==================== design 1
Fig. 1: design 1, metal layers overlaid
Drawn at 6 px/um.
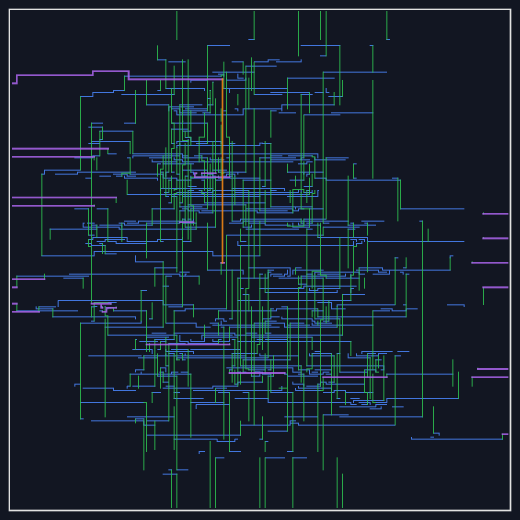

`config.mk`:
```
export PLATFORM = sky130hd
export DESIGN_NAME = vga_timing
export DESIGN_NICKNAME = d
export VERILOG_FILES = /design/src/rtl/vga_timing_pkg.sv /design/src/rtl/vga_axis_counter.sv /design/src/rtl/vga_timing.sv
export SDC_FILE = /design/constraint.sdc
export NUM_CORES = 1
export LEC_CHECK = 0
export CAP_MARGIN = 15
export CORE_MARGIN = 4
export CORE_UTILIZATION = 30
export CTS_CLUSTER_SIZE = 12
export DETAILED_ROUTE_END_ITERATION = 8
export PLACE_DENSITY_LB_ADDON = 0.15
export SKIP_LAST_GASP = 1
export SLEW_MARGIN = 20
export SYNTH_ARGS = -nofsm -noshare
export SYNTH_HDL_FRONTEND = slang
export SYNTH_SLANG_ARGS = --single-unit
```
`constraint.sdc`:
```
create_clock -name clk -period 5.5 [get_ports clk]
set_input_delay 1.65 -clock clk [delete_from_list [all_inputs] [get_ports clk]]
set_output_delay 1.65 -clock clk [all_outputs]
set_load 0.02 [all_outputs]
```
`src/rtl/vga_timing_pkg.sv`:
```
// rtl/vga_timing_pkg.sv - shared display constants, timing defaults and swap-state type
package vga_timing_pkg;
   localparam int unsigned FB_WIDTH  = 800;
   localparam int unsigned FB_HEIGHT = 480;
   localparam int unsigned FB_PIXELS = FB_WIDTH * FB_HEIGHT;

   localparam int unsigned DEF_H_ACTIVE = FB_WIDTH;
   localparam int unsigned DEF_H_FP     = 40;
   localparam int unsigned DEF_H_SYNC   = 48;
   localparam int unsigned DEF_H_BP     = 40;
   localparam int unsigned DEF_V_ACTIVE = FB_HEIGHT;
   localparam int unsigned DEF_V_FP     = 13;
   localparam int unsigned DEF_V_SYNC   = 3;
   localparam int unsigned DEF_V_BP     = 29;
   localparam logic        DEF_SYNC_POL = 1'b0;

   localparam int unsigned AXIS_W     = 10;
   localparam int unsigned AXIS_LIMIT = 1 << AXIS_W;

   function automatic int unsigned axis_total(input int unsigned act, input int unsigned fp,
                                              input int unsigned sync, input int unsigned bp);
      return act + fp + sync + bp;
   endfunction

   localparam int unsigned DEF_H_TOTAL = axis_total(DEF_H_ACTIVE, DEF_H_FP, DEF_H_SYNC, DEF_H_BP);
   localparam int unsigned DEF_V_TOTAL = axis_total(DEF_V_ACTIVE, DEF_V_FP, DEF_V_SYNC, DEF_V_BP);

   typedef enum logic [0:0] {
      SWAP_IDLE    = 1'b0,
      SWAP_PENDING = 1'b1
   } swap_state_t;
endpackage

```
`src/rtl/vga_axis_counter.sv`:
```
// rtl/vga_axis_counter.sv - wrap counter with combinational next value and carry out
module vga_axis_counter #(
   parameter int unsigned W   = 10,
   parameter int unsigned MAX = 927
) (
   input  logic         clk,
   input  logic         rstn,
   input  logic         en,
   output logic [W-1:0] count,
   output logic [W-1:0] nxt,
   output logic         carry
);
   assign carry = en && (count == W'(MAX));

   always_comb begin
      nxt = count;
      if (en) nxt = carry ? '0 : count + 1'b1;
   end

   always_ff @(posedge clk or negedge rstn) begin
      if (!rstn) count <= '0;
      else       count <= nxt;
   end
endmodule

```
`src/rtl/vga_timing.sv`:
```
// rtl/vga_timing.sv - VGA raster timing generator with vblank-aligned framebuffer swap
module vga_timing
   import vga_timing_pkg::*;
#(
   parameter int unsigned H_ACTIVE = DEF_H_ACTIVE,
   parameter int unsigned H_FP     = DEF_H_FP,
   parameter int unsigned H_SYNC   = DEF_H_SYNC,
   parameter int unsigned H_BP     = DEF_H_BP,
   parameter int unsigned V_ACTIVE = DEF_V_ACTIVE,
   parameter int unsigned V_FP     = DEF_V_FP,
   parameter int unsigned V_SYNC   = DEF_V_SYNC,
   parameter int unsigned V_BP     = DEF_V_BP,
   parameter logic        SYNC_POL = DEF_SYNC_POL
) (
   input  logic              clk,
   input  logic              rstn,
   input  logic              pix_en,
   input  logic              swap_req,
   output logic [AXIS_W-1:0] sx,
   output logic [AXIS_W-1:0] sy,
   output logic              hsync,
   output logic              vsync,
   output logic              de,
   output logic              frame_start,
   output logic              vblank,
   output logic              fb_sel,
   output logic              swap_ack
);
   localparam int unsigned H_TOTAL = axis_total(H_ACTIVE, H_FP, H_SYNC, H_BP);
   localparam int unsigned V_TOTAL = axis_total(V_ACTIVE, V_FP, V_SYNC, V_BP);

   if (H_TOTAL > AXIS_LIMIT || V_TOTAL > AXIS_LIMIT) begin : g_size_check
      $error("vga_timing: line or frame total exceeds counter range");
   end

   localparam logic [AXIS_W-1:0] H_ACT_L  = AXIS_W'(H_ACTIVE);
   localparam logic [AXIS_W-1:0] HS_START = AXIS_W'(H_ACTIVE + H_FP);
   localparam logic [AXIS_W-1:0] HS_END   = AXIS_W'(H_ACTIVE + H_FP + H_SYNC);
   localparam logic [AXIS_W-1:0] V_ACT_L  = AXIS_W'(V_ACTIVE);
   localparam logic [AXIS_W-1:0] VS_START = AXIS_W'(V_ACTIVE + V_FP);
   localparam logic [AXIS_W-1:0] VS_END   = AXIS_W'(V_ACTIVE + V_FP + V_SYNC);

   logic [AXIS_W-1:0] x_nxt, y_nxt;
   logic              x_carry, y_carry;
   logic              hs_on, vs_on, de_nxt, vb_nxt, swap_point;
   swap_state_t       state;

   vga_axis_counter #(.W(AXIS_W), .MAX(H_TOTAL - 1)) u_x (
      .clk(clk), .rstn(rstn), .en(pix_en),
      .count(sx), .nxt(x_nxt), .carry(x_carry)
   );

   vga_axis_counter #(.W(AXIS_W), .MAX(V_TOTAL - 1)) u_y (
      .clk(clk), .rstn(rstn), .en(x_carry),
      .count(sy), .nxt(y_nxt), .carry(y_carry)
   );

   // Decode from the next position so the registered flags line up with sx/sy.
   assign hs_on      = (x_nxt >= HS_START) && (x_nxt < HS_END);
   assign vs_on      = (y_nxt >= VS_START) && (y_nxt < VS_END);
   assign de_nxt     = (x_nxt < H_ACT_L) && (y_nxt < V_ACT_L);
   assign vb_nxt     = (y_nxt >= V_ACT_L);
   assign swap_point = x_carry && (y_nxt == V_ACT_L);

   always_ff @(posedge clk or negedge rstn) begin
      if (!rstn) begin
         hsync       <= ~SYNC_POL;
         vsync       <= ~SYNC_POL;
         de          <= 1'b0;
         vblank      <= 1'b0;
         frame_start <= 1'b0;
         swap_ack    <= 1'b0;
         fb_sel      <= 1'b0;
         state       <= SWAP_IDLE;
      end else begin
         frame_start <= y_carry;
         swap_ack    <= 1'b0;
         if (pix_en) begin
            hsync  <= hs_on ? SYNC_POL : ~SYNC_POL;
            vsync  <= vs_on ? SYNC_POL : ~SYNC_POL;
            de     <= de_nxt;
            vblank <= vb_nxt;
         end
         // Swap only at the first vblank pixel; a dropped request cancels.
         case (state)
            SWAP_IDLE: begin
               if (swap_req) state <= SWAP_PENDING;
            end
            SWAP_PENDING: begin
               if (!swap_req) begin
                  state <= SWAP_IDLE;
               end else if (swap_point) begin
                  fb_sel   <= ~fb_sel;
                  swap_ack <= 1'b1;
                  state    <= SWAP_IDLE;
               end
            end
            default: state <= SWAP_IDLE;
         endcase
      end
   end
endmodule

```
==================== design 2
[config.mk]
export PLATFORM = sky130hd
export DESIGN_NAME = axi_burst_write_master
export DESIGN_NICKNAME = d
export VERILOG_FILES = /design/src/rtl/axi_master_pkg.sv /design/src/rtl/axi_burst_write_master.sv
export SDC_FILE = /design/constraint.sdc
export NUM_CORES = 1
export LEC_CHECK = 0
export ABC_AREA = 1
export CAP_MARGIN = 25
export CORE_ASPECT_RATIO = 2
export CORE_MARGIN = 3
export CORE_UTILIZATION = 55
export CTS_BUF_LIST = sky130_fd_sc_hd__clkbuf_4 sky130_fd_sc_hd__clkbuf_8
export DETAILED_ROUTE_END_ITERATION = 7
export GPL_ROUTABILITY_DRIVEN = 0
export PLACE_DENSITY = 0.9
export SYNTH_ARGS = -nofsm -noshare
export SYNTH_HDL_FRONTEND = slang
export SYNTH_SLANG_ARGS = --single-unit
[constraint.sdc]
create_clock -name clk -period 4.9 [get_ports clk]
set_input_delay 0.98 -clock clk [delete_from_list [all_inputs] [get_ports clk]]
set_output_delay 0.98 -clock clk [all_outputs]
set_load 0.02 [all_outputs]
[src/rtl/axi_master_pkg.sv]
// Shared types and helpers for the AXI burst write initiator.
// Holds the FSM state encoding, AXI response codes and the burst sizing helper.
package axi_master_pkg;

  typedef enum logic [1:0] {
    IDLE = 2'd0,
    ADDR = 2'd1,
    DATA = 2'd2,
    RESP = 2'd3
  } state_t;

  localparam logic [1:0] AXI_RESP_OKAY   = 2'b00;
  localparam logic [1:0] AXI_RESP_SLVERR = 2'b10;

  // Beats in the next burst: the smaller of what is left and the burst cap.
  function automatic logic [8:0] burst_min(input logic [31:0] remaining,
                                           input logic [31:0] max_burst);
    logic [31:0] r;
    r = (remaining < max_burst) ? remaining : max_burst;
    return r[8:0];
  endfunction

endpackage

[src/rtl/axi_burst_write_master.sv]
// Moves a linear block of stream words into AXI memory as INCR bursts,
// one burst outstanding at a time (AW, then W beats, then B).
module axi_burst_write_master
  import axi_master_pkg::*;
#(
  parameter int ADDR_WIDTH = 32,
  parameter int DATA_WIDTH = 32,
  parameter int MAX_BURST  = 16,
  parameter int LEN_WIDTH  = 16
) (
  input  logic                  clk,
  input  logic                  rst_n,
  input  logic                  start,
  input  logic [ADDR_WIDTH-1:0] start_addr,
  input  logic [LEN_WIDTH-1:0]  total_beats,
  output logic                  busy,
  output logic                  done,
  output logic                  error,
  input  logic [DATA_WIDTH-1:0] s_data,
  input  logic                  s_valid,
  output logic                  s_ready,
  output logic [ADDR_WIDTH-1:0] awaddr,
  output logic [7:0]            awlen,
  output logic                  awvalid,
  input  logic                  awready,
  output logic [DATA_WIDTH-1:0] wdata,
  output logic                  wlast,
  output logic                  wvalid,
  input  logic                  wready,
  input  logic [1:0]            bresp,
  input  logic                  bvalid,
  output logic                  bready,
  output state_t                dbg_state
);

  // Handshake rule on every channel: a transfer happens on the rising edge
  // where valid && ready; a raised valid (and its payload) is never made to
  // depend on ready. W is a straight pass-through of the input stream.

  state_t                state, state_nxt;
  logic [ADDR_WIDTH-1:0] cur_addr;
  logic [LEN_WIDTH-1:0]  remaining, rem_after;
  logic [8:0]            burst_len, nxt_len;
  logic [7:0]            len_m1, beat_cnt;
  logic                  in_data, w_fire;

  assign in_data   = (state == DATA);
  assign busy      = (state != IDLE);
  assign awvalid   = (state == ADDR);
  assign awaddr    = cur_addr;
  assign awlen     = len_m1;
  assign wvalid    = in_data && s_valid;
  assign wdata     = in_data ? s_data : '0;
  assign s_ready   = in_data && wready;
  assign wlast     = in_data && (beat_cnt == 8'd0);
  assign bready    = (state == RESP);
  assign dbg_state = state;
  assign w_fire    = wvalid && wready;

  assign rem_after = remaining - LEN_WIDTH'(burst_len);
  // Length of the burst about to enter ADDR, from a fresh command or the remainder.
  assign nxt_len   = burst_min(32'((state == IDLE) ? total_beats : rem_after),
                               32'(MAX_BURST));

  always_comb begin
    state_nxt = state;
    case (state)
      IDLE:    if (start && (total_beats != '0)) state_nxt = ADDR;
      ADDR:    if (awready) state_nxt = DATA;
      DATA:    if (w_fire && wlast) state_nxt = RESP;
      RESP:    if (bvalid) state_nxt = (rem_after == '0) ? IDLE : ADDR;
      default: state_nxt = IDLE;
    endcase
  end

  always_ff @(posedge clk or negedge rst_n) begin
    if (!rst_n) state <= IDLE;
    else        state <= state_nxt;
  end

  always_ff @(posedge clk or negedge rst_n) begin
    if (!rst_n) begin
      cur_addr  <= '0;
      remaining <= '0;
      burst_len <= '0;
      len_m1    <= '0;
      beat_cnt  <= '0;
      done      <= 1'b0;
      error     <= 1'b0;
    end else begin
      done <= 1'b0;
      case (state)
        IDLE: begin
          if (start) begin
            cur_addr  <= start_addr;
            remaining <= total_beats;
            error     <= 1'b0;
            if (total_beats == '0) begin
              done <= 1'b1;
            end else begin
              burst_len <= nxt_len;
              len_m1    <= 8'(nxt_len - 9'd1);
            end
          end
        end
        ADDR: if (awready) beat_cnt <= len_m1;
        DATA: if (w_fire) beat_cnt <= beat_cnt - 8'd1;
        RESP: begin
          if (bvalid) begin
            // A failed burst is only recorded; the rest of the block still goes out.
            if (bresp != AXI_RESP_OKAY) error <= 1'b1;
            remaining <= rem_after;
            cur_addr  <= cur_addr + ADDR_WIDTH'(burst_len);
            if (rem_after == '0) begin
              done <= 1'b1;
            end else begin
              burst_len <= nxt_len;
              len_m1    <= 8'(nxt_len - 9'd1);
            end
          end
        end
        default: ;
      endcase
    end
  end

endmodule

==================== design 3
==> src/rtl/irq_ack_responder_pkg.sv <==
// Shared types and bus constants for the 68k-style interrupt acknowledge responder.
package mackerel_irq_pkg;

  typedef enum logic [1:0] {
    WAIT_HIGH = 2'd0,
    IDLE      = 2'd1,
    DECODE    = 2'd2,
    RESPOND   = 2'd3
  } irq_state_e;

  localparam logic [2:0] IACK_FC      = 3'b111;
  localparam logic [3:0] IACK_ADDR_HI = 4'hF;

endpackage

==> src/rtl/irq_ack_responder_sync_2ff.sv <==
// Two-flop synchronizer for asynchronous inputs; both stages clear to zero on reset.
module sync_2ff #(
  parameter int WIDTH = 1
) (
  input  logic             clk,
  input  logic             rst_n,
  input  logic [WIDTH-1:0] d_i,
  output logic [WIDTH-1:0] q_o
);

  logic [WIDTH-1:0] meta_q;
  logic [WIDTH-1:0] sync_q;

  always_ff @(posedge clk or negedge rst_n) begin
    if (!rst_n) begin
      meta_q <= '0;
      sync_q <= '0;
    end else begin
      meta_q <= d_i;
      sync_q <= meta_q;
    end
  end

  assign q_o = sync_q;

endmodule

==> src/rtl/irq_ack_responder.sv <==
// Interrupt pending tracker and IACK bus-cycle responder (vectored, autovector or bus error).
//
// state     | meaning
// WAIT_HIGH | after reset, wait for as_n high so a cut-off bus cycle is never answered
// IDLE      | watch for an IACK bus cycle (fc = 111, A19..A16 = F)
// DECODE    | capture acknowledged level, register the response
// RESPOND   | hold response until as_n returns high
module irq_ack_responder
  import mackerel_irq_pkg::*;
#(
  parameter logic [6:0] EDGE_MASK     = 7'b1000000,
  parameter logic [6:0] VECTORED_MASK = 7'b0000000,
  parameter logic [7:0] VECTOR_BASE   = 8'h40
) (
  input  logic       clk,
  input  logic       rst_n,
  input  logic [6:0] irq,
  input  logic       as_n,
  input  logic [2:0] fc,
  input  logic [3:0] addr_hi,
  input  logic [2:0] addr_lo,
  output logic [6:0] pending,
  output logic [7:0] data_out,
  output logic       data_oe,
  output logic       dtack_n,
  output logic       vpa_n,
  output logic       berr_n,
  output logic       ack_strobe,
  output logic [2:0] ack_level
);

  logic [6:0] irq_s;
  logic       as_n_s;

  sync_2ff #(.WIDTH(7)) u_sync_irq (
    .clk   (clk),
    .rst_n (rst_n),
    .d_i   (irq),
    .q_o   (irq_s)
  );

  sync_2ff #(.WIDTH(1)) u_sync_as (
    .clk   (clk),
    .rst_n (rst_n),
    .d_i   (as_n),
    .q_o   (as_n_s)
  );

  irq_state_e state_q, state_d;
  logic [6:0] irq_prev_q;
  logic [6:0] edge_pend_q, edge_pend_d;
  logic [6:0] clr_mask;
  logic [7:0] data_out_q, data_out_d;
  logic       data_oe_q, data_oe_d;
  logic       dtack_n_q, dtack_n_d;
  logic       vpa_n_q, vpa_n_d;
  logic       berr_n_q, berr_n_d;
  logic       ack_strobe_q, ack_strobe_d;
  logic [2:0] ack_level_q, ack_level_d;

  logic       iack_cyc;
  logic [7:0] pend_ext;
  logic [7:0] vec_ext;
  logic       valid_ack;

  // Bit 0 of the extended vectors stands for level 0, which is never valid.
  assign pend_ext  = {pending, 1'b0};
  assign vec_ext   = {VECTORED_MASK, 1'b0};
  assign valid_ack = pend_ext[addr_lo];
  assign iack_cyc  = !as_n_s && (fc == IACK_FC) && (addr_hi == IACK_ADDR_HI);

  always_comb begin
    state_d      = state_q;
    data_out_d   = data_out_q;
    data_oe_d    = data_oe_q;
    dtack_n_d    = dtack_n_q;
    vpa_n_d      = vpa_n_q;
    berr_n_d     = berr_n_q;
    ack_strobe_d = 1'b0;
    ack_level_d  = ack_level_q;
    clr_mask     = '0;
    case (state_q)
      WAIT_HIGH: begin
        if (as_n_s) state_d = IDLE;
      end
      IDLE: begin
        if (iack_cyc) state_d = DECODE;
      end
      DECODE: begin
        state_d = RESPOND;
        if (valid_ack) begin
          ack_strobe_d = 1'b1;
          ack_level_d  = addr_lo;
          clr_mask     = 7'b1 << (addr_lo - 3'd1);
          if (vec_ext[addr_lo]) begin
            data_out_d = VECTOR_BASE + {5'b0, addr_lo};
            data_oe_d  = 1'b1;
            dtack_n_d  = 1'b0;
          end else begin
            vpa_n_d = 1'b0;
          end
        end else begin
          berr_n_d = 1'b0;
        end
      end
      RESPOND: begin
        if (as_n_s) begin
          state_d    = IDLE;
          data_out_d = 8'h00;
          data_oe_d  = 1'b0;
          dtack_n_d  = 1'b1;
          vpa_n_d    = 1'b1;
          berr_n_d   = 1'b1;
        end
      end
      default: state_d = WAIT_HIGH;
    endcase
  end

  // A new edge in the same cycle as the acknowledge clear keeps the request pending.
  assign edge_pend_d = EDGE_MASK & ((irq_s & ~irq_prev_q) | (edge_pend_q & ~clr_mask));
  assign pending     = edge_pend_q | (irq_s & ~EDGE_MASK);

  always_ff @(posedge clk or negedge rst_n) begin
    if (!rst_n) begin
      state_q      <= WAIT_HIGH;
      irq_prev_q   <= '0;
      edge_pend_q  <= '0;
      data_out_q   <= 8'h00;
      data_oe_q    <= 1'b0;
      dtack_n_q    <= 1'b1;
      vpa_n_q      <= 1'b1;
      berr_n_q     <= 1'b1;
      ack_strobe_q <= 1'b0;
      ack_level_q  <= 3'd0;
    end else begin
      state_q      <= state_d;
      irq_prev_q   <= irq_s;
      edge_pend_q  <= edge_pend_d;
      data_out_q   <= data_out_d;
      data_oe_q    <= data_oe_d;
      dtack_n_q    <= dtack_n_d;
      vpa_n_q      <= vpa_n_d;
      berr_n_q     <= berr_n_d;
      ack_strobe_q <= ack_strobe_d;
      ack_level_q  <= ack_level_d;
    end
  end

  assign data_out   = data_out_q;
  assign data_oe    = data_oe_q;
  assign dtack_n    = dtack_n_q;
  assign vpa_n      = vpa_n_q;
  assign berr_n     = berr_n_q;
  assign ack_strobe = ack_strobe_q;
  assign ack_level  = ack_level_q;

endmodule

==> config.mk <==
export PLATFORM = sky130hd
export DESIGN_NAME = irq_ack_responder
export DESIGN_NICKNAME = d
export VERILOG_FILES = /design/src/rtl/irq_ack_responder_pkg.sv /design/src/rtl/irq_ack_responder_sync_2ff.sv /design/src/rtl/irq_ack_responder.sv
export SDC_FILE = /design/constraint.sdc
export NUM_CORES = 1
export LEC_CHECK = 0
export ABC_AREA = 1
export CAP_MARGIN = 30
export CORE_UTILIZATION = 40
export CTS_CLUSTER_DIAMETER = 100
export DETAILED_ROUTE_END_ITERATION = 8
export PLACE_DENSITY = 0.83
export SETUP_SLACK_MARGIN = 0.4
export SLEW_MARGIN = 30
export SYNTH_ARGS = -nofsm -noshare
export SYNTH_HDL_FRONTEND = slang
export SYNTH_HIERARCHICAL = 1
export SYNTH_SLANG_ARGS = --single-unit
==> constraint.sdc <==
create_clock -name clk -period 3.15 [get_ports clk]
set_input_delay 0.315 -clock clk [delete_from_list [all_inputs] [get_ports clk]]
set_output_delay 0.315 -clock clk [all_outputs]
set_load 0.005 [all_outputs]
==================== design 4
**config.mk**
```make
export PLATFORM = sky130hd
export DESIGN_NAME = adc_decimator_flat
export DESIGN_NICKNAME = d
export VERILOG_FILES = /design/src/rtl/adc_decimator_if.sv /design/src/rtl/adc_decimator.sv /design/src/flat_wrapper.sv
export SDC_FILE = /design/constraint.sdc
export NUM_CORES = 1
export LEC_CHECK = 0
export CAP_MARGIN = 20
export CORE_MARGIN = 3
export CORE_UTILIZATION = 40
export DETAILED_ROUTE_END_ITERATION = 6
export GPL_TIMING_DRIVEN = 1
export SYNTH_ARGS = -nofsm -noshare
export SYNTH_HDL_FRONTEND = slang
export SYNTH_SLANG_ARGS = --single-unit
```
**constraint.sdc**
```tcl
create_clock -name clk -period 4.85 [get_ports clk]
set_input_delay 1.2125 -clock clk [delete_from_list [all_inputs] [get_ports clk]]
set_output_delay 1.2125 -clock clk [all_outputs]
set_load 0.01 [all_outputs]
```
**src/rtl/adc_decimator_if.sv**
```systemverilog
// rtl/adc_decimator_if.sv - sample input, averaged output and status bundle for adc_decimator
interface adc_decimator_if #(
    parameter int FIFO_DEPTH = 4
);
    localparam int LVL_W = $clog2(FIFO_DEPTH) + 1;

    logic [15:0]      in_data;
    logic             in_valid;
    logic [15:0]      out_data;
    logic             out_valid;
    logic             out_ready;
    logic [LVL_W-1:0] fifo_level;
    logic             overflow;
    logic             clear_overflow;

    modport master (
        output in_data, in_valid, out_ready, clear_overflow,
        input  out_data, out_valid, fifo_level, overflow
    );

    modport slave (
        input  in_data, in_valid, out_ready, clear_overflow,
        output out_data, out_valid, fifo_level, overflow
    );
endinterface

```
**src/rtl/adc_decimator.sv**
```systemverilog
// rtl/adc_decimator.sv - accumulate-and-dump boxcar decimator with FWFT output FIFO
module adc_decimator #(
    parameter int DECIM      = 4,
    parameter int LOG2_DECIM = 2,
    parameter int FIFO_DEPTH = 4
) (
    input  logic           clk,
    input  logic           reset,
    adc_decimator_if.slave bus
);
    localparam int ACC_W = 16 + LOG2_DECIM;
    localparam int PTR_W = $clog2(FIFO_DEPTH);
    localparam int LVL_W = PTR_W + 1;
    localparam logic [LOG2_DECIM-1:0] LAST_PHASE = LOG2_DECIM'(DECIM - 1);
    localparam logic [LVL_W-1:0]      FULL_LEVEL = LVL_W'(FIFO_DEPTH);

    logic [LOG2_DECIM-1:0]   phase_q, phase_d;
    logic signed [ACC_W-1:0] acc_q, acc_d;
    logic signed [ACC_W-1:0] sample_ext, sum;
    logic [15:0]             result;
    logic [15:0]             mem_q [FIFO_DEPTH];
    logic [PTR_W-1:0]        rd_q, rd_d, wr_q, wr_d, rd_inc;
    logic [LVL_W-1:0]        level_q, level_d;
    logic [15:0]             head_q, head_d;
    logic                    ovf_q, ovf_d;
    logic                    block_done, full, pop, do_push, drop;

    always_comb begin
        sample_ext = {{LOG2_DECIM{bus.in_data[15]}}, bus.in_data};
        sum        = acc_q + sample_ext;
        // Top 16 bits of the sum are the floor-averaged result (arithmetic shift by LOG2_DECIM).
        result     = sum[ACC_W-1:LOG2_DECIM];
        block_done = bus.in_valid && (phase_q == LAST_PHASE);
        full       = (level_q == FULL_LEVEL);
        pop        = (level_q != '0) && bus.out_ready;
        do_push    = block_done && (!full || pop);
        drop       = block_done && full && !pop;
        rd_inc     = rd_q + PTR_W'(1);
    end

    always_comb begin
        phase_d = phase_q;
        acc_d   = acc_q;
        if (bus.in_valid) begin
            phase_d = phase_q + LOG2_DECIM'(1);
            acc_d   = (phase_q == '0) ? sample_ext : sum;
        end

        rd_d    = pop ? rd_inc : rd_q;
        wr_d    = do_push ? wr_q + PTR_W'(1) : wr_q;
        level_d = level_q + LVL_W'(do_push) - LVL_W'(pop);

        // Head register mirrors the FIFO front and keeps the last popped value once empty.
        head_d = head_q;
        if (pop && (level_q > LVL_W'(1)))
            head_d = mem_q[rd_inc];
        else if (do_push && ((level_q == '0) || pop))
            head_d = result;

        ovf_d = drop ? 1'b1 : (bus.clear_overflow ? 1'b0 : ovf_q);
    end

    always_ff @(posedge clk) begin
        if (reset) begin
            phase_q <= '0;
            acc_q   <= '0;
            rd_q    <= '0;
            wr_q    <= '0;
            level_q <= '0;
            head_q  <= '0;
            ovf_q   <= 1'b0;
        end else begin
            phase_q <= phase_d;
            acc_q   <= acc_d;
            rd_q    <= rd_d;
            wr_q    <= wr_d;
            level_q <= level_d;
            head_q  <= head_d;
            ovf_q   <= ovf_d;
        end
    end

    always_ff @(posedge clk) begin
        if (!reset && do_push)
            mem_q[wr_q] <= result;
    end

    assign bus.out_data   = head_q;
    assign bus.out_valid  = (level_q != '0);
    assign bus.fifo_level = level_q;
    assign bus.overflow   = ovf_q;
endmodule

```
**src/flat_wrapper.sv**
```systemverilog
// flat-port wrapper written by rule: the top's interface ports become plain ports
module adc_decimator_flat 
#(
    parameter int DECIM      = 4,
    parameter int LOG2_DECIM = 2,
    parameter int FIFO_DEPTH = 4
)
  (clk, reset, bus_in_data, bus_in_valid, bus_out_ready, bus_clear_overflow, bus_out_data, bus_out_valid, bus_fifo_level, bus_overflow);
  adc_decimator_if #(.FIFO_DEPTH(FIFO_DEPTH)) bus_i ();
  input  logic clk;
  input  logic reset;
  input wire logic [$bits(bus_i.in_data)-1:0] bus_in_data;
  input wire logic [$bits(bus_i.in_valid)-1:0] bus_in_valid;
  input wire logic [$bits(bus_i.out_ready)-1:0] bus_out_ready;
  input wire logic [$bits(bus_i.clear_overflow)-1:0] bus_clear_overflow;
  output wire logic [$bits(bus_i.out_data)-1:0] bus_out_data;
  output wire logic [$bits(bus_i.out_valid)-1:0] bus_out_valid;
  output wire logic [$bits(bus_i.fifo_level)-1:0] bus_fifo_level;
  output wire logic [$bits(bus_i.overflow)-1:0] bus_overflow;
  assign bus_i.in_data = bus_in_data;
  assign bus_i.in_valid = bus_in_valid;
  assign bus_i.out_ready = bus_out_ready;
  assign bus_i.clear_overflow = bus_clear_overflow;
  assign bus_out_data = bus_i.out_data;
  assign bus_out_valid = bus_i.out_valid;
  assign bus_fifo_level = bus_i.fifo_level;
  assign bus_overflow = bus_i.overflow;
  adc_decimator #(.DECIM(DECIM), .LOG2_DECIM(LOG2_DECIM), .FIFO_DEPTH(FIFO_DEPTH)) u_core (.clk(clk), .reset(reset), .bus(bus_i));
endmodule
```
Fig. 2: design 3, clock network drawn from the DEF
Drawn at 4 px/um.
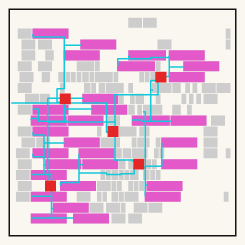
- cyan: clock wires (length 340 um)
- magenta: flip-flops (count 31)
- red: cells driving clock nets (count 5)
- flops lie: all over the die
- routed clock nets: 6
Clock net power: 0.000256 W
clock network fraction of design power: 0.241
Clk Latency, worst-skew pair: 0.32 ns
post-route clock skew: 0.00997 ns

==> CHANGELOG.md, design 3 <==
### Metrics

* Number of max-slew violations in the final report at 0
* Seq/Total Area, Yosys at 0.663
* Capture instance of the worst register-to-register path: vpa_n$_DFFE_PN1P_
* Gr usage total at 0.154
* Number of violations of the max-capacitance limit at 0
* Final core utilization at 0.592
* Worst hold path endpoint: u_sync_irq/q_o[4]$_DFF_PN0_
* Via count of the first global-routing pass at about 830
* Unrepaired setup endpoints after global routing: false
* Slowest-stage cell, CP: sky130_fd_sc_hd__dfstp_2
* Status: completed
* Sequential power share at 0.478
* Global route overflow at 0
* Max Fclk at just under 600 MHz
* Global routing usage on met3 at 0.0814
* Last element of the critical path: berr_n
* Routability cong. at between 0.7 and 0.8
* DRT Pass-1 Iters at 4
* Placed insts at roughly 180
* Seq group at 0.000509 W
design 3: cell families (layout without fill, tap and decap cells):
family | after synthesis | after routing | share of synthesized area
AND-OR/OR-AND | 9 | 9 | 0.0447
buffers and inverters | 24 | 66 | 0.0926
adder cells (fa/ha/maj) | 3 | 3 | 0.0319
flip-flops | 31 | 31 | 0.663
AND/OR/NAND/NOR | 42 | 42 | 0.165
other | 1 | 4 | 0.00319
design 3: final cells by class:
type	count	area, um^2
clock buffer	8	68.8
fill	251	1140
inverter	19	71.3
multi-input combinational	58	299
sequential	31	779
tap	31	38.8
timing repair buffer	39	388
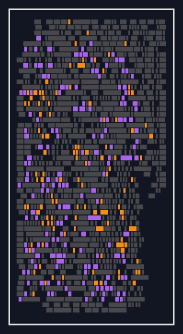
Fig. 3. Logic cells by family (design 2).
Drawn at 2 px/um.
- orange: NOR gates (cells 111)
- purple: inverting AOI/OAI gates (cells 162)
multi-input gate share of the layout cell area: 0.439
dominant logic cell type in the layout: sky130_fd_sc_hd__nand2_1
Non-Filler Instances: 1264

Fig. 4: design 2, clock network drawn from the DEF
Drawn at 2 px/um.
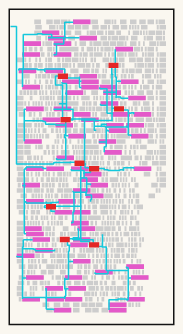
- cyan: clock wires (length 1070 um)
- magenta: flip-flops (count 77)
- red: cells driving clock nets (count 9)
- flops lie: all over the die
clock network fraction of design power: 0.095
Clock net power: 0.000509 W
Clk Latency, worst-skew pair: 0.37 ns
post-route clock skew: 0.0129 ns

==> CHANGELOG.md, design 2 <==
### Metrics

* Yosys stat area at 0.00626 mm^2
* Bufs on Longest Clock Path at 2
* Slowest-stage cell, CP: sky130_fd_sc_hd__clkdlybuf4s50_1
* Fraction of power spent switching nets at 0.538
* Multi-input logic area at ~0.0036 mm^2
* Die X at roughly 81 um
* Synthesis Warnings at 0
* Via count of the first global-routing pass at just under 7000
* Gr usage total at 0.326
* Yosys cell types at roughly 47
* Tap cell count at ~140
* MUX share of area at 0
* Setup TNS at 0 ns
* Source of the critical timing path: dbg_state[0]$_DFFE_PN0P_
* Register cell area after layout at about 0.0019 mm^2
* DRT Pass-1 Iters at 5
* Share of the synthesized area in the top cell type at 0.308
* Area fraction in full adders, half adders and majority gates at 0.0544
* Fraction of registers with async set/reset at 1.00
* Biggest cell category by area in the final layout: combinational gates
* Std cell rows at between 50 and 60
* Status: completed
* Total number of sequential cells at ~77
-- design 2: per-layer routing --
metal | up-vias | global-route usage | wire, um
met1 | 3228 | 0.314 | 6580
met4 | 0 | 0.253 | 1650
li1 | 3412 | - | -
met2 | 367 | 0.595 | 11100
met3 | 118 | 0.0481 | 1280
met5 | - | 0 | 0
-- design 2: flip-flops by register name, summed over array words and instances (netlist names) --
register,cells
awaddr,32
remaining,16
burst_len,9
awlen,8
beat_cnt,8
dbg_state,2
done,1
error,1
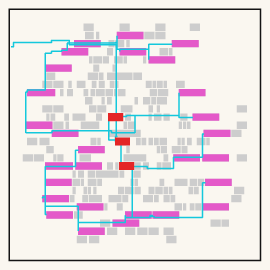
Fig. 5. Clock network drawn from the DEF (design 1).
Drawn at 3 px/um.
- red: cells driving clock nets (count 3)
- magenta: flip-flops (count 28)
- cyan: clock wires (length 424 um)
- flops lie: all over the die
- routed clock nets: 4
post-route clock skew: 0.00433 ns
Clock net power: 0.000166 W
clock network fraction of design power: 0.290

About Fig. 1:
- green: met2 (wire length 1740 um)
- orange: met4 (wire length 30.6 um)
- blue: met1 (wire length 2100 um)
- purple: met3 (wire length 191 um)
number of vias after detailed routing: 1425
gr usage total: 0.121
total wire length after detailed routing: 4.06 mm

==> CHANGELOG.md, design 1 <==
### Metrics

* Cell type group with the largest total delay on the critical path: AND-OR/OR-AND gates
* Yosys cell types at around 45
* Slowest-stage cell, CP: sky130_fd_sc_hd__or4_4
* Placed insts at 277
* Vias per cell at approximately 5
* Number of buffer cells added on primary ports at 30
* Final core utilization at 0.386
* Setup slack of the most critical reg-to-reg path at ~2.7 ns
* Source of the critical timing path: pix_en
* Tap cell count at roughly 72
* Number of nets in the final layout at 217
* Last element of the critical path: vblank$_DFFE_PN0P_
* Unrepaired setup endpoints after global routing: false
* Maximum resistive drop on vdd at 131 uV
* Fraction of power spent switching nets at 0.319
* Via count of the first global-routing pass at ~1400
* Proportion of layout cells with a drive suffix above 1 at 0.0957
* AND-OR/OR-AND share of the synthesized area at 0.145
* Total number of sequential cells at 28
* CLK BUF at 3
* Clk Latency, worst-skew pair at approximately 0.28 ns
* Wire length of the first global-routing pass at 6.90 mm
* Kind of end point of the critical path: register
* Floorplan core density at 0.309
* PostCTS Resize Cnt at 0
* Path type of the worst min-delay path: register to register
* CTS H-Tree Depth at 1
* Final non-filler cell area at ~0.0021 mm^2
* Area Growth Syn to Fin at 24.9%
* Worst slack, placed at ~1.2 ns
* Biggest regs: u_x.count (10), u_y.count (10)
* CTS Root Cell: sky130_fd_sc_hd__clkbuf_8
* Worst rel slew slack at 0.700
* Die X at 83.3 um
* Most frequent cells in the layout: 30 x sky130_fd_sc_hd__clkdlybuf4s50_1, 26 x sky130_fd_sc_hd__dfrtp_1, 22 x sky130_fd_sc_hd__nand2_1, 13 x sky130_fd_sc_hd__nor2_1, 9 x sky130_fd_sc_hd__nor3_1
* Critical Path Stages at 8
* Crit path setup slack, layout at around 1.5 ns
* Number of max-slew violations in the final report at 0
* Non-Filler Instances at 281
* Non-clock buffer instance count of the final layout at 33
* Most instantiated cells after synthesis: 26 x sky130_fd_sc_hd__dfrtp_1, 22 x sky130_fd_sc_hd__nand2_1, 13 x sky130_fd_sc_hd__nor2_1
* Internal power at roughly 0.0004 W
* Count of antenna-violating nets left after detailed routing at 0
* Max Fclk at 248 MHz
* Status: completed
==> design 1: cells by family after synthesis <==
group                      Yosys count
buffers and inverters               20
and+or+nand+nor                     85
adders and majority gates            3
AOI/OAI and AO/OA                   34
DFF                                 28
xor gates and xnor gates            12
muxes                                3
==> design 1: routing by layer <==
| layer | up-vias | global-route usage | wire, um |
|---|---|---|---|
| li1 | 714 | - | - |
| met1 | 675 | 0.179 | 2100 |
| met2 | 34 | 0.176 | 1740 |
| met3 | 2 | 0.0258 | 191 |
| met4 | 0 | 0.0312 | 30 |
| met5 | - | 0 | 0 |
Fig. 6: design 4, supply network
Drawn at 3 px/um. Pins as bars on the die edge.
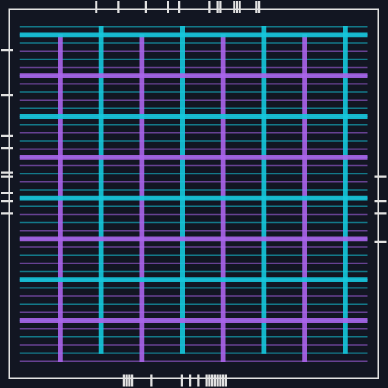
- purple: VSS
- cyan: VDD
- rows: 41
- met4 straps: 8
core region area: 0.0129 mm^2
die height: 123 um
Die X: 123 um

==> CHANGELOG.md, design 4 <==
### Metrics

* Placement Cell Area at approximately 0.006 mm^2
* PD cells at 417 mW/mm^2
* Seq/Total Area, Yosys at 0.516
* Register bit total from synthesis at 108
* Slowest-stage cell, CP: sky130_fd_sc_hd__clkdlybuf4s50_1
* Area enclosed by the die boundary at approximately 0.015 mm^2
* Post-Synth Simple-Gate Area at 0.130
* Antenna violations before repair at 0
* Leading register cell type out of synthesis: sky130_fd_sc_hd__edfxtp_1
* CLK BUF at 9
* Path type of the worst min-delay path: register to register
* Bufs on Longest Clock Path at 2
* Total number of sequential cells at between 100 and 150
* Number of buffer cells added on primary ports at 41
* Data arrival at the endpoint of the critical path at ~4 ns
* Yosys stat area at ~0.0054 mm^2
* Multi-input gate share of the layout cell area at 0.390
* Status: completed
* Hold wc startpoint: u_core.bus.out_data[3]$_SDFFE_PP0P_
* Warning total across the stage logs at 31
* Clk pin slew, worst setup/hold paths at around 0.070 ns
* CTS Root Cell: sky130_fd_sc_hd__clkbuf_16
* Area Growth Syn to Fin at 16.3%
* Global routing met1 resource utilization at 0.246
* Met3 wire length at around 640 um
* Layout filler cell count at around 1200
* Combinational cell fraction of total power at 0.276
* Std cell rows at about 40
* XOR/XNOR Area Share at 0.0258
* Crit path setup slack, layout at 1.22 ns
* Dominant logic cell type in the layout: sky130_fd_sc_hd__edfxtp_1
==> design 4: metrics by stage <==
step / utilization / total power [W]
floorplan: - / 0.00163
global placement: 0.465 / 0.00187
detailed placement: 0.465 / 0.00189
CTS: 0.489 / 0.00266
global route: 0.489 / 0.00277
finish: 0.489 / 0.00263
==> design 4: flip-flops by register name (all words and copies together), names as in the netlist <==
signal / cells
u_core.phase_q: 2
u_core.wr_q: 2
u_core.bus.out_data: 16
u_core.bus.overflow: 1
u_core.acc_q: 18
u_core.rd_q: 2
u_core.bus.fifo_level: 3
u_core.mem_q: 64

==================== design 5
Fig. 7: design 5, metal layers overlaid
Drawn at 6 px/um.
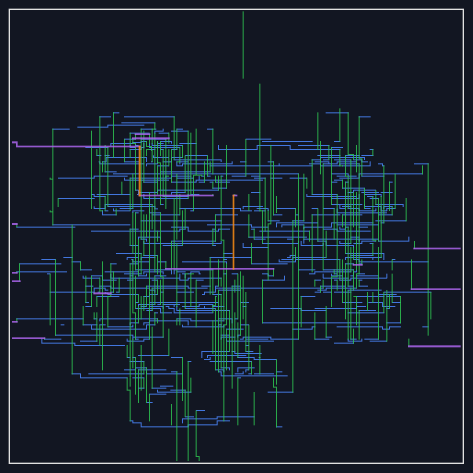

## config.mk

```make
export PLATFORM = sky130hd
export DESIGN_NAME = link_fault_status_ctrl_rx
export DESIGN_NICKNAME = d
export VERILOG_FILES = /design/src/rtl/link_fault_pkg.sv /design/src/rtl/link_fault_event_reg.sv /design/src/rtl/link_fault_status_ctrl_rx.sv
export SDC_FILE = /design/constraint.sdc
export NUM_CORES = 1
export LEC_CHECK = 0
export CORE_MARGIN = 5
export CORE_UTILIZATION = 35
export CTS_BUF_LIST = sky130_fd_sc_hd__clkbuf_8
export DETAILED_ROUTE_END_ITERATION = 6
export GPL_TIMING_DRIVEN = 0
export PLACE_DENSITY = 0.64
export SETUP_SLACK_MARGIN = 0.02
export SLEW_MARGIN = 5
export SYNTH_ARGS = -nofsm -noshare
export SYNTH_HDL_FRONTEND = slang
export SYNTH_SLANG_ARGS = --single-unit
```

## constraint.sdc

```tcl
create_clock -name clk -period 3.33 [get_ports clk]
set_clock_uncertainty 0.2 [all_clocks]
set_input_delay 0.666 -clock clk [delete_from_list [all_inputs] [get_ports clk]]
set_output_delay 0.666 -clock clk [all_outputs]
set_load 0.02 [all_outputs]
```

## src/rtl/link_fault_pkg.sv

```systemverilog
// link_fault_pkg: shared status encodings, FSM state type and default thresholds
// for the RX link-fault sequencer.
package link_fault_pkg;

    localparam logic [1:0] LF_OK     = 2'b00;
    localparam logic [1:0] LF_LOCAL  = 2'b01;
    localparam logic [1:0] LF_REMOTE = 2'b10;

    localparam int DEF_SEQ_THRESH = 4;
    localparam int DEF_COL_THRESH = 128;

    typedef enum logic [1:0] {
        ST_INIT,
        ST_COUNT,
        ST_FAULT
    } lf_state_e;

endpackage

```

## src/rtl/link_fault_event_reg.sv

```systemverilog
// link_fault_event_reg: single-entry Avalon-ST holding register; a new load
// overwrites any pending payload so only the latest status is delivered.
module link_fault_event_reg (
    input  logic       clk,
    input  logic       reset_n,
    input  logic       load,
    input  logic [1:0] load_data,
    input  logic       out_ready,
    output logic [1:0] out_data,
    output logic       out_valid
);

    logic [1:0] r_data;
    logic       r_valid;

    // A load on the accepting edge wins, so the new value stays pending.
    always_ff @(posedge clk or negedge reset_n) begin
        if (!reset_n) begin
            r_data  <= 2'b00;
            r_valid <= 1'b0;
        end else if (load) begin
            r_data  <= load_data;
            r_valid <= 1'b1;
        end else if (r_valid && out_ready) begin
            r_valid <= 1'b0;
        end
    end

    assign out_data  = r_data;
    assign out_valid = r_valid;

endmodule

```

## src/rtl/link_fault_status_ctrl_rx.sv

```systemverilog
// link_fault_status_ctrl_rx: RX RS link_fault state machine deciding the 2-bit
// fault status. Optional fault statistics under LINK_FAULT_STATUS_STATS_EN.
module link_fault_status_ctrl_rx
    import link_fault_pkg::*;
#(
    parameter int SEQ_THRESH = DEF_SEQ_THRESH,
    parameter int COL_THRESH = DEF_COL_THRESH,
    parameter int CNT_W      = 8
) (
    input  logic       clk,
    input  logic       reset_n,
    input  logic       col_valid,
    input  logic       col_is_seq,
    input  logic [1:0] col_seq_type,
    output logic [1:0] link_fault_status,
    output logic [1:0] out_data,
    output logic       out_valid,
    input  logic       out_ready,
    output logic       fault_active
`ifdef LINK_FAULT_STATUS_STATS_EN
    ,
    input  logic        stats_clr,
    output logic [15:0] local_fault_cnt,
    output logic [15:0] remote_fault_cnt
`endif
);

    localparam logic [3:0]       SEQ_MAX = 4'(SEQ_THRESH);
    localparam logic [CNT_W-1:0] COL_MAX = CNT_W'(COL_THRESH);

    lf_state_e        r_state, w_state_nxt;
    logic [1:0]       r_status, w_status_nxt;
    logic [1:0]       r_last_type, w_last_nxt;
    logic [3:0]       r_seq_cnt, w_seq_nxt;
    logic [CNT_W-1:0] r_col_cnt, w_col_nxt;
    logic             w_seq, w_ord, w_change;

    always_ff @(posedge clk or negedge reset_n) begin
        if (!reset_n) begin
            r_state     <= ST_INIT;
            r_status    <= LF_OK;
            r_last_type <= LF_OK;
            r_seq_cnt   <= '0;
            r_col_cnt   <= '0;
        end else begin
            r_state     <= w_state_nxt;
            r_status    <= w_status_nxt;
            r_last_type <= w_last_nxt;
            r_seq_cnt   <= w_seq_nxt;
            r_col_cnt   <= w_col_nxt;
        end
    end

    // Threshold tests use the already-updated counters so status moves on the
    // same edge that consumes the qualifying column.
    always_comb begin
        w_seq        = col_valid && col_is_seq && (col_seq_type == LF_LOCAL || col_seq_type == LF_REMOTE);
        w_ord        = col_valid && !w_seq;
        w_state_nxt  = r_state;
        w_status_nxt = r_status;
        w_last_nxt   = r_last_type;
        w_seq_nxt    = r_seq_cnt;
        w_col_nxt    = r_col_cnt;
        if (w_seq) begin
            w_col_nxt  = '0;
            w_last_nxt = col_seq_type;
            w_seq_nxt  = (col_seq_type != r_last_type) ? 4'd1 :
                         (r_seq_cnt == SEQ_MAX) ? SEQ_MAX : r_seq_cnt + 4'd1;
        end else if (w_ord) begin
            w_col_nxt = (r_col_cnt == COL_MAX) ? COL_MAX : r_col_cnt + CNT_W'(1);
        end
        case (r_state)
            ST_INIT: begin
                if (w_seq) w_state_nxt = ST_COUNT;
            end
            ST_COUNT: begin
                if (w_seq && w_seq_nxt == SEQ_MAX) begin
                    w_state_nxt  = ST_FAULT;
                    w_status_nxt = w_last_nxt;
                end else if (w_ord && w_col_nxt == COL_MAX) begin
                    w_state_nxt = ST_INIT;
                    w_seq_nxt   = '0;
                end
            end
            ST_FAULT: begin
                if (w_seq && w_seq_nxt == SEQ_MAX) begin
                    w_status_nxt = w_last_nxt;
                end else if (w_ord && w_col_nxt == COL_MAX) begin
                    w_state_nxt  = ST_INIT;
                    w_status_nxt = LF_OK;
                    w_seq_nxt    = '0;
                    w_last_nxt   = LF_OK;
                end
            end
            default: w_state_nxt = ST_INIT;
        endcase
        w_change = w_status_nxt != r_status;
    end

    link_fault_event_reg u_event (
        .clk       (clk),
        .reset_n   (reset_n),
        .load      (w_change),
        .load_data (w_status_nxt),
        .out_ready (out_ready),
        .out_data  (out_data),
        .out_valid (out_valid)
    );

    assign link_fault_status = r_status;
    assign fault_active      = r_status != LF_OK;

`ifdef LINK_FAULT_STATUS_STATS_EN
    logic [15:0] r_local_cnt, r_remote_cnt;

    always_ff @(posedge clk or negedge reset_n) begin
        if (!reset_n) begin
            r_local_cnt  <= '0;
            r_remote_cnt <= '0;
        end else if (stats_clr) begin
            r_local_cnt  <= '0;
            r_remote_cnt <= '0;
        end else if (w_change) begin
            if (w_status_nxt == LF_LOCAL && r_local_cnt != 16'hFFFF)
                r_local_cnt <= r_local_cnt + 16'd1;
            if (w_status_nxt == LF_REMOTE && r_remote_cnt != 16'hFFFF)
                r_remote_cnt <= r_remote_cnt + 16'd1;
        end
    end

    assign local_fault_cnt  = r_local_cnt;
    assign remote_fault_cnt = r_remote_cnt;
`endif

endmodule

```

==================== design 6
`src/rtl/dmc_req_sequencer.sv`:
```
// Request sequencer for the dmc: queues client read/write commands in a FIFO and
// issues them one at a time, holding read responses until the consumer takes them.
module dmc_req_sequencer #(
  parameter int DEPTH  = 4,
  parameter int RD_LAT = 1
) (
  input  logic                     clk,
  input  logic                     rst_n,
  input  logic                     req_valid,
  output logic                     req_ready,
  input  logic                     req_we,
  input  logic                     req_sel,
  input  logic [7:0]               req_addr,
  input  logic [7:0]               req_wdata,
  output logic                     mem_select,
  output logic                     write_enable,
  output logic [7:0]               add_ex,
  output logic [7:0]               data_ex,
  input  logic [7:0]               data_out,
  output logic                     rsp_valid,
  input  logic                     rsp_ready,
  output logic [7:0]               rsp_data,
  output logic [$clog2(DEPTH):0]   fifo_count,
  output logic                     busy
);

  localparam int AW = $clog2(DEPTH);
  localparam int CW = $clog2(RD_LAT + 1);
  localparam logic [AW:0] FULL_COUNT = (AW + 1)'(DEPTH);

  typedef enum logic [1:0] {IDLE, ISSUE, WAIT, RESP} state_t;

  state_t          state_q;
  logic [17:0]     fifo_mem [DEPTH];
  logic [AW-1:0]   wr_ptr_q, wr_ptr_d;
  logic [AW-1:0]   rd_ptr_q, rd_ptr_d;
  logic [AW:0]     count_q, count_d;
  logic [CW-1:0]   lat_q;
  logic            mem_select_q, write_enable_q, rsp_valid_q;
  logic [7:0]      add_ex_q, data_ex_q, rsp_data_q;
  logic            push, pop;
  logic [17:0]     head;

  assign req_ready = (count_q != FULL_COUNT);
  assign push      = req_valid && req_ready;
  assign pop       = (state_q == IDLE) && (count_q != '0);
  assign head      = fifo_mem[rd_ptr_q];

  // Entry layout: {we, sel, addr[7:0], wdata[7:0]}
  always_ff @(posedge clk) begin
    if (push) fifo_mem[wr_ptr_q] <= {req_we, req_sel, req_addr, req_wdata};
  end

  always_comb begin
    wr_ptr_d = push ? wr_ptr_q + AW'(1) : wr_ptr_q;
    rd_ptr_d = pop  ? rd_ptr_q + AW'(1) : rd_ptr_q;
    count_d  = count_q;
    if (push && !pop)      count_d = count_q + (AW + 1)'(1);
    else if (pop && !push) count_d = count_q - (AW + 1)'(1);
  end

  always_ff @(posedge clk or negedge rst_n) begin
    if (!rst_n) begin
      wr_ptr_q <= '0;
      rd_ptr_q <= '0;
      count_q  <= '0;
    end else begin
      wr_ptr_q <= wr_ptr_d;
      rd_ptr_q <= rd_ptr_d;
      count_q  <= count_d;
    end
  end

  always_ff @(posedge clk or negedge rst_n) begin
    if (!rst_n) begin
      state_q        <= IDLE;
      lat_q          <= '0;
      mem_select_q   <= 1'b0;
      write_enable_q <= 1'b0;
      add_ex_q       <= 8'h00;
      data_ex_q      <= 8'h00;
      rsp_valid_q    <= 1'b0;
      rsp_data_q     <= 8'h00;
    end else begin
      case (state_q)
        IDLE: begin
          if (pop) begin
            {write_enable_q, mem_select_q, add_ex_q, data_ex_q} <= head;
            state_q <= ISSUE;
          end else begin
            write_enable_q <= 1'b0;
          end
        end
        ISSUE: begin
          if (write_enable_q) begin
            write_enable_q <= 1'b0;
            state_q        <= IDLE;
          end else begin
            lat_q   <= CW'(RD_LAT);
            state_q <= WAIT;
          end
        end
        WAIT: begin
          lat_q <= lat_q - CW'(1);
          // Counter hits zero on this edge: data_out is valid now.
          if (lat_q == CW'(1)) begin
            rsp_data_q  <= data_out;
            rsp_valid_q <= 1'b1;
            state_q     <= RESP;
          end
        end
        RESP: begin
          if (rsp_ready) begin
            rsp_valid_q <= 1'b0;
            state_q     <= IDLE;
          end
        end
        default: state_q <= IDLE;
      endcase
    end
  end

  assign mem_select   = mem_select_q;
  assign write_enable = write_enable_q;
  assign add_ex       = add_ex_q;
  assign data_ex      = data_ex_q;
  assign rsp_valid    = rsp_valid_q;
  assign rsp_data     = rsp_data_q;
  assign fifo_count   = count_q;
  assign busy         = (state_q != IDLE) || (count_q != '0);

endmodule

```
`config.mk`:
```
export PLATFORM = sky130hd
export DESIGN_NAME = dmc_req_sequencer
export DESIGN_NICKNAME = d
export VERILOG_FILES = /design/src/rtl/dmc_req_sequencer.sv
export SDC_FILE = /design/constraint.sdc
export NUM_CORES = 1
export LEC_CHECK = 0
export CAP_MARGIN = 20
export CORE_MARGIN = 5
export CORE_UTILIZATION = 57
export DETAILED_ROUTE_END_ITERATION = 10
export GPL_TIMING_DRIVEN = 0
export PLACE_DENSITY_LB_ADDON = 0.25
export SETUP_SLACK_MARGIN = 0.15
export SKIP_CTS_REPAIR_TIMING = 1
export SYNTH_ARGS = -nofsm -noshare
export SYNTH_HDL_FRONTEND = slang
export SYNTH_SLANG_ARGS = --single-unit
```
`constraint.sdc`:
```
create_clock -name clk -period 7.2 [get_ports clk]
set_clock_uncertainty 0.15 [all_clocks]
set_input_delay 2.16 -clock clk [delete_from_list [all_inputs] [get_ports clk]]
set_output_delay 2.16 -clock clk [all_outputs]
set_load 0.005 [all_outputs]
```
==================== design 7
===== config.mk =====
export PLATFORM = sky130hd
export DESIGN_NAME = rvm_mem_ctrl_flat
export DESIGN_NICKNAME = d
export VERILOG_FILES = /design/src/rtl/rvm_mem_ctrl_pkg.sv /design/src/rtl/rvm_mem_ctrl_if.sv /design/src/rtl/rvm_mem_lane.sv /design/src/rtl/rvm_mem_ctrl.sv /design/src/flat_wrapper.sv
export SDC_FILE = /design/constraint.sdc
export NUM_CORES = 1
export LEC_CHECK = 0
export ABC_CLOCK_PERIOD_IN_PS = 2150
export CAP_MARGIN = 0
export CORE_UTILIZATION = 37
export CTS_BUF_LIST = sky130_fd_sc_hd__clkbuf_16
export CTS_CLUSTER_SIZE = 30
export DETAILED_ROUTE_END_ITERATION = 7
export PLACE_DENSITY = 0.69
export SYNTH_ARGS = -nofsm -noshare
export SYNTH_HDL_FRONTEND = slang
export SYNTH_HIERARCHICAL = 1
export SYNTH_SLANG_ARGS = --single-unit

===== constraint.sdc =====
create_clock -name clk -period 2.15 [get_ports clk]
set_clock_uncertainty 0.15 [all_clocks]
set_input_delay 0.43 -clock clk [delete_from_list [all_inputs] [get_ports clk]]
set_output_delay 0.43 -clock clk [all_outputs]
set_load 0.02 [all_outputs]

===== src/rtl/rvm_mem_ctrl_pkg.sv =====
`default_nettype none
// ============================================================================
// Module   : rvm_mem_ctrl_pkg
// Brief    : Size/state encodings and alignment helper for the load/store adapter.
// Revision : 1.0 - initial release
// ============================================================================
package rvm_mem_ctrl_pkg;

    localparam logic [1:0] RVM_MEM_SIZE_BYTE = 2'b00;
    localparam logic [1:0] RVM_MEM_SIZE_HALF = 2'b01;
    localparam logic [1:0] RVM_MEM_SIZE_WORD = 2'b10;
    localparam logic [1:0] RVM_MEM_SIZE_RSVD = 2'b11;

    typedef enum logic [1:0] {
        RVM_MEM_IDLE = 2'd0,
        RVM_MEM_REQ  = 2'd1,
        RVM_MEM_RSP  = 2'd2,
        RVM_MEM_DONE = 2'd3
    } rvm_mem_state_e;

    // A request is illegal when its size is reserved or its address is not naturally aligned.
    function automatic logic rvm_mem_illegal(input logic [1:0] size, input logic [1:0] addr_lo);
        logic bad;
        bad = 1'b1;
        case (size)
            RVM_MEM_SIZE_BYTE: bad = 1'b0;
            RVM_MEM_SIZE_HALF: bad = addr_lo[0];
            RVM_MEM_SIZE_WORD: bad = |addr_lo;
            default:           bad = 1'b1;
        endcase
        return bad;
    endfunction

endpackage
`default_nettype wire


===== src/rtl/rvm_mem_ctrl_if.sv =====
`default_nettype none
// ============================================================================
// Module   : rvm_mem_ctrl_if
// Brief    : Control-side request/ack bundle plus external memory bus signals.
// Revision : 1.0 - initial release
// ============================================================================
interface rvm_mem_ctrl_if #(
    parameter int ADDR_W = 32
) ();
    logic              ctrl_req;
    logic              ctrl_wen;
    logic [1:0]        ctrl_size;
    logic              ctrl_sign;
    logic [ADDR_W-1:0] ctrl_addr;
    logic [31:0]       ctrl_wdata;
    logic              ctrl_ack;
    logic              ctrl_err;
    logic [31:0]       ctrl_rdata;

    logic              mem_cen;
    logic              mem_wen;
    logic [ADDR_W-1:0] mem_addr;
    logic [3:0]        mem_wstrb;
    logic [31:0]       mem_wdata;
    logic              mem_stall;
    logic              mem_rvalid;
    logic [31:0]       mem_rdata;
    logic              mem_error;

    // The adapter is the slave of the control FSM and drives the memory bus.
    modport slave (
        input  ctrl_req, ctrl_wen, ctrl_size, ctrl_sign, ctrl_addr, ctrl_wdata,
        output ctrl_ack, ctrl_err, ctrl_rdata,
        output mem_cen, mem_wen, mem_addr, mem_wstrb, mem_wdata,
        input  mem_stall, mem_rvalid, mem_rdata, mem_error
    );

    modport master (
        output ctrl_req, ctrl_wen, ctrl_size, ctrl_sign, ctrl_addr, ctrl_wdata,
        input  ctrl_ack, ctrl_err, ctrl_rdata,
        input  mem_cen, mem_wen, mem_addr, mem_wstrb, mem_wdata,
        output mem_stall, mem_rvalid, mem_rdata, mem_error
    );
endinterface
`default_nettype wire


===== src/rtl/rvm_mem_lane.sv =====
`default_nettype none
// ============================================================================
// Module   : rvm_mem_lane
// Brief    : Combinational byte-lane steering: strobes, write replication, read extract/extend.
// Revision : 1.0 - initial release
// ============================================================================
module rvm_mem_lane
    import rvm_mem_ctrl_pkg::*;
(
    input  wire logic [1:0]  i_size,
    input  wire logic [1:0]  i_addr_lo,
    input  wire logic        i_sign,
    input  wire logic [31:0] i_wdata,
    input  wire logic [31:0] i_rdata,
    output logic      [3:0]  o_wstrb,
    output logic      [31:0] o_wdata,
    output logic      [31:0] o_rdata
);

    logic [31:0] w_shifted;
    logic [7:0]  w_byte;
    logic [15:0] w_half;

    always_comb begin
        w_shifted = i_rdata >> {i_addr_lo, 3'b000};
        w_byte    = w_shifted[7:0];
        w_half    = i_addr_lo[1] ? i_rdata[31:16] : i_rdata[15:0];
        o_wstrb   = 4'b1111;
        o_wdata   = i_wdata;
        o_rdata   = i_rdata;
        case (i_size)
            RVM_MEM_SIZE_BYTE: begin
                o_wstrb = 4'b0001 << i_addr_lo;
                o_wdata = {4{i_wdata[7:0]}};
                o_rdata = {{24{i_sign & w_byte[7]}}, w_byte};
            end
            RVM_MEM_SIZE_HALF: begin
                o_wstrb = i_addr_lo[1] ? 4'b1100 : 4'b0011;
                o_wdata = {2{i_wdata[15:0]}};
                o_rdata = {{16{i_sign & w_half[15]}}, w_half};
            end
            default: begin
                o_wstrb = 4'b1111;
                o_wdata = i_wdata;
                o_rdata = i_rdata;
            end
        endcase
    end

endmodule
`default_nettype wire


===== src/rtl/rvm_mem_ctrl.sv =====
`default_nettype none
// ============================================================================
// Module   : rvm_mem_ctrl
// Brief    : One-at-a-time load/store adapter between the control FSM and the memory bus.
//            Optional bus watchdog enabled by defining RVM_MEM_TIMEOUT_EN.
// Revision : 1.0 - initial release
// ============================================================================
module rvm_mem_ctrl
    import rvm_mem_ctrl_pkg::*;
#(
    parameter int ADDR_W         = 32,
    parameter int TIMEOUT_CYCLES = 255
) (
    input  wire logic       clk,
    input  wire logic       resetn,
    rvm_mem_ctrl_if.slave   bus
);

    rvm_mem_state_e    state_q, state_d;
    logic              wen_q, wen_d;
    logic [1:0]        size_q, size_d;
    logic              sign_q, sign_d;
    logic [ADDR_W-1:0] addr_q, addr_d;
    logic [31:0]       wdata_q, wdata_d;
    logic              err_q, err_d;
    logic [31:0]       rdata_q, rdata_d;
    logic              w_timeout;

    logic [3:0]        w_wstrb;
    logic [31:0]       w_wdata_rep;
    logic [31:0]       w_rdata_ext;

    rvm_mem_lane u_lane (
        .i_size    (size_q),
        .i_addr_lo (addr_q[1:0]),
        .i_sign    (sign_q),
        .i_wdata   (wdata_q),
        .i_rdata   (bus.mem_rdata),
        .o_wstrb   (w_wstrb),
        .o_wdata   (w_wdata_rep),
        .o_rdata   (w_rdata_ext)
    );

`ifdef RVM_MEM_TIMEOUT_EN
    localparam logic [7:0] C_TIMEOUT_LAST = 8'(TIMEOUT_CYCLES - 1);

    logic [7:0] cnt_q, cnt_d;

    always_comb begin
        cnt_d = cnt_q;
        if (state_q == RVM_MEM_IDLE) begin
            cnt_d = 8'd0;
        end else if (state_q == RVM_MEM_REQ || state_q == RVM_MEM_RSP) begin
            cnt_d = cnt_q + 8'd1;
        end
    end

    always_ff @(posedge clk or negedge resetn) begin
        if (!resetn) begin
            cnt_q <= 8'd0;
        end else begin
            cnt_q <= cnt_d;
        end
    end

    assign w_timeout = (cnt_q == C_TIMEOUT_LAST);
`else
    assign w_timeout = 1'b0;
`endif

    always_comb begin
        state_d = state_q;
        wen_d   = wen_q;
        size_d  = size_q;
        sign_d  = sign_q;
        addr_d  = addr_q;
        wdata_d = wdata_q;
        err_d   = err_q;
        rdata_d = rdata_q;
        case (state_q)
            RVM_MEM_IDLE: begin
                if (bus.ctrl_req) begin
                    if (rvm_mem_illegal(bus.ctrl_size, bus.ctrl_addr[1:0])) begin
                        state_d = RVM_MEM_DONE;
                        err_d   = 1'b1;
                        rdata_d = 32'd0;
                    end else begin
                        state_d = RVM_MEM_REQ;
                        wen_d   = bus.ctrl_wen;
                        size_d  = bus.ctrl_size;
                        sign_d  = bus.ctrl_sign;
                        addr_d  = bus.ctrl_addr;
                        wdata_d = bus.ctrl_wdata;
                    end
                end
            end
            RVM_MEM_REQ: begin
                if (!bus.mem_stall) begin
                    state_d = RVM_MEM_RSP;
                end else if (w_timeout) begin
                    state_d = RVM_MEM_DONE;
                    err_d   = 1'b1;
                    rdata_d = 32'd0;
                end
            end
            RVM_MEM_RSP: begin
                // A response arriving on the watchdog's last cycle still wins.
                if (bus.mem_rvalid) begin
                    state_d = RVM_MEM_DONE;
                    err_d   = bus.mem_error;
                    rdata_d = (bus.mem_error || wen_q) ? 32'd0 : w_rdata_ext;
                end else if (w_timeout) begin
                    state_d = RVM_MEM_DONE;
                    err_d   = 1'b1;
                    rdata_d = 32'd0;
                end
            end
            default: begin
                state_d = RVM_MEM_IDLE;
            end
        endcase
    end

    always_ff @(posedge clk or negedge resetn) begin
        if (!resetn) begin
            state_q <= RVM_MEM_IDLE;
            wen_q   <= 1'b0;
            size_q  <= 2'b00;
            sign_q  <= 1'b0;
            addr_q  <= '0;
            wdata_q <= 32'd0;
            err_q   <= 1'b0;
            rdata_q <= 32'd0;
        end else begin
            state_q <= state_d;
            wen_q   <= wen_d;
            size_q  <= size_d;
            sign_q  <= sign_d;
            addr_q  <= addr_d;
            wdata_q <= wdata_d;
            err_q   <= err_d;
            rdata_q <= rdata_d;
        end
    end

    logic w_in_req;
    logic w_in_done;

    assign w_in_req       = (state_q == RVM_MEM_REQ);
    assign w_in_done      = (state_q == RVM_MEM_DONE);

    assign bus.ctrl_ack   = w_in_done;
    assign bus.ctrl_err   = w_in_done & err_q;
    assign bus.ctrl_rdata = w_in_done ? rdata_q : 32'd0;

    assign bus.mem_cen    = w_in_req;
    assign bus.mem_wen    = w_in_req & wen_q;
    assign bus.mem_addr   = w_in_req ? {addr_q[ADDR_W-1:2], 2'b00} : '0;
    assign bus.mem_wstrb  = (w_in_req && wen_q) ? w_wstrb : 4'b0000;
    assign bus.mem_wdata  = w_in_req ? w_wdata_rep : 32'd0;

endmodule
`default_nettype wire


===== src/flat_wrapper.sv =====
// flat-port wrapper written by rule: the top's interface ports become plain ports
module rvm_mem_ctrl_flat import rvm_mem_ctrl_pkg::*;
#(
    parameter int ADDR_W         = 32,
    parameter int TIMEOUT_CYCLES = 255
)
  (clk, resetn, bus_ctrl_req, bus_ctrl_wen, bus_ctrl_size, bus_ctrl_sign, bus_ctrl_addr, bus_ctrl_wdata, bus_ctrl_ack, bus_ctrl_err, bus_ctrl_rdata, bus_mem_cen, bus_mem_wen, bus_mem_addr, bus_mem_wstrb, bus_mem_wdata, bus_mem_stall, bus_mem_rvalid, bus_mem_rdata, bus_mem_error);
  rvm_mem_ctrl_if #(.ADDR_W(ADDR_W)) bus_i ();
  input  wire logic clk;
  input  wire logic resetn;
  input wire logic [$bits(bus_i.ctrl_req)-1:0] bus_ctrl_req;
  input wire logic [$bits(bus_i.ctrl_wen)-1:0] bus_ctrl_wen;
  input wire logic [$bits(bus_i.ctrl_size)-1:0] bus_ctrl_size;
  input wire logic [$bits(bus_i.ctrl_sign)-1:0] bus_ctrl_sign;
  input wire logic [$bits(bus_i.ctrl_addr)-1:0] bus_ctrl_addr;
  input wire logic [$bits(bus_i.ctrl_wdata)-1:0] bus_ctrl_wdata;
  output wire logic [$bits(bus_i.ctrl_ack)-1:0] bus_ctrl_ack;
  output wire logic [$bits(bus_i.ctrl_err)-1:0] bus_ctrl_err;
  output wire logic [$bits(bus_i.ctrl_rdata)-1:0] bus_ctrl_rdata;
  output wire logic [$bits(bus_i.mem_cen)-1:0] bus_mem_cen;
  output wire logic [$bits(bus_i.mem_wen)-1:0] bus_mem_wen;
  output wire logic [$bits(bus_i.mem_addr)-1:0] bus_mem_addr;
  output wire logic [$bits(bus_i.mem_wstrb)-1:0] bus_mem_wstrb;
  output wire logic [$bits(bus_i.mem_wdata)-1:0] bus_mem_wdata;
  input wire logic [$bits(bus_i.mem_stall)-1:0] bus_mem_stall;
  input wire logic [$bits(bus_i.mem_rvalid)-1:0] bus_mem_rvalid;
  input wire logic [$bits(bus_i.mem_rdata)-1:0] bus_mem_rdata;
  input wire logic [$bits(bus_i.mem_error)-1:0] bus_mem_error;
  assign bus_i.ctrl_req = bus_ctrl_req;
  assign bus_i.ctrl_wen = bus_ctrl_wen;
  assign bus_i.ctrl_size = bus_ctrl_size;
  assign bus_i.ctrl_sign = bus_ctrl_sign;
  assign bus_i.ctrl_addr = bus_ctrl_addr;
  assign bus_i.ctrl_wdata = bus_ctrl_wdata;
  assign bus_ctrl_ack = bus_i.ctrl_ack;
  assign bus_ctrl_err = bus_i.ctrl_err;
  assign bus_ctrl_rdata = bus_i.ctrl_rdata;
  assign bus_mem_cen = bus_i.mem_cen;
  assign bus_mem_wen = bus_i.mem_wen;
  assign bus_mem_addr = bus_i.mem_addr;
  assign bus_mem_wstrb = bus_i.mem_wstrb;
  assign bus_mem_wdata = bus_i.mem_wdata;
  assign bus_i.mem_stall = bus_mem_stall;
  assign bus_i.mem_rvalid = bus_mem_rvalid;
  assign bus_i.mem_rdata = bus_mem_rdata;
  assign bus_i.mem_error = bus_mem_error;
  rvm_mem_ctrl #(.ADDR_W(ADDR_W), .TIMEOUT_CYCLES(TIMEOUT_CYCLES)) u_core (.clk(clk), .resetn(resetn), .bus(bus_i));
endmodule


==> screenshots <==
Clock network drawn from the DEF.
shot_01.png
Drawn at 3 px/um.
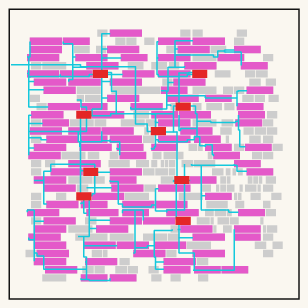
shot_02.png
Drawn at 4 px/um.
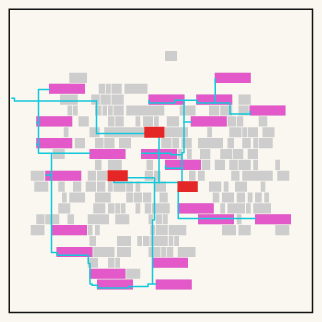
shot_03.png
Drawn at 2 px/um.
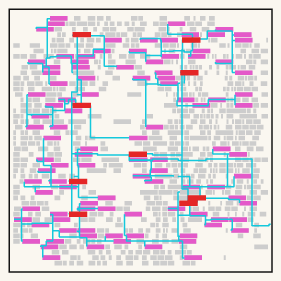
shot_02.png: design 5
shot_01.png: design 6
shot_03.png: design 7
- largest die: shot_03.png
- fewest sequential cells: shot_02.png

Fig. 8: design 5, logic cells by family
Drawn at 4 px/um.
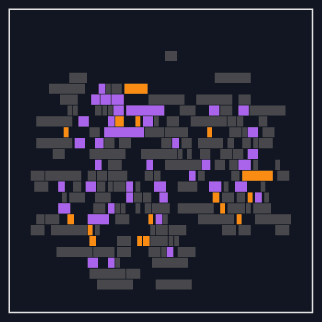
- orange: NOR gates (cells 16)
- purple: inverting AOI/OAI gates (cells 38)
Non-Filler Instances: 227
multi-input gate share of the layout cell area: 0.516
dominant logic cell type in the layout: sky130_fd_sc_hd__dfrtp_1

Fig. 9: design 5, clock nets
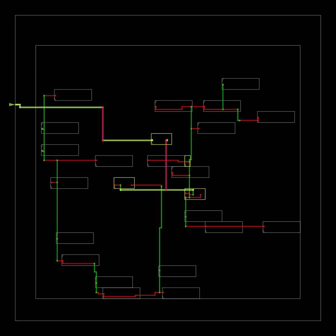
number of sinks driven by the clock tree: 21
total number of sequential cells: 21
CLK BUF: 3
total CTS buffers: 3

## Picture notes: Fig. 7
- orange: met4 (wire length 20.4 um)
- green: met2 (wire length 1630 um)
- purple: met3 (wire length 97.3 um)
- blue: met1 (wire length 1650 um)
gr usage total: 0.134
routed length per instance: 15.0 um
total wire length after detailed routing: 3.40 mm
number of vias after detailed routing: 1256

==> CHANGELOG.md, design 5 <==
### Metrics

* Status: completed
* Bufs on Longest Clock Path at 2
* Clk pin slew, worst setup/hold paths at roughly 0.080 ns
* Global routing usage on met3 at 0.0277
* Most frequent cells in the layout: 21 x sky130_fd_sc_hd__dfrtp_1, 14 x sky130_fd_sc_hd__nand2_1, 12 x sky130_fd_sc_hd__inv_1, 9 x sky130_fd_sc_hd__nor2_1
* Maximum resistive drop on vdd at 188 uV
* Slew at the pin closest to its max-slew limit at ~1 ns
* Register cell area after layout at 526 um^2
* Number of standard cells reported by yosys at ~160
* Warning total across the stage logs at 31
* Post-synthesis area per instance at ~9.5 um^2
* Longest individual stage delay on the worst path at about 0.42 ns
* Netlist area before placement at 0.00150 mm^2
* Post-route clock period utilization at 0.949
* Register name with the most flops: r_col_cnt
* Worst Path Required at approximately 3.3 ns
* Cell depth of the worst min-delay path at 2
* MUX share of area at 0.0301
-- design 5: timing repair --
action,4_1_cts,5_1_grt
setup endpoints to repair,3,0
resized,6,0
hold endpoints to repair,0,0
setup buffers,4,0
-- design 5: area by class of cell --
class                      instances  area share
clock inverter                     1     0.00214
buffer                             6      0.0207
inverter                          12      0.0256
tap                               50      0.0356
sequential                        21       0.299
multi-input combinational        119       0.516
timing repair buffer              15      0.0776
clock buffer                       3      0.0235
Fig. 10: design 7, clock nets
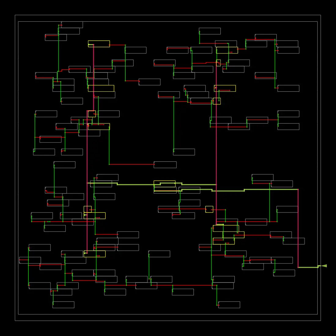
number of sinks driven by the clock tree: 103
total CTS buffers: 9
Clock net power: 0.00182 W
Clk Latency, worst-skew pair: 0.36 ns
CLK BUF: 9

Fig. 11: design 7, metal layers overlaid
Drawn at 4 px/um.
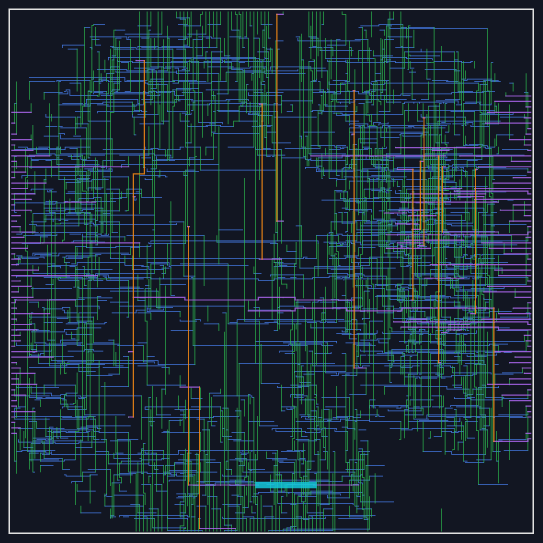
- blue: met1 (wire length 7780 um)
- green: met2 (wire length 9190 um)
- purple: met3 (wire length 1150 um)
- orange: met4 (wire length 571 um)
- cyan: met5 (wire length 13.8 um)
total wire length after detailed routing: 18.7 mm
gr usage total: 0.207

==> CHANGELOG.md, design 7 <==
### Metrics

* Status: complete, but fails checks
* Failing checks: hold timing, setup timing
* Max Fclk at 440 MHz
* Number of enable flip-flop cells at 0
* Area enclosed by the die boundary at approximately 0.017 mm^2
* Final hold slack at -0.0624 ns
* Category of the worst setup path launch point: register
* Register bit total from synthesis at roughly 100
* Crit path setup slack, layout at -0.121 ns
* Setup violations, final at between 40 and 50
* Clk pin slew, worst setup/hold paths at ~0.07 ns
* Tap cell count at around 220
* Number of standard cells reported by yosys at a little under 600
* Critical Path Stages at 5
* Routed length per instance at 18.0 um
* Die height at around 130 um
* Final number of hold-violating endpoints at 25
## design 7: flip-flops by register name, indices dropped and copies added, names as in the netlist
signal          count
u_core/sign_q       1
u_core/addr_q      32
u_core/state_q      2
u_core/wdata_q     32
u_core/err_q        1
u_core/wen_q        1
u_core/size_q       2
u_core/rdata_q     32
## design 7: power by group through the flow
stage               sequential (W)  combinational [W]  clock (W)
detailed placement         0.00337            0.00662          0
floorplan                  0.00318            0.00442          0
global route               0.00349            0.00795    0.00194
finish                     0.00338            0.00745    0.00182
global placement           0.00332            0.00648          0
CTS                        0.00337            0.00650    0.00187
Fig. 12: design 6, supply network
Drawn at 4 px/um. Pins as bars on the die edge.
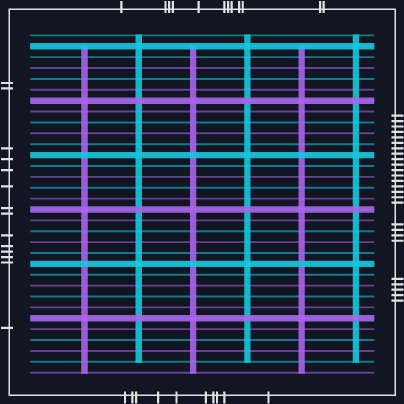
- purple: VSS
- cyan: VDD
- met1 rails: 32
- rows: 31
- signal pins: 62
- met5 straps: 6
- met4 straps: 6
die height: 96.1 um
maximum resistive drop on vdd: 178 uV
core region area: 0.00725 mm^2

==> CHANGELOG.md, design 6 <==
### Metrics

* Status: completed
* Most used routing layer in global routing: met2
* Multi-input combinational cell count at 88
* Number of violations of the max-capacitance limit at 0
* Die X at roughly 96 um
* Setup TNS at 0 ns
* Design Power at about 0.0022 W
* Path type of the worst min-delay path: register to register
* Seq/Total Area, Yosys at 0.731
* Violation tally from detailed-route iteration zero at roughly 80
* Proportion of layout cells with a drive suffix above 1 at 0.254
* Register bit total from synthesis at 109
* Wire length of the first global-routing pass at 11.7 mm
* Routed length on met2 at 3.63 mm
* Tap cell count at 99
* Worst Path Class, Setup: input pin to register
* Capture instance of the worst register-to-register path: fifo_count[2]$_DFFE_PN0P_
* Worst Path Required at 7.03 ns
* Vias per cell at 5.36
* Longest individual stage delay on the worst path at 0.86 ns
* # IOs at approximately 62
* Routed length per instance at about 19 um
* Register cell area after layout at 0.00309 mm^2
* Non-clock buffer instance count of the final layout at 67
* Most instantiated cells after synthesis: 72 x sky130_fd_sc_hd__edfxtp_1, 37 x sky130_fd_sc_hd__dfrtp_1, 19 x sky130_fd_sc_hd__mux2_2
* LEAKAGE at approximately 1.9 nW
* Placed insts at around 370
* Number of standard cells reported by yosys at about 200
* Antenna diode count at 0
* Leading register cell type out of synthesis: sky130_fd_sc_hd__edfxtp_1
* Area enclosed by the die boundary at roughly 0.0092 mm^2
* Routability cong. at between 0.7 and 0.8
* DRT Pass-1 Iters at 4
* Detailed-routing wirelength on met1 at between 3 and 4 mm
* Kind of end point of the critical path: register
* Final number of hold-violating endpoints at 0
* Dominant logic cell type in the layout: sky130_fd_sc_hd__edfxtp_1
* Final core utilization at 0.712
* Cell count after synthesis at roughly 210
* PD cells at approximately 420 mW/mm^2
* Multi-input logic area at 0.00107 mm^2
* CLK BUF at 9
* Final period demand of the worst path at roughly 4 ns
* Met3 wire length at 350 um
* Register name with the most flops: fifo_mem
-- design 6: where the power goes --
group	internal (W)	leakage (nW)	switching [W]
Sequential	0.000872	1.09	0.0000957
Combinational	0.000495	0.686	0.000323
Clock	0.000167	0.104	0.000212
Total	0.00153	1.88	0.000631
-- design 6: cells by family (layout without fill, tap and decap cells) --
family	count (synthesis)	after routing	synth area share
AOI/OAI and AO/OA	9	9	0.0151
xor gates and xnor gates	6	6	0.0124
adders and majority gates	6	6	0.0195
buffers and inverters	9	86	0.0169
DFF	109	109	0.731
muxes	45	45	0.175
and+or+nand+nor	22	22	0.0305

==================== design 8
Fig. 13: design 8, supply network
Drawn at 3 px/um. Pins as bars on the die edge.
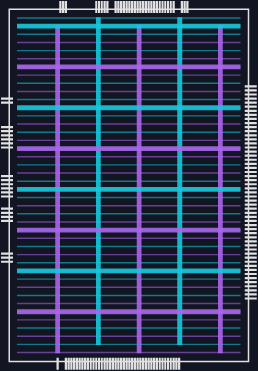

<file path="config.mk">
export PLATFORM = sky130hd
export DESIGN_NAME = gpio_port_flat
export DESIGN_NICKNAME = d
export VERILOG_FILES = /design/src/rtl/Utilities.sv /design/src/rtl/gpio_port_if.sv /design/src/rtl/gpio_debounce.sv /design/src/rtl/gpio_port.sv /design/src/flat_wrapper.sv
export SDC_FILE = /design/constraint.sdc
export NUM_CORES = 1
export LEC_CHECK = 0
export ABC_AREA = 1
export CORE_ASPECT_RATIO = 1.5
export CORE_MARGIN = 2
export CORE_UTILIZATION = 37
export DETAILED_ROUTE_END_ITERATION = 7
export HOLD_SLACK_MARGIN = 0.02
export MAX_ROUTING_LAYER = met4
export PLACE_DENSITY = 0.84
export SYNTH_ARGS = -nofsm -noshare
export SYNTH_HDL_FRONTEND = slang
export SYNTH_HIERARCHICAL = 1
export SYNTH_SLANG_ARGS = --single-unit
</file>
<file path="constraint.sdc">
create_clock -name clk -period 0.8 [get_ports clk]
set_input_delay 0.16 -clock clk [delete_from_list [all_inputs] [get_ports clk]]
set_output_delay 0.16 -clock clk [all_outputs]
set_load 0.02 [all_outputs]
</file>
<file path="src/rtl/Utilities.sv">
// Shared decode-stage types and the GPIO address map used by the load/store path.
package Utilities;

  typedef enum logic [2:0] {
    UOP_NOP    = 3'd0,
    UOP_ALU    = 3'd1,
    UOP_LDR    = 3'd2,
    UOP_STR    = 3'd3,
    UOP_BRANCH = 3'd4,
    UOP_JUMP   = 3'd5
  } Uop;

  localparam logic [31:0] GPIO_DATA_ADDR     = 32'd32;
  localparam logic [31:0] GPIO_EDGE_CLR_ADDR = 32'd33;
  localparam int          GPIO_WIDTH         = 16;

  function automatic logic is_store_to(input Uop u, input logic [31:0] a,
                                       input logic [31:0] target);
    return (u == UOP_STR) && (a == target);
  endfunction

endpackage

</file>
<file path="src/rtl/gpio_port_if.sv">
// Load/store bus between the execute stage (master) and the GPIO port (slave).
interface gpio_port_if;
  import Utilities::*;

  // uop/addr/wdata are valid every cycle; there is no ready because the port
  // accepts every store and answers every load in the same cycle.
  Uop          uop;
  logic [31:0] addr;
  logic [31:0] wdata;
  logic [31:0] gpio_state;
  logic        edge_irq;

  modport master (output uop, addr, wdata, input gpio_state, edge_irq);
  modport slave  (input uop, addr, wdata, output gpio_state, edge_irq);

endinterface

</file>
<file path="src/rtl/gpio_debounce.sv">
// One input bit: 2-flop synchronizer, then (when GPIO_DEBOUNCE_EN is defined)
// a saturating run counter that gates changes of the stable bit.
module gpio_debounce #(
  parameter int DEBOUNCE_CYCLES = 4
) (
  input  logic clk,
  input  logic rst_n,
  input  logic pin_in,
  output logic stable_o,
  output logic rise_o
);

  if ((DEBOUNCE_CYCLES < 1) || (DEBOUNCE_CYCLES > 255)) begin : g_bad_cycles
    $error("gpio_debounce: DEBOUNCE_CYCLES must be in 1..255");
  end

  logic sync1_q, sync1_d;
  logic sync2_q, sync2_d;

  always_comb begin
    sync1_d = pin_in;
    sync2_d = sync1_q;
  end

  always_ff @(posedge clk or negedge rst_n) begin
    if (!rst_n) begin
      sync1_q <= 1'b0;
      sync2_q <= 1'b0;
    end else begin
      sync1_q <= sync1_d;
      sync2_q <= sync2_d;
    end
  end

`ifdef GPIO_DEBOUNCE_EN
  localparam logic [7:0] LAST_CNT = 8'(DEBOUNCE_CYCLES - 1);

  logic [7:0] cnt_q, cnt_d;
  logic       stable_q, stable_d;

  // The counter stops at LAST_CNT: reaching it with the bit still different
  // commits the new level and clears, so it never wraps.
  always_comb begin
    cnt_d    = 8'd0;
    stable_d = stable_q;
    if (sync2_q != stable_q) begin
      if (cnt_q == LAST_CNT) begin
        stable_d = sync2_q;
      end else begin
        cnt_d = cnt_q + 8'd1;
      end
    end
  end

  always_ff @(posedge clk or negedge rst_n) begin
    if (!rst_n) begin
      cnt_q    <= 8'd0;
      stable_q <= 1'b0;
    end else begin
      cnt_q    <= cnt_d;
      stable_q <= stable_d;
    end
  end

  assign stable_o = stable_q;
  assign rise_o   = stable_d & ~stable_q;
`else
  // Without debounce the second synchronizer flop is the stable bit.
  assign stable_o = sync2_q;
  assign rise_o   = sync2_d & ~sync2_q;
`endif

endmodule

</file>
<file path="src/rtl/gpio_port.sv">
// 16-bit GPIO port: output data/enable registers, synchronized (optionally
// debounced via GPIO_DEBOUNCE_EN) inputs, rising-edge flags with W1C clear.
module gpio_port
  import Utilities::*;
#(
  parameter int DEBOUNCE_CYCLES = 4
) (
  input  logic                  clk,
  input  logic                  rst_n,
  gpio_port_if.slave            bus,
  input  logic [GPIO_WIDTH-1:0] pins_in,
  output logic [GPIO_WIDTH-1:0] pins_out,
  output logic [GPIO_WIDTH-1:0] pins_oe
);

  logic [GPIO_WIDTH-1:0] out_q,  out_d;
  logic [GPIO_WIDTH-1:0] oe_q,   oe_d;
  logic [GPIO_WIDTH-1:0] edge_q, edge_d;
  logic [GPIO_WIDTH-1:0] stable;
  logic [GPIO_WIDTH-1:0] rise;

  for (genvar i = 0; i < GPIO_WIDTH; i++) begin : g_bit
    gpio_debounce #(
      .DEBOUNCE_CYCLES(DEBOUNCE_CYCLES)
    ) u_deb (
      .clk      (clk),
      .rst_n    (rst_n),
      .pin_in   (pins_in[i]),
      .stable_o (stable[i]),
      .rise_o   (rise[i])
    );
  end

  always_comb begin
    out_d  = out_q;
    oe_d   = oe_q;
    edge_d = edge_q;
    if (is_store_to(bus.uop, bus.addr, GPIO_DATA_ADDR)) begin
      out_d = bus.wdata[15:0];
      oe_d  = bus.wdata[31:16];
    end
    if (is_store_to(bus.uop, bus.addr, GPIO_EDGE_CLR_ADDR)) begin
      edge_d = edge_q & ~bus.wdata[31:16];
    end
    // A rise landing in the clear cycle must not be lost, so set is applied last.
    edge_d = edge_d | rise;
  end

  always_ff @(posedge clk or negedge rst_n) begin
    if (!rst_n) begin
      out_q  <= '0;
      oe_q   <= '0;
      edge_q <= '0;
    end else begin
      out_q  <= out_d;
      oe_q   <= oe_d;
      edge_q <= edge_d;
    end
  end

  assign pins_out       = out_q;
  assign pins_oe        = oe_q;
  assign bus.gpio_state = {edge_q, stable};
  assign bus.edge_irq   = |edge_q;

endmodule

</file>
<file path="src/flat_wrapper.sv">
// flat-port wrapper written by rule: the top's interface ports become plain ports
module gpio_port_flat import Utilities::*;
#(
  parameter int DEBOUNCE_CYCLES = 4
)
  (clk, rst_n, pins_in, pins_out, pins_oe, bus_uop, bus_addr, bus_wdata, bus_gpio_state, bus_edge_irq);
  gpio_port_if bus_i ();
  input  logic clk;
  input  logic rst_n;
  input  logic [GPIO_WIDTH-1:0] pins_in;
  output logic [GPIO_WIDTH-1:0] pins_out;
  output logic [GPIO_WIDTH-1:0] pins_oe;
  input wire logic [$bits(bus_i.uop)-1:0] bus_uop;
  input wire logic [$bits(bus_i.addr)-1:0] bus_addr;
  input wire logic [$bits(bus_i.wdata)-1:0] bus_wdata;
  output wire logic [$bits(bus_i.gpio_state)-1:0] bus_gpio_state;
  output wire logic [$bits(bus_i.edge_irq)-1:0] bus_edge_irq;
  assign bus_i.uop = bus_uop;
  assign bus_i.addr = bus_addr;
  assign bus_i.wdata = bus_wdata;
  assign bus_gpio_state = bus_i.gpio_state;
  assign bus_edge_irq = bus_i.edge_irq;
  gpio_port #(.DEBOUNCE_CYCLES(DEBOUNCE_CYCLES)) u_core (.clk(clk), .rst_n(rst_n), .bus(bus_i), .pins_in(pins_in), .pins_out(pins_out), .pins_oe(pins_oe));
endmodule
</file>
==================== design 9
==> src/rtl/debounce_pkg.sv <==
// debounce_pkg: shared state encoding and counter-width helper for the debouncer channels
package debounce_pkg;
  typedef enum logic [1:0] {
    ZERO  = 2'd0,
    WAIT1 = 2'd1,
    ONE   = 2'd2,
    WAIT0 = 2'd3
  } db_state_t;
  function automatic int cnt_width(input int n);
    return (n < 1) ? 1 : $clog2(n + 1);
  endfunction
endpackage

==> src/rtl/debounce_channel.sv <==
// debounce_channel: one synchronised, tick-qualified debounce FSM with level and edge outputs
// Optional hold counter and long-press pulse under DEBOUNCE_LONG_PRESS_EN.
module debounce_channel
  import debounce_pkg::*;
#(
  parameter int STABLE_TICKS = 3
`ifdef DEBOUNCE_LONG_PRESS_EN
  , parameter int LONG_TICKS = 100
`endif
) (
  input  logic clk,
  input  logic reset,
  input  logic i_tick,
  input  logic i_sw,
  output logic o_db,
  output logic o_rise,
  output logic o_fall,
  output logic o_long_press
);
  localparam int CW = cnt_width(STABLE_TICKS);
  logic [1:0] r_sync;
  db_state_t r_state, w_next;
  logic [CW-1:0] r_cnt, w_cnt_next;
  logic r_db_q;
  logic w_s, w_db, w_last;
  assign w_s = r_sync[1];
  assign w_last = i_tick && (r_cnt == CW'(STABLE_TICKS - 1));
  always_ff @(posedge clk or posedge reset) begin
    if (reset) begin
      r_sync  <= '0;
      r_state <= ZERO;
      r_cnt   <= '0;
      r_db_q  <= 1'b0;
    end else begin
      r_sync  <= {r_sync[0], i_sw};
      r_state <= w_next;
      r_cnt   <= w_cnt_next;
      r_db_q  <= w_db;
    end
  end
  // A glitch back to the old level during WAIT aborts; counting starts the cycle after entry.
  always_comb begin
    w_next = r_state;
    w_cnt_next = r_cnt;
    case (r_state)
      ZERO: if (w_s) begin
        w_next = WAIT1;
        w_cnt_next = '0;
      end
      WAIT1: if (!w_s) w_next = ZERO;
        else if (w_last) w_next = ONE;
        else if (i_tick) w_cnt_next = r_cnt + 1'b1;
      ONE: if (!w_s) begin
        w_next = WAIT0;
        w_cnt_next = '0;
      end
      WAIT0: if (w_s) w_next = ONE;
        else if (w_last) w_next = ZERO;
        else if (i_tick) w_cnt_next = r_cnt + 1'b1;
      default: w_next = ZERO;
    endcase
  end
  always_comb begin
    w_db = (r_state == ONE) || (r_state == WAIT0);
    o_rise = w_db & ~r_db_q;
    o_fall = ~w_db & r_db_q;
  end
  assign o_db = w_db;
`ifdef DEBOUNCE_LONG_PRESS_EN
  localparam int HW = cnt_width(LONG_TICKS);
  logic [HW-1:0] r_hold;
  logic w_hold_inc;
  assign w_hold_inc = i_tick && w_db && (r_hold != HW'(LONG_TICKS));
  // Cleared only on a fresh press, so a release glitch back into ONE cannot re-arm the pulse.
  always_ff @(posedge clk or posedge reset) begin
    if (reset) r_hold <= '0;
    else if ((r_state == WAIT1 && w_next == ONE) || r_state == ZERO) r_hold <= '0;
    else if (w_hold_inc) r_hold <= r_hold + 1'b1;
  end
  assign o_long_press = w_hold_inc && (r_hold == HW'(LONG_TICKS - 1));
`else
  assign o_long_press = 1'b0;
`endif
endmodule

==> src/rtl/multi_debouncer.sv <==
// multi_debouncer: N-channel debouncer sharing one sample-tick prescaler
// Long-press pulses are built only when DEBOUNCE_LONG_PRESS_EN is defined.
module multi_debouncer
  import debounce_pkg::*;
#(
  parameter int N = 4,
  parameter int TICK_DIV = 500_000,
  parameter int STABLE_TICKS = 3,
  parameter int LONG_TICKS = 100
) (
  input  logic         clk,
  input  logic         reset,
  input  logic [N-1:0] sw,
  output logic [N-1:0] db,
  output logic [N-1:0] rise,
  output logic [N-1:0] fall,
  output logic [N-1:0] long_press
);
  localparam int DW = cnt_width(TICK_DIV - 1);
  logic [DW-1:0] r_div;
  logic w_tick;
  if (N < 1 || TICK_DIV < 2 || STABLE_TICKS < 1 || LONG_TICKS < 1) begin : g_bad_param
    $error("multi_debouncer: parameter out of range");
  end
  assign w_tick = (r_div == DW'(TICK_DIV - 1));
  always_ff @(posedge clk or posedge reset) begin
    if (reset) r_div <= '0;
    else r_div <= w_tick ? '0 : r_div + 1'b1;
  end
  for (genvar i = 0; i < N; i++) begin : g_ch
    debounce_channel #(
      .STABLE_TICKS(STABLE_TICKS)
`ifdef DEBOUNCE_LONG_PRESS_EN
      , .LONG_TICKS(LONG_TICKS)
`endif
    ) u_ch (
      .clk(clk),
      .reset(reset),
      .i_tick(w_tick),
      .i_sw(sw[i]),
      .o_db(db[i]),
      .o_rise(rise[i]),
      .o_fall(fall[i]),
      .o_long_press(long_press[i])
    );
  end
endmodule

==> config.mk <==
export PLATFORM = sky130hd
export DESIGN_NAME = multi_debouncer
export DESIGN_NICKNAME = d
export VERILOG_FILES = /design/src/rtl/debounce_pkg.sv /design/src/rtl/debounce_channel.sv /design/src/rtl/multi_debouncer.sv
export SDC_FILE = /design/constraint.sdc
export NUM_CORES = 1
export LEC_CHECK = 0
export CAP_MARGIN = 20
export CORE_MARGIN = 2
export CORE_UTILIZATION = 56
export DETAILED_ROUTE_END_ITERATION = 12
export PLACE_DENSITY = 0.78
export SYNTH_ARGS = -nofsm -noshare
export SYNTH_HDL_FRONTEND = slang
export SYNTH_SLANG_ARGS = --single-unit
==> constraint.sdc <==
create_clock -name clk -period 2.38 [get_ports clk]
set_clock_uncertainty 0.2 [all_clocks]
set_input_delay 0.238 -clock clk [delete_from_list [all_inputs] [get_ports clk]]
set_output_delay 0.238 -clock clk [all_outputs]
set_load 0.05 [all_outputs]
==================== design 10
**src/rtl/program_loader.sv**
```systemverilog
// program_loader: receives a 16-byte image from a host, optionally verifies
// a trailing checksum byte, then feeds each word to the control block through
// its programming handshake (read_ui_in at T3, done_load at T4).
// Optional feature macro: LOADER_CHECKSUM_EN (adds a 17th checksum byte).
module program_loader (
  input  logic       clk,
  input  logic       resetn,
  input  logic       start,
  input  logic       host_valid,
  input  logic [7:0] host_data,
  output logic       host_ready,
  output logic       programming,
  input  logic       read_ui_in,
  input  logic       done_load,
  output logic [7:0] load_data,
  output logic [3:0] load_idx,
  output logic       load_done,
  output logic       error
);

  typedef enum logic [2:0] {
    IDLE  = 3'd0,
    RECV  = 3'd1,
    CHECK = 3'd2,
    PROG  = 3'd3,
    DONE  = 3'd4
  } state_t;

`ifdef LOADER_CHECKSUM_EN
  localparam logic [4:0] LAST_CNT = 5'd16;
`else
  localparam logic [4:0] LAST_CNT = 5'd15;
`endif

  state_t     state_q, state_d;
  logic [4:0] rx_cnt_q, rx_cnt_d;
  logic [3:0] load_idx_q, load_idx_d;
  logic       load_done_q, load_done_d;
  logic       error_q, error_d;
  logic       programming_q, programming_d;
  logic       read_seen_q, read_seen_d;
  logic [7:0] img_q [16];
  logic [7:0] img_d [16];
`ifdef LOADER_CHECKSUM_EN
  logic [7:0] sum_q, sum_d;
`endif

  logic xfer;

  assign host_ready  = (state_q == RECV);
  assign xfer        = host_ready && host_valid;
  assign programming = programming_q;
  assign load_idx    = load_idx_q;
  assign load_done   = load_done_q;
  assign error       = error_q;
  assign load_data   = (state_q == PROG) ? img_q[load_idx_q] : 8'h00;

  // Next-state logic: receive bytes, check, then step words through the control block
  always_comb begin
    state_d       = state_q;
    rx_cnt_d      = rx_cnt_q;
    load_idx_d    = load_idx_q;
    load_done_d   = load_done_q;
    error_d       = error_q;
    programming_d = programming_q;
    read_seen_d   = read_seen_q;
    img_d         = img_q;
`ifdef LOADER_CHECKSUM_EN
    sum_d         = sum_q;
`endif
    case (state_q)
      IDLE, DONE: begin
        if (start) begin
          state_d     = RECV;
          rx_cnt_d    = 5'd0;
          load_idx_d  = 4'd0;
          load_done_d = 1'b0;
          error_d     = 1'b0;
`ifdef LOADER_CHECKSUM_EN
          sum_d       = 8'h00;
`endif
        end
      end
      RECV: begin
        if (xfer) begin
          // The checksum byte (count 16) is only summed, never stored
          if (!rx_cnt_q[4]) begin
            img_d[rx_cnt_q[3:0]] = host_data;
          end
`ifdef LOADER_CHECKSUM_EN
          sum_d = sum_q + host_data;
`endif
          rx_cnt_d = rx_cnt_q + 5'd1;
          if (rx_cnt_q == LAST_CNT) begin
            state_d = CHECK;
          end
        end
      end
      CHECK: begin
`ifdef LOADER_CHECKSUM_EN
        if (sum_q != 8'h00) begin
          state_d = IDLE;
          error_d = 1'b1;
        end else begin
          state_d       = PROG;
          programming_d = 1'b1;
          read_seen_d   = 1'b0;
        end
`else
        state_d       = PROG;
        programming_d = 1'b1;
        read_seen_d   = 1'b0;
`endif
      end
      PROG: begin
        read_seen_d = read_seen_q | read_ui_in;
        if (done_load) begin
          // A commit with no read since the last commit is a protocol fault
          if (!(read_seen_q || read_ui_in)) begin
            error_d = 1'b1;
          end
          read_seen_d = 1'b0;
          load_idx_d  = load_idx_q + 4'd1;
          if (load_idx_q == 4'd15) begin
            state_d       = DONE;
            programming_d = 1'b0;
            load_done_d   = 1'b1;
          end
        end
      end
      default: begin
        state_d       = IDLE;
        programming_d = 1'b0;
      end
    endcase
  end

  // Control registers with synchronous active-low reset
  always_ff @(posedge clk) begin
    if (!resetn) begin
      state_q       <= IDLE;
      rx_cnt_q      <= 5'd0;
      load_idx_q    <= 4'd0;
      load_done_q   <= 1'b0;
      error_q       <= 1'b0;
      programming_q <= 1'b0;
      read_seen_q   <= 1'b0;
`ifdef LOADER_CHECKSUM_EN
      sum_q         <= 8'h00;
`endif
    end else begin
      state_q       <= state_d;
      rx_cnt_q      <= rx_cnt_d;
      load_idx_q    <= load_idx_d;
      load_done_q   <= load_done_d;
      error_q       <= error_d;
      programming_q <= programming_d;
      read_seen_q   <= read_seen_d;
`ifdef LOADER_CHECKSUM_EN
      sum_q         <= sum_d;
`endif
    end
  end

  // Image buffer has no reset; its contents are only meaningful after a full receive
  always_ff @(posedge clk) begin
    img_q <= img_d;
  end

endmodule

```
**config.mk**
```make
export PLATFORM = sky130hd
export DESIGN_NAME = program_loader
export DESIGN_NICKNAME = d
export VERILOG_FILES = /design/src/rtl/program_loader.sv
export SDC_FILE = /design/constraint.sdc
export NUM_CORES = 1
export LEC_CHECK = 0
export CAP_MARGIN = 20
export CORE_MARGIN = 2
export CORE_UTILIZATION = 55
export DETAILED_ROUTE_END_ITERATION = 16
export HOLD_SLACK_MARGIN = 0.05
export PLACE_DENSITY = 0.72
export SYNTH_ARGS = -nofsm -noshare
export SYNTH_HDL_FRONTEND = slang
export SYNTH_SLANG_ARGS = --single-unit
```
**constraint.sdc**
```tcl
create_clock -name clk -period 3.4 [get_ports clk]
set_clock_uncertainty 0.1 [all_clocks]
set_input_delay 0.68 -clock clk [delete_from_list [all_inputs] [get_ports clk]]
set_output_delay 0.68 -clock clk [all_outputs]
set_load 0.05 [all_outputs]
```
Fig. 14: design 8, clock nets
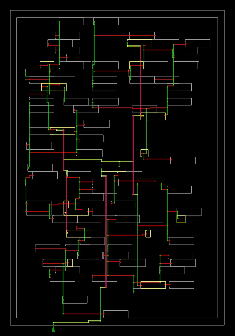
post-route clock skew: 0.00529 ns
Clock net power: 0.00383 W
CLK BUF: 11
total number of sequential cells: 80
total CTS buffers: 9

## Picture notes: Fig. 13
- purple: VSS
- cyan: VDD
- rows: 41
- met4 straps: 5
core region area: 0.00831 mm^2
maximum resistive drop on vdd: 1320 uV
die height: 117 um
Die X: 79.3 um

==> CHANGELOG.md, design 8 <==
### Metrics

* Area contributors post-synth: sky130_fd_sc_hd__dfrtp_1 64%, sky130_fd_sc_hd__nand2_1 13%, sky130_fd_sc_hd__nand3_1 7.8%, sky130_fd_sc_hd__inv_1 4.2%, sky130_fd_sc_hd__nor2_2 3.2%
* Routability cong. at 0.769
* Longest individual stage delay on the worst path at a little over 0.4 ns
* Remaining design rule violation count at 0
* Source of the critical timing path: u_core/edge_q[14]$_DFF_PN0_
* Wire length of the first global-routing pass at between 15 and 20 mm
* Worst rel slew slack at 0.777
* Setup violations, final at 113
* Clk Latency, worst-skew pair at around 0.33 ns
* Cell count after synthesis at approximately 320
* Multi-input gate share of the layout cell area at 0.219
* LEAKAGE at approximately 3.1 nW
* Kind of end point of the critical path: output pin
* Maximum number of pins on one net before global-route repair at 57
* Max Fclk at between 600 and 700 MHz
* Most instantiated cells after synthesis: 105 x sky130_fd_sc_hd__nand2_1, 80 x sky130_fd_sc_hd__dfrtp_1, 49 x sky130_fd_sc_hd__nand3_1
* Status: complete, but fails checks
* Std cell rows at 41
* Post-Synth Simple-Gate Area at 0.287
* XOR/XNOR Area Share at 0
* Switching component of the power at just over 0.002 W
* Failing checks: setup timing
* MUX share of area at 0
* Setup TNS at -36.73 ns
* CTS Root Cell: sky130_fd_sc_hd__clkbuf_16
* Logic inverters at 35
* Path type of the worst min-delay path: input pin to register
* Fraction of power spent switching nets at 0.228
* Worst hold path endpoint: u_core/g_bit[15].u_deb/sync1_q$_DFF_PN0_
* Critical Path Stages at 3
* Antenna violations before repair at 0
* Number of vias after detailed routing at approximately 3300
* DRT Pass-1 Iters at 4
* Leading register cell type out of synthesis: sky130_fd_sc_hd__dfrtp_1
* Routed length per instance at about 18 um
* Routing usage on met2 at 0.447
* Register cell area after layout at between 0.002 and 0.0025 mm^2
* Crit path setup slack, layout at -0.824 ns
* Routed length on met2 at approximately 7 mm
-- design 8: registers in the layout, summed over array words and instances, names as in the netlist --
name	cells
u_core/pins_out	16
u_core/pins_oe	16
u_core/g_bit.u_deb/sync1_q	16
u_core/edge_q	16
u_core/g_bit.u_deb/stable_o	16
-- design 8: repair_timing --
action / 4_1_cts / 5_1_grt
setup endpoints to repair: 113 / 113
pin swaps: 41 / 35
buffers inserted: 29 / 29
resized: 585 / 84
endpoints found under the hold margin: 80 / 0
hold buffers: 1 / 0
gates cloned: 10 / 0
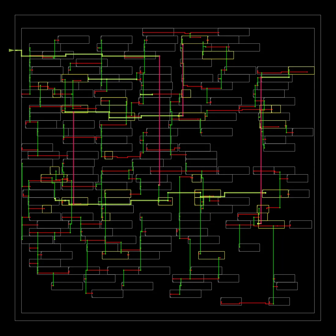
Fig. 15. Clock nets (design 10).
Clock net power: 0.00176 W
total number of sequential cells: 144
total CTS buffers: 17

Fig. 16: design 10, logic cells by family
Drawn at 2 px/um.
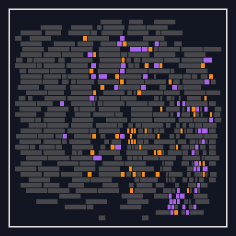
- purple: inverting AOI/OAI gates (cells 55)
- orange: NOR gates (cells 51)
dominant logic cell type in the layout: sky130_fd_sc_hd__edfxtp_1
Non-Filler Instances: 582
multi-input gate share of the layout cell area: 0.235

==> CHANGELOG.md, design 10 <==
### Metrics

* Number of max-slew violations in the final report at 0
* Last element of the critical path: load_data[3]
* Global routing usage on met3 at 0.0579
* Core region area at approximately 0.010 mm^2
* Switching component of the power at approximately 0.00098 W
* Beginning of the worst register-to-register path: state_q[0]$_SDFFE_PN0P_
* Most instantiated cells after synthesis: 128 x sky130_fd_sc_hd__edfxtp_1, 23 x sky130_fd_sc_hd__mux4_2, 21 x sky130_fd_sc_hd__nand2_1, 21 x sky130_fd_sc_hd__nor2_1, 21 x sky130_fd_sc_hd__nor2b_1
* Logic inverters at 9
* Global route overflow at 0
* Status: completed
* Antenna violations before repair at 0
* Worst hold path endpoint: rx_cnt_q[4]$_SDFFE_PN0P_
* Series of cell instances along the critical path: buf_4 > nand2_1 > a211oi_1 > o31ai_1 > a221o_1 > buf_4
* Placed wire-length estimate at ~8.1 mm
* # hold bufs at CTS at 0
* Remaining design rule violation count at 0
* Critical Path Stages at 6
* DRT Pass-1 Iters at 4
* # IOs at 30
* Most frequent cells in the layout: 128 x sky130_fd_sc_hd__edfxtp_1, 34 x sky130_fd_sc_hd__buf_4, 23 x sky130_fd_sc_hd__mux4_2
* Yosys cell types at 44
* Layout filler cell count at approximately 720
* Setup slack of the most critical reg-to-reg path at 0.97 ns
* Yosys stat area at around 0.0060 mm^2
* Biggest cell category by area in the final layout: flip-flops and latches
* Via count of the first global-routing pass at around 3500
* Global routing met1 resource utilization at 0.309
* Routing usage on met2 at 0.374
* Area Growth Syn to Fin at 20.3%
## design 10: kinds of logic after synthesis
| kind of cell | count (synthesis) | share of synthesized area |
|---|---|---|
| and+or+nand+nor | 100 | 0.0889 |
| adders and majority gates | 6 | 0.0126 |
| xor gates and xnor gates | 3 | 0.00442 |
| muxes | 32 | 0.103 |
| AOI/OAI and AO/OA | 62 | 0.0696 |
| DFF | 144 | 0.700 |
| buffers and inverters | 26 | 0.0219 |
## design 10: worst register-to-register path, delay by kind of cell (launching register included)
kind | cells | cell delay, ns
and+or+nand+nor | 4 | 1.14
buffers and inverters | 2 | 0.40
DFF | 1 | 0.48
Fig. 17: design 9, clock nets
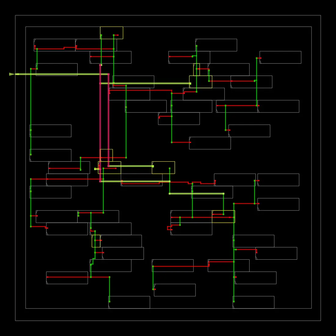
Clock net power: 0.000466 W
CLK BUF: 6
total number of sequential cells: 47
Clk Latency, worst-skew pair: 0.30 ns

==> CHANGELOG.md, design 9 <==
### Metrics

* Status: completed
* Seq/Total Area, Yosys at 0.516
* Cell accounting for the most synthesized area: sky130_fd_sc_hd__dfrtp_1
* Uppermost routed layer: met4
* Final-layout non-clock buffer area share at 0.0820
* Total wire length after detailed routing at 3.71 mm
* Wire length of the first global-routing pass at approximately 6.2 mm
* Maximum number of pins on one net before global-route repair at 28
* Area Growth Syn to Fin at 9.76%
* Non-clock buffer instance count of the final layout at 20
* Gr usage total at 0.182
* Cell count after synthesis at a little over 200
* Die X at about 68 um
* Unrepaired setup endpoints after global routing: false
* Area fraction in full adders, half adders and majority gates at 0.0274
* Biggest cell category by area in the final layout: flip-flops and latches
* Series of cell instances along the critical path: nor2b_1 > clkdlybuf4s50_1
* Slowest-stage cell, CP: sky130_fd_sc_hd__clkdlybuf4s50_1
* Comb. pwr at approximately 0.000054 W
* Antenna diode count at 0
* Number of violations of the max-capacitance limit at 0
* Beginning of the worst register-to-register path: r_div[0]$_DFF_PP0_
* Number of buffer cells added on primary ports at 17
* Worst Path Required at slightly below 2 ns
* Category of the worst setup path launch point: register
* Via count of the first global-routing pass at between 1000 and 1500
* Routed length per instance at approximately 14 um
* Post-synthesis area per instance at around 11 um^2
* Biggest regs: r_div (19), g_ch.u_ch.r_cnt (8), g_ch.u_ch.r_sync (8)
* Setup TNS at 0 ns
* Routability cong. at ~0.82
* Register cell area after layout at between 0.001 and 0.0015 mm^2
* Antenna violations before repair at 0
* Netlist area before placement at between 0.002 and 0.0025 mm^2
* Final number of hold-violating endpoints at 0
* Tap cell count at ~50
* Global routing met1 resource utilization at 0.209
* Longest individual stage delay on the worst path at 0.83 ns
* Logic inverters at 10
* Final period demand of the worst path at ~2.2 ns
* Yosys cell types at roughly 40
* Seq group at between 0.0008 and 0.0009 W
## design 9: stage by stage
| step | hold WS, ns | instances | setup WS (ns) | total power [W] | utilization |
|---|---|---|---|---|---|
| after floorplan | 0.0694 | 208 | 0.304 | 0.000871 | - |
| after global placement | 0.132 | 255 | 0.232 | 0.000883 | 0.607 |
| after detailed placement | 0.139 | 255 | 0.119 | 0.000886 | 0.607 |
| after CTS | 0.102 | 263 | 0.104 | 0.00136 | 0.629 |
| after global routing | 0.119 | 263 | 0.127 | 0.00139 | 0.630 |
| final | 0.0805 | 263 | 0.214 | 0.00134 | 0.630 |

==================== design 11
Fig. 18: design 11, logic cells by family
Drawn at 6 px/um.
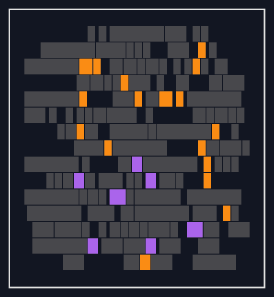

**config.mk**
```make
export PLATFORM = sky130hd
export DESIGN_NAME = port_serializer
export DESIGN_NICKNAME = d
export VERILOG_FILES = /design/src/rtl/port_serializer.sv
export SDC_FILE = /design/constraint.sdc
export NUM_CORES = 1
export LEC_CHECK = 0
export ABC_AREA = 1
export CAP_MARGIN = 30
export CORE_ASPECT_RATIO = 1.1
export CORE_MARGIN = 2
export CORE_UTILIZATION = 56
export CTS_BUF_LIST = sky130_fd_sc_hd__clkbuf_8
export DETAILED_ROUTE_END_ITERATION = 16
export PLACE_DENSITY = 0.86
export SLEW_MARGIN = 20
export SYNTH_ARGS = -nofsm -noshare
export SYNTH_HDL_FRONTEND = slang
export SYNTH_SLANG_ARGS = --single-unit
```
**constraint.sdc**
```tcl
create_clock -name clock -period 3.1 [get_ports clock]
set_clock_uncertainty 0.05 [all_clocks]
set_input_delay 0.62 -clock clock [delete_from_list [all_inputs] [get_ports clock]]
set_output_delay 0.62 -clock clock [all_outputs]
set_load 0.05 [all_outputs]
```
**src/rtl/port_serializer.sv**
```systemverilog
// -----------------------------------------------------------------------------
// port_serializer
//   Output-side parallel-to-serial stage for one router output port. Pops
//   payload words over a valid/ready handshake and shifts them out LSB-first
//   on the dout / valido_n / frameo_n serial triple. frameo_n is held low
//   for the whole packet except during its final bit. After the final bit,
//   GAP_CYCLES idle cycles are forced before the next packet can start.
//
// Parameters
//   DATA_W      payload word width (>= 2)
//   GAP_CYCLES  idle cycles forced after each packet's final bit (>= 1)
//
// Ports
//   clock       rising-edge clock
//   reset_n     asynchronous active-low reset
//   byte_data   payload word, bit 0 sent first
//   byte_last   word is the final word of its packet (valid with byte_valid)
//   byte_valid  upstream word present
//   byte_ready  word accepted this cycle (transfer = valid & ready)
//   dout        serial data bit
//   valido_n    active-low: dout carries a payload bit
//   frameo_n    active-low packet frame
//   busy        state != IDLE
//   pkt_done    one-cycle pulse during the final bit of each packet
// -----------------------------------------------------------------------------
module port_serializer #(
  parameter int DATA_W     = 8,
  parameter int GAP_CYCLES = 1
) (
  input  logic              clock,
  input  logic              reset_n,
  input  logic [DATA_W-1:0] byte_data,
  input  logic              byte_last,
  input  logic              byte_valid,
  output logic              byte_ready,
  output logic              dout,
  output logic              valido_n,
  output logic              frameo_n,
  output logic              busy,
  output logic              pkt_done
);

  localparam int CNT_W = (DATA_W > 1) ? $clog2(DATA_W) : 1;
  localparam int GAP_W = (GAP_CYCLES > 1) ? $clog2(GAP_CYCLES) : 1;
  localparam logic [CNT_W-1:0] LAST_BIT = CNT_W'(DATA_W - 1);
  localparam logic [GAP_W-1:0] GAP_INIT = GAP_W'(GAP_CYCLES - 1);

  typedef enum logic [1:0] {
    ST_IDLE  = 2'd0,
    ST_SHIFT = 2'd1,
    ST_STALL = 2'd2,
    ST_GAP   = 2'd3
  } state_t;

  state_t             state_q,  state_d;
  logic [DATA_W-1:0]  shreg_q,  shreg_d;
  logic [CNT_W-1:0]   bitcnt_q, bitcnt_d;
  logic               last_q,   last_d;
  logic [GAP_W-1:0]   gapcnt_q, gapcnt_d;

  logic word_end;   // final bit of the current word is on the wire
  logic pkt_end;    // final bit of the packet is on the wire
  logic xfer;

  assign word_end = (state_q == ST_SHIFT) && (bitcnt_q == LAST_BIT);
  assign pkt_end  = word_end && last_q;

  // The only input-dependent output is byte_ready; it is also gated by
  // reset_n so nothing is accepted while reset is held.
  assign byte_ready = reset_n &&
                      ((state_q == ST_IDLE) || (state_q == ST_STALL) ||
                       (word_end && !last_q));
  assign xfer = byte_valid && byte_ready;

  // The shift register moves right each bit, so bit bitcnt of the loaded
  // word always sits at shreg_q[0].
  assign dout     = (state_q == ST_SHIFT) && shreg_q[0];
  assign valido_n = (state_q != ST_SHIFT);
  assign frameo_n = !(((state_q == ST_SHIFT) && !pkt_end) ||
                      (state_q == ST_STALL));
  assign busy     = (state_q != ST_IDLE);
  assign pkt_done = pkt_end;

  always_comb begin
    state_d  = state_q;
    shreg_d  = shreg_q;
    bitcnt_d = bitcnt_q;
    last_d   = last_q;
    gapcnt_d = gapcnt_q;
    unique case (state_q)
      ST_IDLE, ST_STALL: begin
        if (xfer) begin
          state_d  = ST_SHIFT;
          shreg_d  = byte_data;
          last_d   = byte_last;
          bitcnt_d = '0;
        end
      end
      ST_SHIFT: begin
        if (word_end) begin
          if (last_q) begin
            state_d  = ST_GAP;
            gapcnt_d = GAP_INIT;
          end else if (xfer) begin
            // next word follows with no bubble
            shreg_d  = byte_data;
            last_d   = byte_last;
            bitcnt_d = '0;
          end else begin
            state_d = ST_STALL;
          end
        end else begin
          shreg_d  = shreg_q >> 1;
          bitcnt_d = bitcnt_q + CNT_W'(1);
        end
      end
      ST_GAP: begin
        if (gapcnt_q == '0) state_d = ST_IDLE;
        else                gapcnt_d = gapcnt_q - GAP_W'(1);
      end
      default: state_d = ST_IDLE;
    endcase
  end

  always_ff @(posedge clock or negedge reset_n) begin
    if (!reset_n) begin
      state_q  <= ST_IDLE;
      shreg_q  <= '0;
      bitcnt_q <= '0;
      last_q   <= 1'b0;
      gapcnt_q <= '0;
    end else begin
      state_q  <= state_d;
      shreg_q  <= shreg_d;
      bitcnt_q <= bitcnt_d;
      last_q   <= last_d;
      gapcnt_q <= gapcnt_d;
    end
  end

endmodule

```
==================== design 12
$ cat src/rtl/as_pack.sv
// Shared types and constants for the as_* execute-side helpers.
// Holds the divide sequencer op/state encodings and ALU select codes.
package as_pack;

    localparam int reg_width      = 64;
    localparam int aluselrv_width = 5;

    typedef enum logic [1:0] {
        OP_DIVU = 2'b00,
        OP_REMU = 2'b01,
        OP_DIV  = 2'b10,
        OP_REM  = 2'b11
    } div_op_t;

    typedef enum logic [2:0] {
        DS_IDLE,
        DS_NEGA,
        DS_NEGB,
        DS_CMP,
        DS_SUB,
        DS_FIXQ,
        DS_FIXR,
        DS_DONE
    } divseq_state_t;

    localparam logic [aluselrv_width-1:0] ALUSEL_SUB  = 5'd1;
    localparam logic [aluselrv_width-1:0] ALUSEL_SLTU = 5'd6;

endpackage

$ cat src/rtl/as_divseq.sv
// Multi-cycle DIV/DIVU/REM/REMU sequencer that borrows the shared ALU.
// Restoring division, one SLTU + one SUB per quotient bit.
module as_divseq
    import as_pack::*;
#(
    parameter int XLEN     = reg_width,
    parameter int ALUSEL_W = aluselrv_width
) (
    input  logic                clk_i,
    input  logic                rstn_i,
    input  logic                req_valid_i,
    output logic                req_ready_o,
    input  logic [1:0]          req_op_i,
    input  logic [XLEN-1:0]     req_a_i,
    input  logic [XLEN-1:0]     req_b_i,
    output logic                rsp_valid_o,
    input  logic                rsp_ready_i,
    output logic [XLEN-1:0]     rsp_data_o,
    output logic                alu_req_o,
    input  logic                alu_gnt_i,
    output logic [ALUSEL_W-1:0] alu_sel_o,
    output logic [XLEN-1:0]     alu_a_o,
    output logic [XLEN-1:0]     alu_b_o,
    input  logic [XLEN-1:0]     alu_result_i
);

    divseq_state_t state, state_nxt;

    logic [1:0]      op;
    logic            a_neg;
    logic            b_neg;
    logic            lt;
    logic [6:0]      cnt;
    logic [XLEN-1:0] q;
    logic [XLEN-1:0] r;
    logic [XLEN-1:0] d;

    logic [XLEN-1:0] r_sh;
    logic            top;
    logic            b_zero;
    logic            ovf;
    logic            last;

    assign r_sh   = {r[XLEN-2:0], q[XLEN-1]};
    assign top    = r[XLEN-1];
    assign b_zero = (req_b_i == '0);
    assign ovf    = req_op_i[1]
                  & (req_a_i == {1'b1, {(XLEN-1){1'b0}}})
                  & (&req_b_i);
    assign last   = (cnt == 7'(XLEN-1));

    always_ff @(posedge clk_i or negedge rstn_i) begin
        if (!rstn_i) begin
            state <= DS_IDLE;
        end else begin
            state <= state_nxt;
        end
    end

    always_comb begin
        state_nxt   = state;
        req_ready_o = 1'b0;
        rsp_valid_o = 1'b0;
        rsp_data_o  = '0;
        alu_req_o   = 1'b0;
        alu_sel_o   = '0;
        alu_a_o     = '0;
        alu_b_o     = '0;
        unique case (state)
            DS_IDLE: begin
                req_ready_o = 1'b1;
                if (req_valid_i) begin
                    if (b_zero || ovf)   state_nxt = DS_DONE;
                    else if (req_op_i[1]) state_nxt = DS_NEGA;
                    else                  state_nxt = DS_CMP;
                end
            end
            DS_NEGA: begin
                alu_req_o = 1'b1;
                alu_sel_o = ALUSEL_SUB;
                alu_b_o   = q;
                if (alu_gnt_i) state_nxt = DS_NEGB;
            end
            DS_NEGB: begin
                alu_req_o = 1'b1;
                alu_sel_o = ALUSEL_SUB;
                alu_b_o   = d;
                if (alu_gnt_i) state_nxt = DS_CMP;
            end
            DS_CMP: begin
                alu_req_o = 1'b1;
                alu_sel_o = ALUSEL_SLTU;
                alu_a_o   = r_sh;
                alu_b_o   = d;
                if (alu_gnt_i) state_nxt = DS_SUB;
            end
            DS_SUB: begin
                alu_req_o = 1'b1;
                alu_sel_o = ALUSEL_SUB;
                alu_a_o   = r_sh;
                alu_b_o   = d;
                if (alu_gnt_i) begin
                    if (!last)      state_nxt = DS_CMP;
                    else if (op[1]) state_nxt = DS_FIXQ;
                    else            state_nxt = DS_DONE;
                end
            end
            DS_FIXQ: begin
                alu_req_o = 1'b1;
                alu_sel_o = ALUSEL_SUB;
                alu_b_o   = q;
                if (alu_gnt_i) state_nxt = DS_FIXR;
            end
            DS_FIXR: begin
                alu_req_o = 1'b1;
                alu_sel_o = ALUSEL_SUB;
                alu_b_o   = r;
                if (alu_gnt_i) state_nxt = DS_DONE;
            end
            DS_DONE: begin
                rsp_valid_o = 1'b1;
                rsp_data_o  = op[0] ? r : q;
                if (rsp_ready_i) state_nxt = DS_IDLE;
            end
            default: state_nxt = DS_IDLE;
        endcase
    end

    // Datapath only moves on a granted cycle; a stalled state keeps everything.
    always_ff @(posedge clk_i or negedge rstn_i) begin
        if (!rstn_i) begin
            op    <= '0;
            a_neg <= 1'b0;
            b_neg <= 1'b0;
            lt    <= 1'b0;
            cnt   <= '0;
            q     <= '0;
            r     <= '0;
            d     <= '0;
        end else begin
            unique case (state)
                DS_IDLE: begin
                    if (req_valid_i) begin
                        op    <= req_op_i;
                        a_neg <= req_op_i[1] & req_a_i[XLEN-1];
                        b_neg <= req_op_i[1] & req_b_i[XLEN-1];
                        lt    <= 1'b0;
                        cnt   <= '0;
                        d     <= req_b_i;
                        q     <= b_zero ? '1 : req_a_i;
                        r     <= b_zero ? req_a_i : '0;
                    end
                end
                DS_NEGA: if (alu_gnt_i && a_neg) q <= alu_result_i;
                DS_NEGB: if (alu_gnt_i && b_neg) d <= alu_result_i;
                DS_CMP:  if (alu_gnt_i) lt <= alu_result_i[0] & ~top;
                DS_SUB: begin
                    if (alu_gnt_i) begin
                        r   <= lt ? r_sh : alu_result_i;
                        q   <= {q[XLEN-2:0], ~lt};
                        cnt <= cnt + 7'd1;
                    end
                end
                DS_FIXQ: if (alu_gnt_i && (a_neg ^ b_neg)) q <= alu_result_i;
                DS_FIXR: if (alu_gnt_i && a_neg) r <= alu_result_i;
                default: ;
            endcase
        end
    end

endmodule

$ cat config.mk
export PLATFORM = sky130hd
export DESIGN_NAME = as_divseq
export DESIGN_NICKNAME = d
export VERILOG_FILES = /design/src/rtl/as_pack.sv /design/src/rtl/as_divseq.sv
export SDC_FILE = /design/constraint.sdc
export NUM_CORES = 1
export LEC_CHECK = 0
export CAP_MARGIN = 10
export CELL_PAD_IN_SITES_DETAIL_PLACEMENT = 0
export CELL_PAD_IN_SITES_GLOBAL_PLACEMENT = 2
export CORE_ASPECT_RATIO = 0.75
export CORE_MARGIN = 5
export CORE_UTILIZATION = 30
export CTS_CLUSTER_SIZE = 30
export DETAILED_ROUTE_END_ITERATION = 16
export HOLD_SLACK_MARGIN = 0.05
export PLACE_DENSITY = 0.95
export SLEW_MARGIN = 15
export SYNTH_ARGS = -nofsm -noshare
export SYNTH_HDL_FRONTEND = slang
export SYNTH_SLANG_ARGS = --single-unit
$ cat constraint.sdc
create_clock -name clk_i -period 5.2 [get_ports clk_i]
set_clock_uncertainty 0.2 [all_clocks]
set_input_delay 0.78 -clock clk_i [delete_from_list [all_inputs] [get_ports clk_i]]
set_output_delay 0.78 -clock clk_i [all_outputs]
set_load 0.03 [all_outputs]
Fig. 19: design 12, metal layers overlaid
Drawn at 2 px/um.
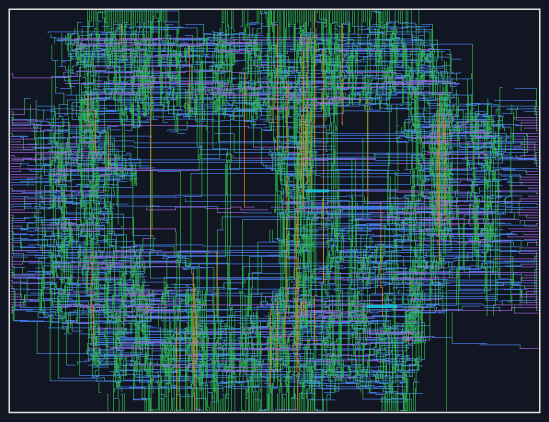
- blue: met1 (wire length 31.4 mm)
- purple: met3 (wire length 6760 um)
- orange: met4 (wire length 1810 um)
- green: met2 (wire length 31.8 mm)
- cyan: met5 (wire length 23.9 um)
routed length per instance: 26.4 um
total wire length after detailed routing: 71.9 mm
gr usage total: 0.256
number of vias after detailed routing: 16091

==> CHANGELOG.md, design 12 <==
### Metrics

* Setup violations, final at 0
* CLK BUF at 37
* Yosys cell types at about 50
* Number of violations of the max-capacitance limit at 0
* Final-layout non-clock buffer area share at 0.227
* Number of standard cells reported by yosys at 1770
* PD cells at 705 mW/mm^2
* Uppermost routed layer: met5
* Status: completed
* Worst slack, placed at roughly 1.1 ns
* Dominant logic cell type in the layout: sky130_fd_sc_hd__clkdlybuf4s50_1
* Total CTS buffers at 25
* Worst rel slew slack at 0.244
* Register cell area after layout at 0.00519 mm^2
* Remaining design rule violation count at 0
* Wire length of the first global-routing pass at 107 mm
* Longest individual stage delay on the worst path at between 0.7 and 0.8 ns
* Met3 wire length at roughly 6.8 mm
* Area fraction in full adders, half adders and majority gates at 0.000859
* Fraction of power spent switching nets at 0.508
* Post-CTS Setup Bufs at 0
* Global routing usage on met3 at 0.0565
* Final core utilization at 0.416
* Last element of the critical path: alu_b_o[44]
* Beginning of the worst register-to-register path: state[1]$_DFFE_PN0P_
* Cell accounting for the most synthesized area: sky130_fd_sc_hd__dfrtp_1
* Combinational cell fraction of total power at 0.623
* Logic inverters at about 70
* Die X at between 200 and 300 um
* Most frequent cells in the layout: 340 x sky130_fd_sc_hd__clkdlybuf4s50_1, 205 x sky130_fd_sc_hd__dfrtp_1, 204 x sky130_fd_sc_hd__nor2_1, 194 x sky130_fd_sc_hd__mux2i_1, 135 x sky130_fd_sc_hd__o21ai_0
* Multi-input gate share of the layout cell area at 0.421
* Number of nets in the final layout at approximately 2200
* Most used standard cell by instance count after synthesis: sky130_fd_sc_hd__dfrtp_1
* Global routing met1 resource utilization at 0.370
* Std cell rows at 70
* Slew at the pin closest to its max-slew limit at around 1.1 ns
* Area Growth Syn to Fin at 38.3%
* Post-route clock period utilization at 0.888
* Comb. pwr at roughly 0.0089 W
* Multi-input logic area at roughly 0.0085 mm^2
## design 12: registers in the layout (all words and copies together), names as in the netlist
signal / flops
op: 2
state: 3
a_neg: 1
b_neg: 1
lt: 1
d: 64
q: 64
r: 64
cnt: 7
## design 12: through the flow
stage                     std cells  power, W  hold WS, ns
after floorplan                1771   0.00860        0.246
after global placement         2668    0.0122        0.266
after detailed placement       2668    0.0124        0.288
after CTS                      2713    0.0142       0.0871
after global routing           2717    0.0150        0.107
final                          2722    0.0142       0.0722
Fig. 20: design 11, metal layers overlaid
Drawn at 10 px/um.
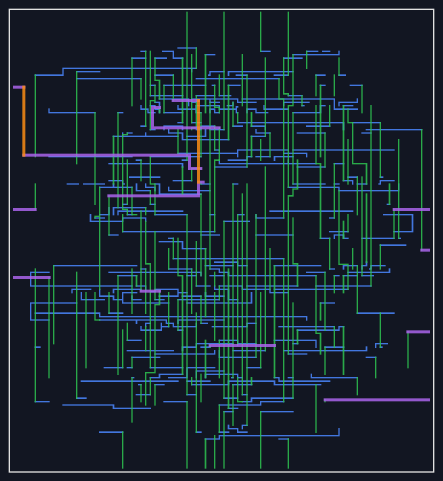
- green: met2 (wire length 1010 um)
- blue: met1 (wire length 816 um)
- purple: met3 (wire length 72.8 um)
- orange: met4 (wire length 15.0 um)
total wire length after detailed routing: 1.91 mm
gr usage total: 0.221

Fig. 21: design 11, clock nets
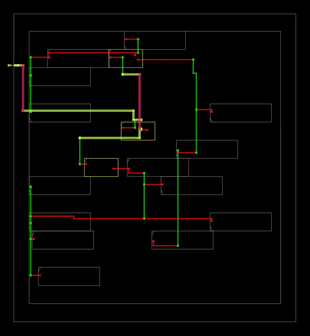
number of sinks driven by the clock tree: 14
Clock net power: 0.000150 W
CLK BUF: 3

## Picture notes: Fig. 18
- purple: inverting AOI/OAI gates (cells 7)
- orange: NOR gates (cells 17)
dominant logic cell type in the layout: sky130_fd_sc_hd__nand2_1
multi-input gate share of the layout cell area: 0.386
Non-Filler Instances: 152

==> CHANGELOG.md, design 11 <==
### Metrics

* Detailed-routing wirelength on met1 at around 800 um
* Routed length on met2 at a little over 1 mm
* Setup slack of the most critical reg-to-reg path at between 1 and 1.5 ns
* Design Power at 0.00114 W
* CTS H-Tree Depth at 1
* Status: completed
* Share of the synthesized area in the top cell type at 0.388
* Path depth of the worst reg2reg path at 8
* Placed insts at around 150
* Placement Cell Area at roughly 0.0011 mm^2
* Fraction of power spent switching nets at 0.479
* Core region area at roughly 0.0015 mm^2
* Final period demand of the worst path at between 2 and 3 ns
* Beginning of the worst register-to-register path: bitcnt_q[0]$_DFFE_PN0P_
* Total CTS buffers at 3
* Count of antenna-violating nets left after detailed routing at 0
* Antenna diode count at 0
* Seq group at between 0.0003 and 0.0004 W
* Main power-consuming group: combinational logic
* Seq/Total Area, Yosys at 0.388
* Global routing met1 resource utilization at 0.271
* Register cell area after layout at between 300 and 400 um^2
* Tap cell count at 17
* Remaining design rule violation count at 0
* # hold bufs at CTS at 0
* Sequential power share at 0.287
* Routing usage on met2 at 0.397
* Most instantiated cells after synthesis: 25 x sky130_fd_sc_hd__nand2_1, 20 x sky130_fd_sc_hd__inv_1, 14 x sky130_fd_sc_hd__dfrtp_1, 14 x sky130_fd_sc_hd__nor2_1, 9 x sky130_fd_sc_hd__nand4_1
* CTS Root Cell: sky130_fd_sc_hd__clkbuf_8
* Switching component of the power at between 0.0005 and 0.0006 W
* Final non-filler cell area at approximately 0.0011 mm^2
* Placed wire-length estimate at approximately 1.3 mm
* Global routing usage on met3 at 0.0431
* XOR/XNOR Area Share at 0
* Maximum number of pins on one net before global-route repair at 26
* Logic inverters at 21
* # IOs at 18
* Die X at ~42 um
## design 11: registers in the layout, indices dropped and copies added, names as in the netlist
name      count
state_q       2
bitcnt_q      3
last_q        1
shreg_q       8
## design 11: worst max-delay path, cell delays in order (launching register included)
cell and delay (ns):
sky130_fd_sc_hd__dfrtp_1 0.36, sky130_fd_sc_hd__ha_1 0.16, sky130_fd_sc_hd__ha_1 0.26, sky130_fd_sc_hd__inv_1 0.10, sky130_fd_sc_hd__nor3_1 0.17, sky130_fd_sc_hd__clkdlybuf4s50_1 0.82

==> screenshots <==
Clock network drawn from the DEF.
Plate I
Drawn at 6 px/um.
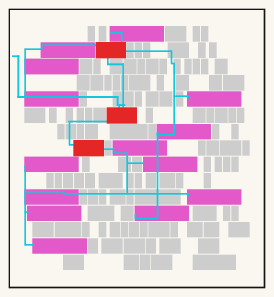
Plate II
Drawn at 1 px/um.
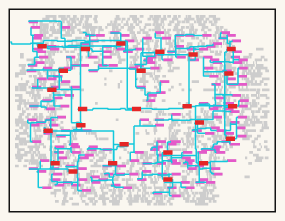
design 12 -> Plate II
design 11 -> Plate I
- most sequential cells: Plate II

Key to Plate II:
- cyan: clock wires (length 3530 um)
- magenta: flip-flops (count 207)
- red: cells driving clock nets (count 25)
- routed clock nets: 26



==> screenshots <==
Metal layers overlaid.
(a)
Drawn at 4 px/um.
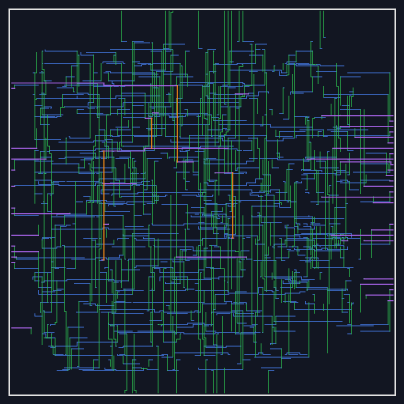
(b)
Drawn at 6 px/um.
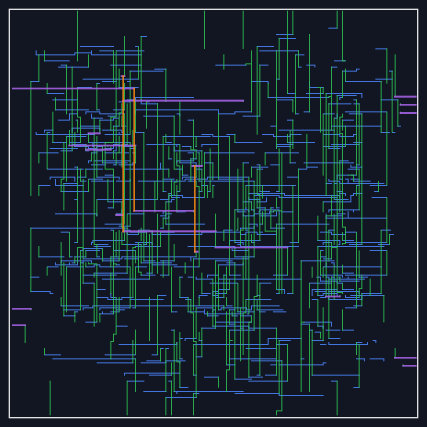
(c)
Drawn at 8 px/um.
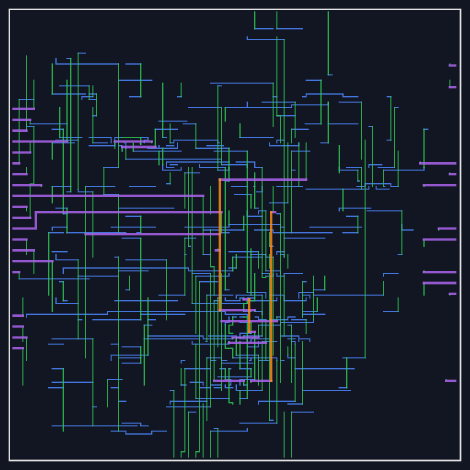
(d)
Drawn at 4 px/um.
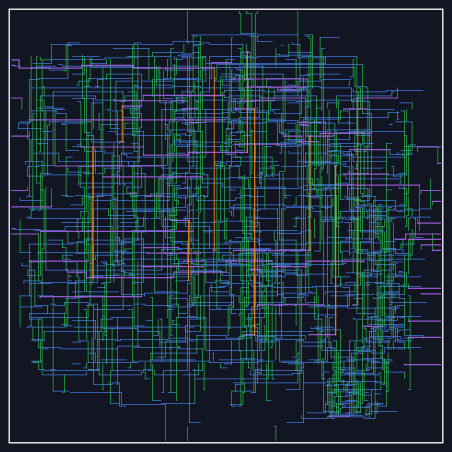
(e)
Drawn at 4 px/um.
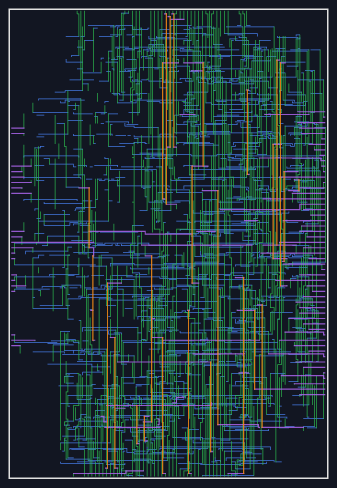
(f)
Drawn at 4 px/um.
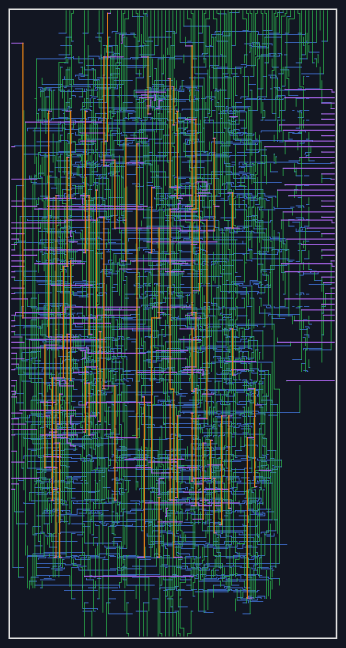
design 2: (f)
design 6: (a)
design 3: (c)
design 8: (e)
design 10: (d)
design 9: (b)
- smallest die: (c)
- least wire: (c)

Key to (f):
- purple: met3 (wire length 1280 um)
- orange: met4 (wire length 1650 um)
- blue: met1 (wire length 6580 um)
- green: met2 (wire length 11100 um)


==> layout pictures side by side <==
Supply network.
image #1
Drawn at 8 px/um. Pins as bars on the die edge.
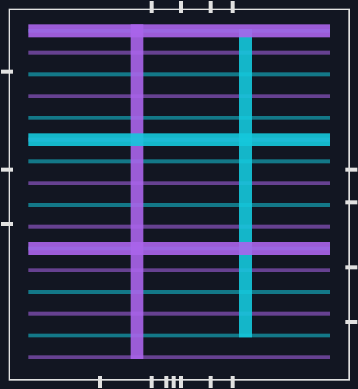
image #2
Drawn at 3 px/um. Pins as bars on the die edge.
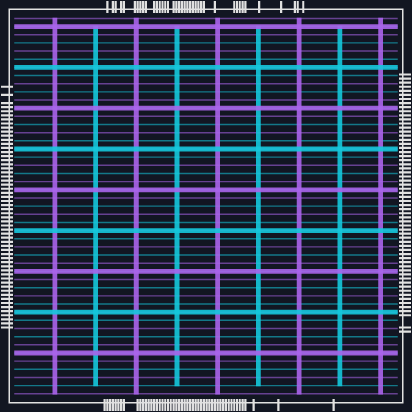
image #3
Drawn at 3 px/um. Pins as bars on the die edge.
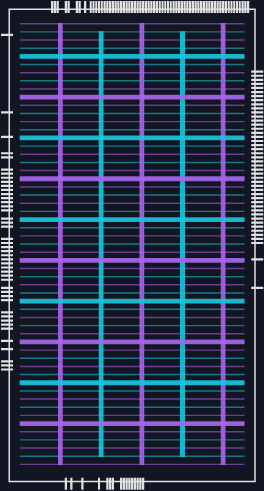
image #4
Drawn at 3 px/um. Pins as bars on the die edge.
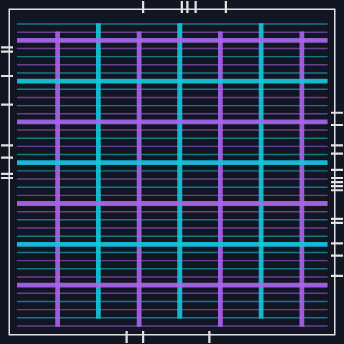
image #5
Drawn at 4 px/um. Pins as bars on the die edge.
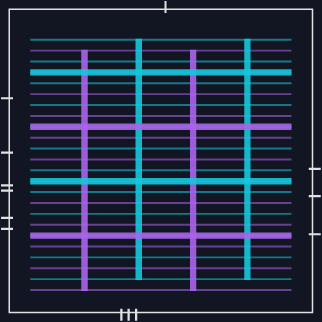
image #6
Drawn at 6 px/um. Pins as bars on the die edge.
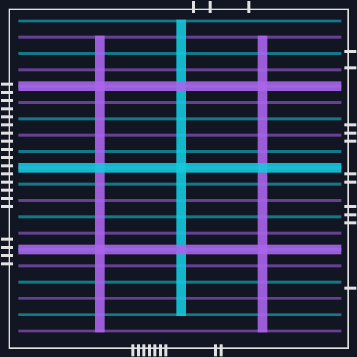
| picture | from |
|---|---|
| image #2 | design 7 |
| image #5 | design 5 |
| image #3 | design 2 |
| image #4 | design 10 |
| image #6 | design 3 |
| image #1 | design 11 |
- fewest pins: image #5

Key to image #4:
- cyan: VDD
- purple: VSS
- met4 straps: 7
- rows: 37
- met5 straps: 7
- met1 rails: 38
- signal pins: 30

Power figures rest on the tool's default switching activity, not on a simulated workload.
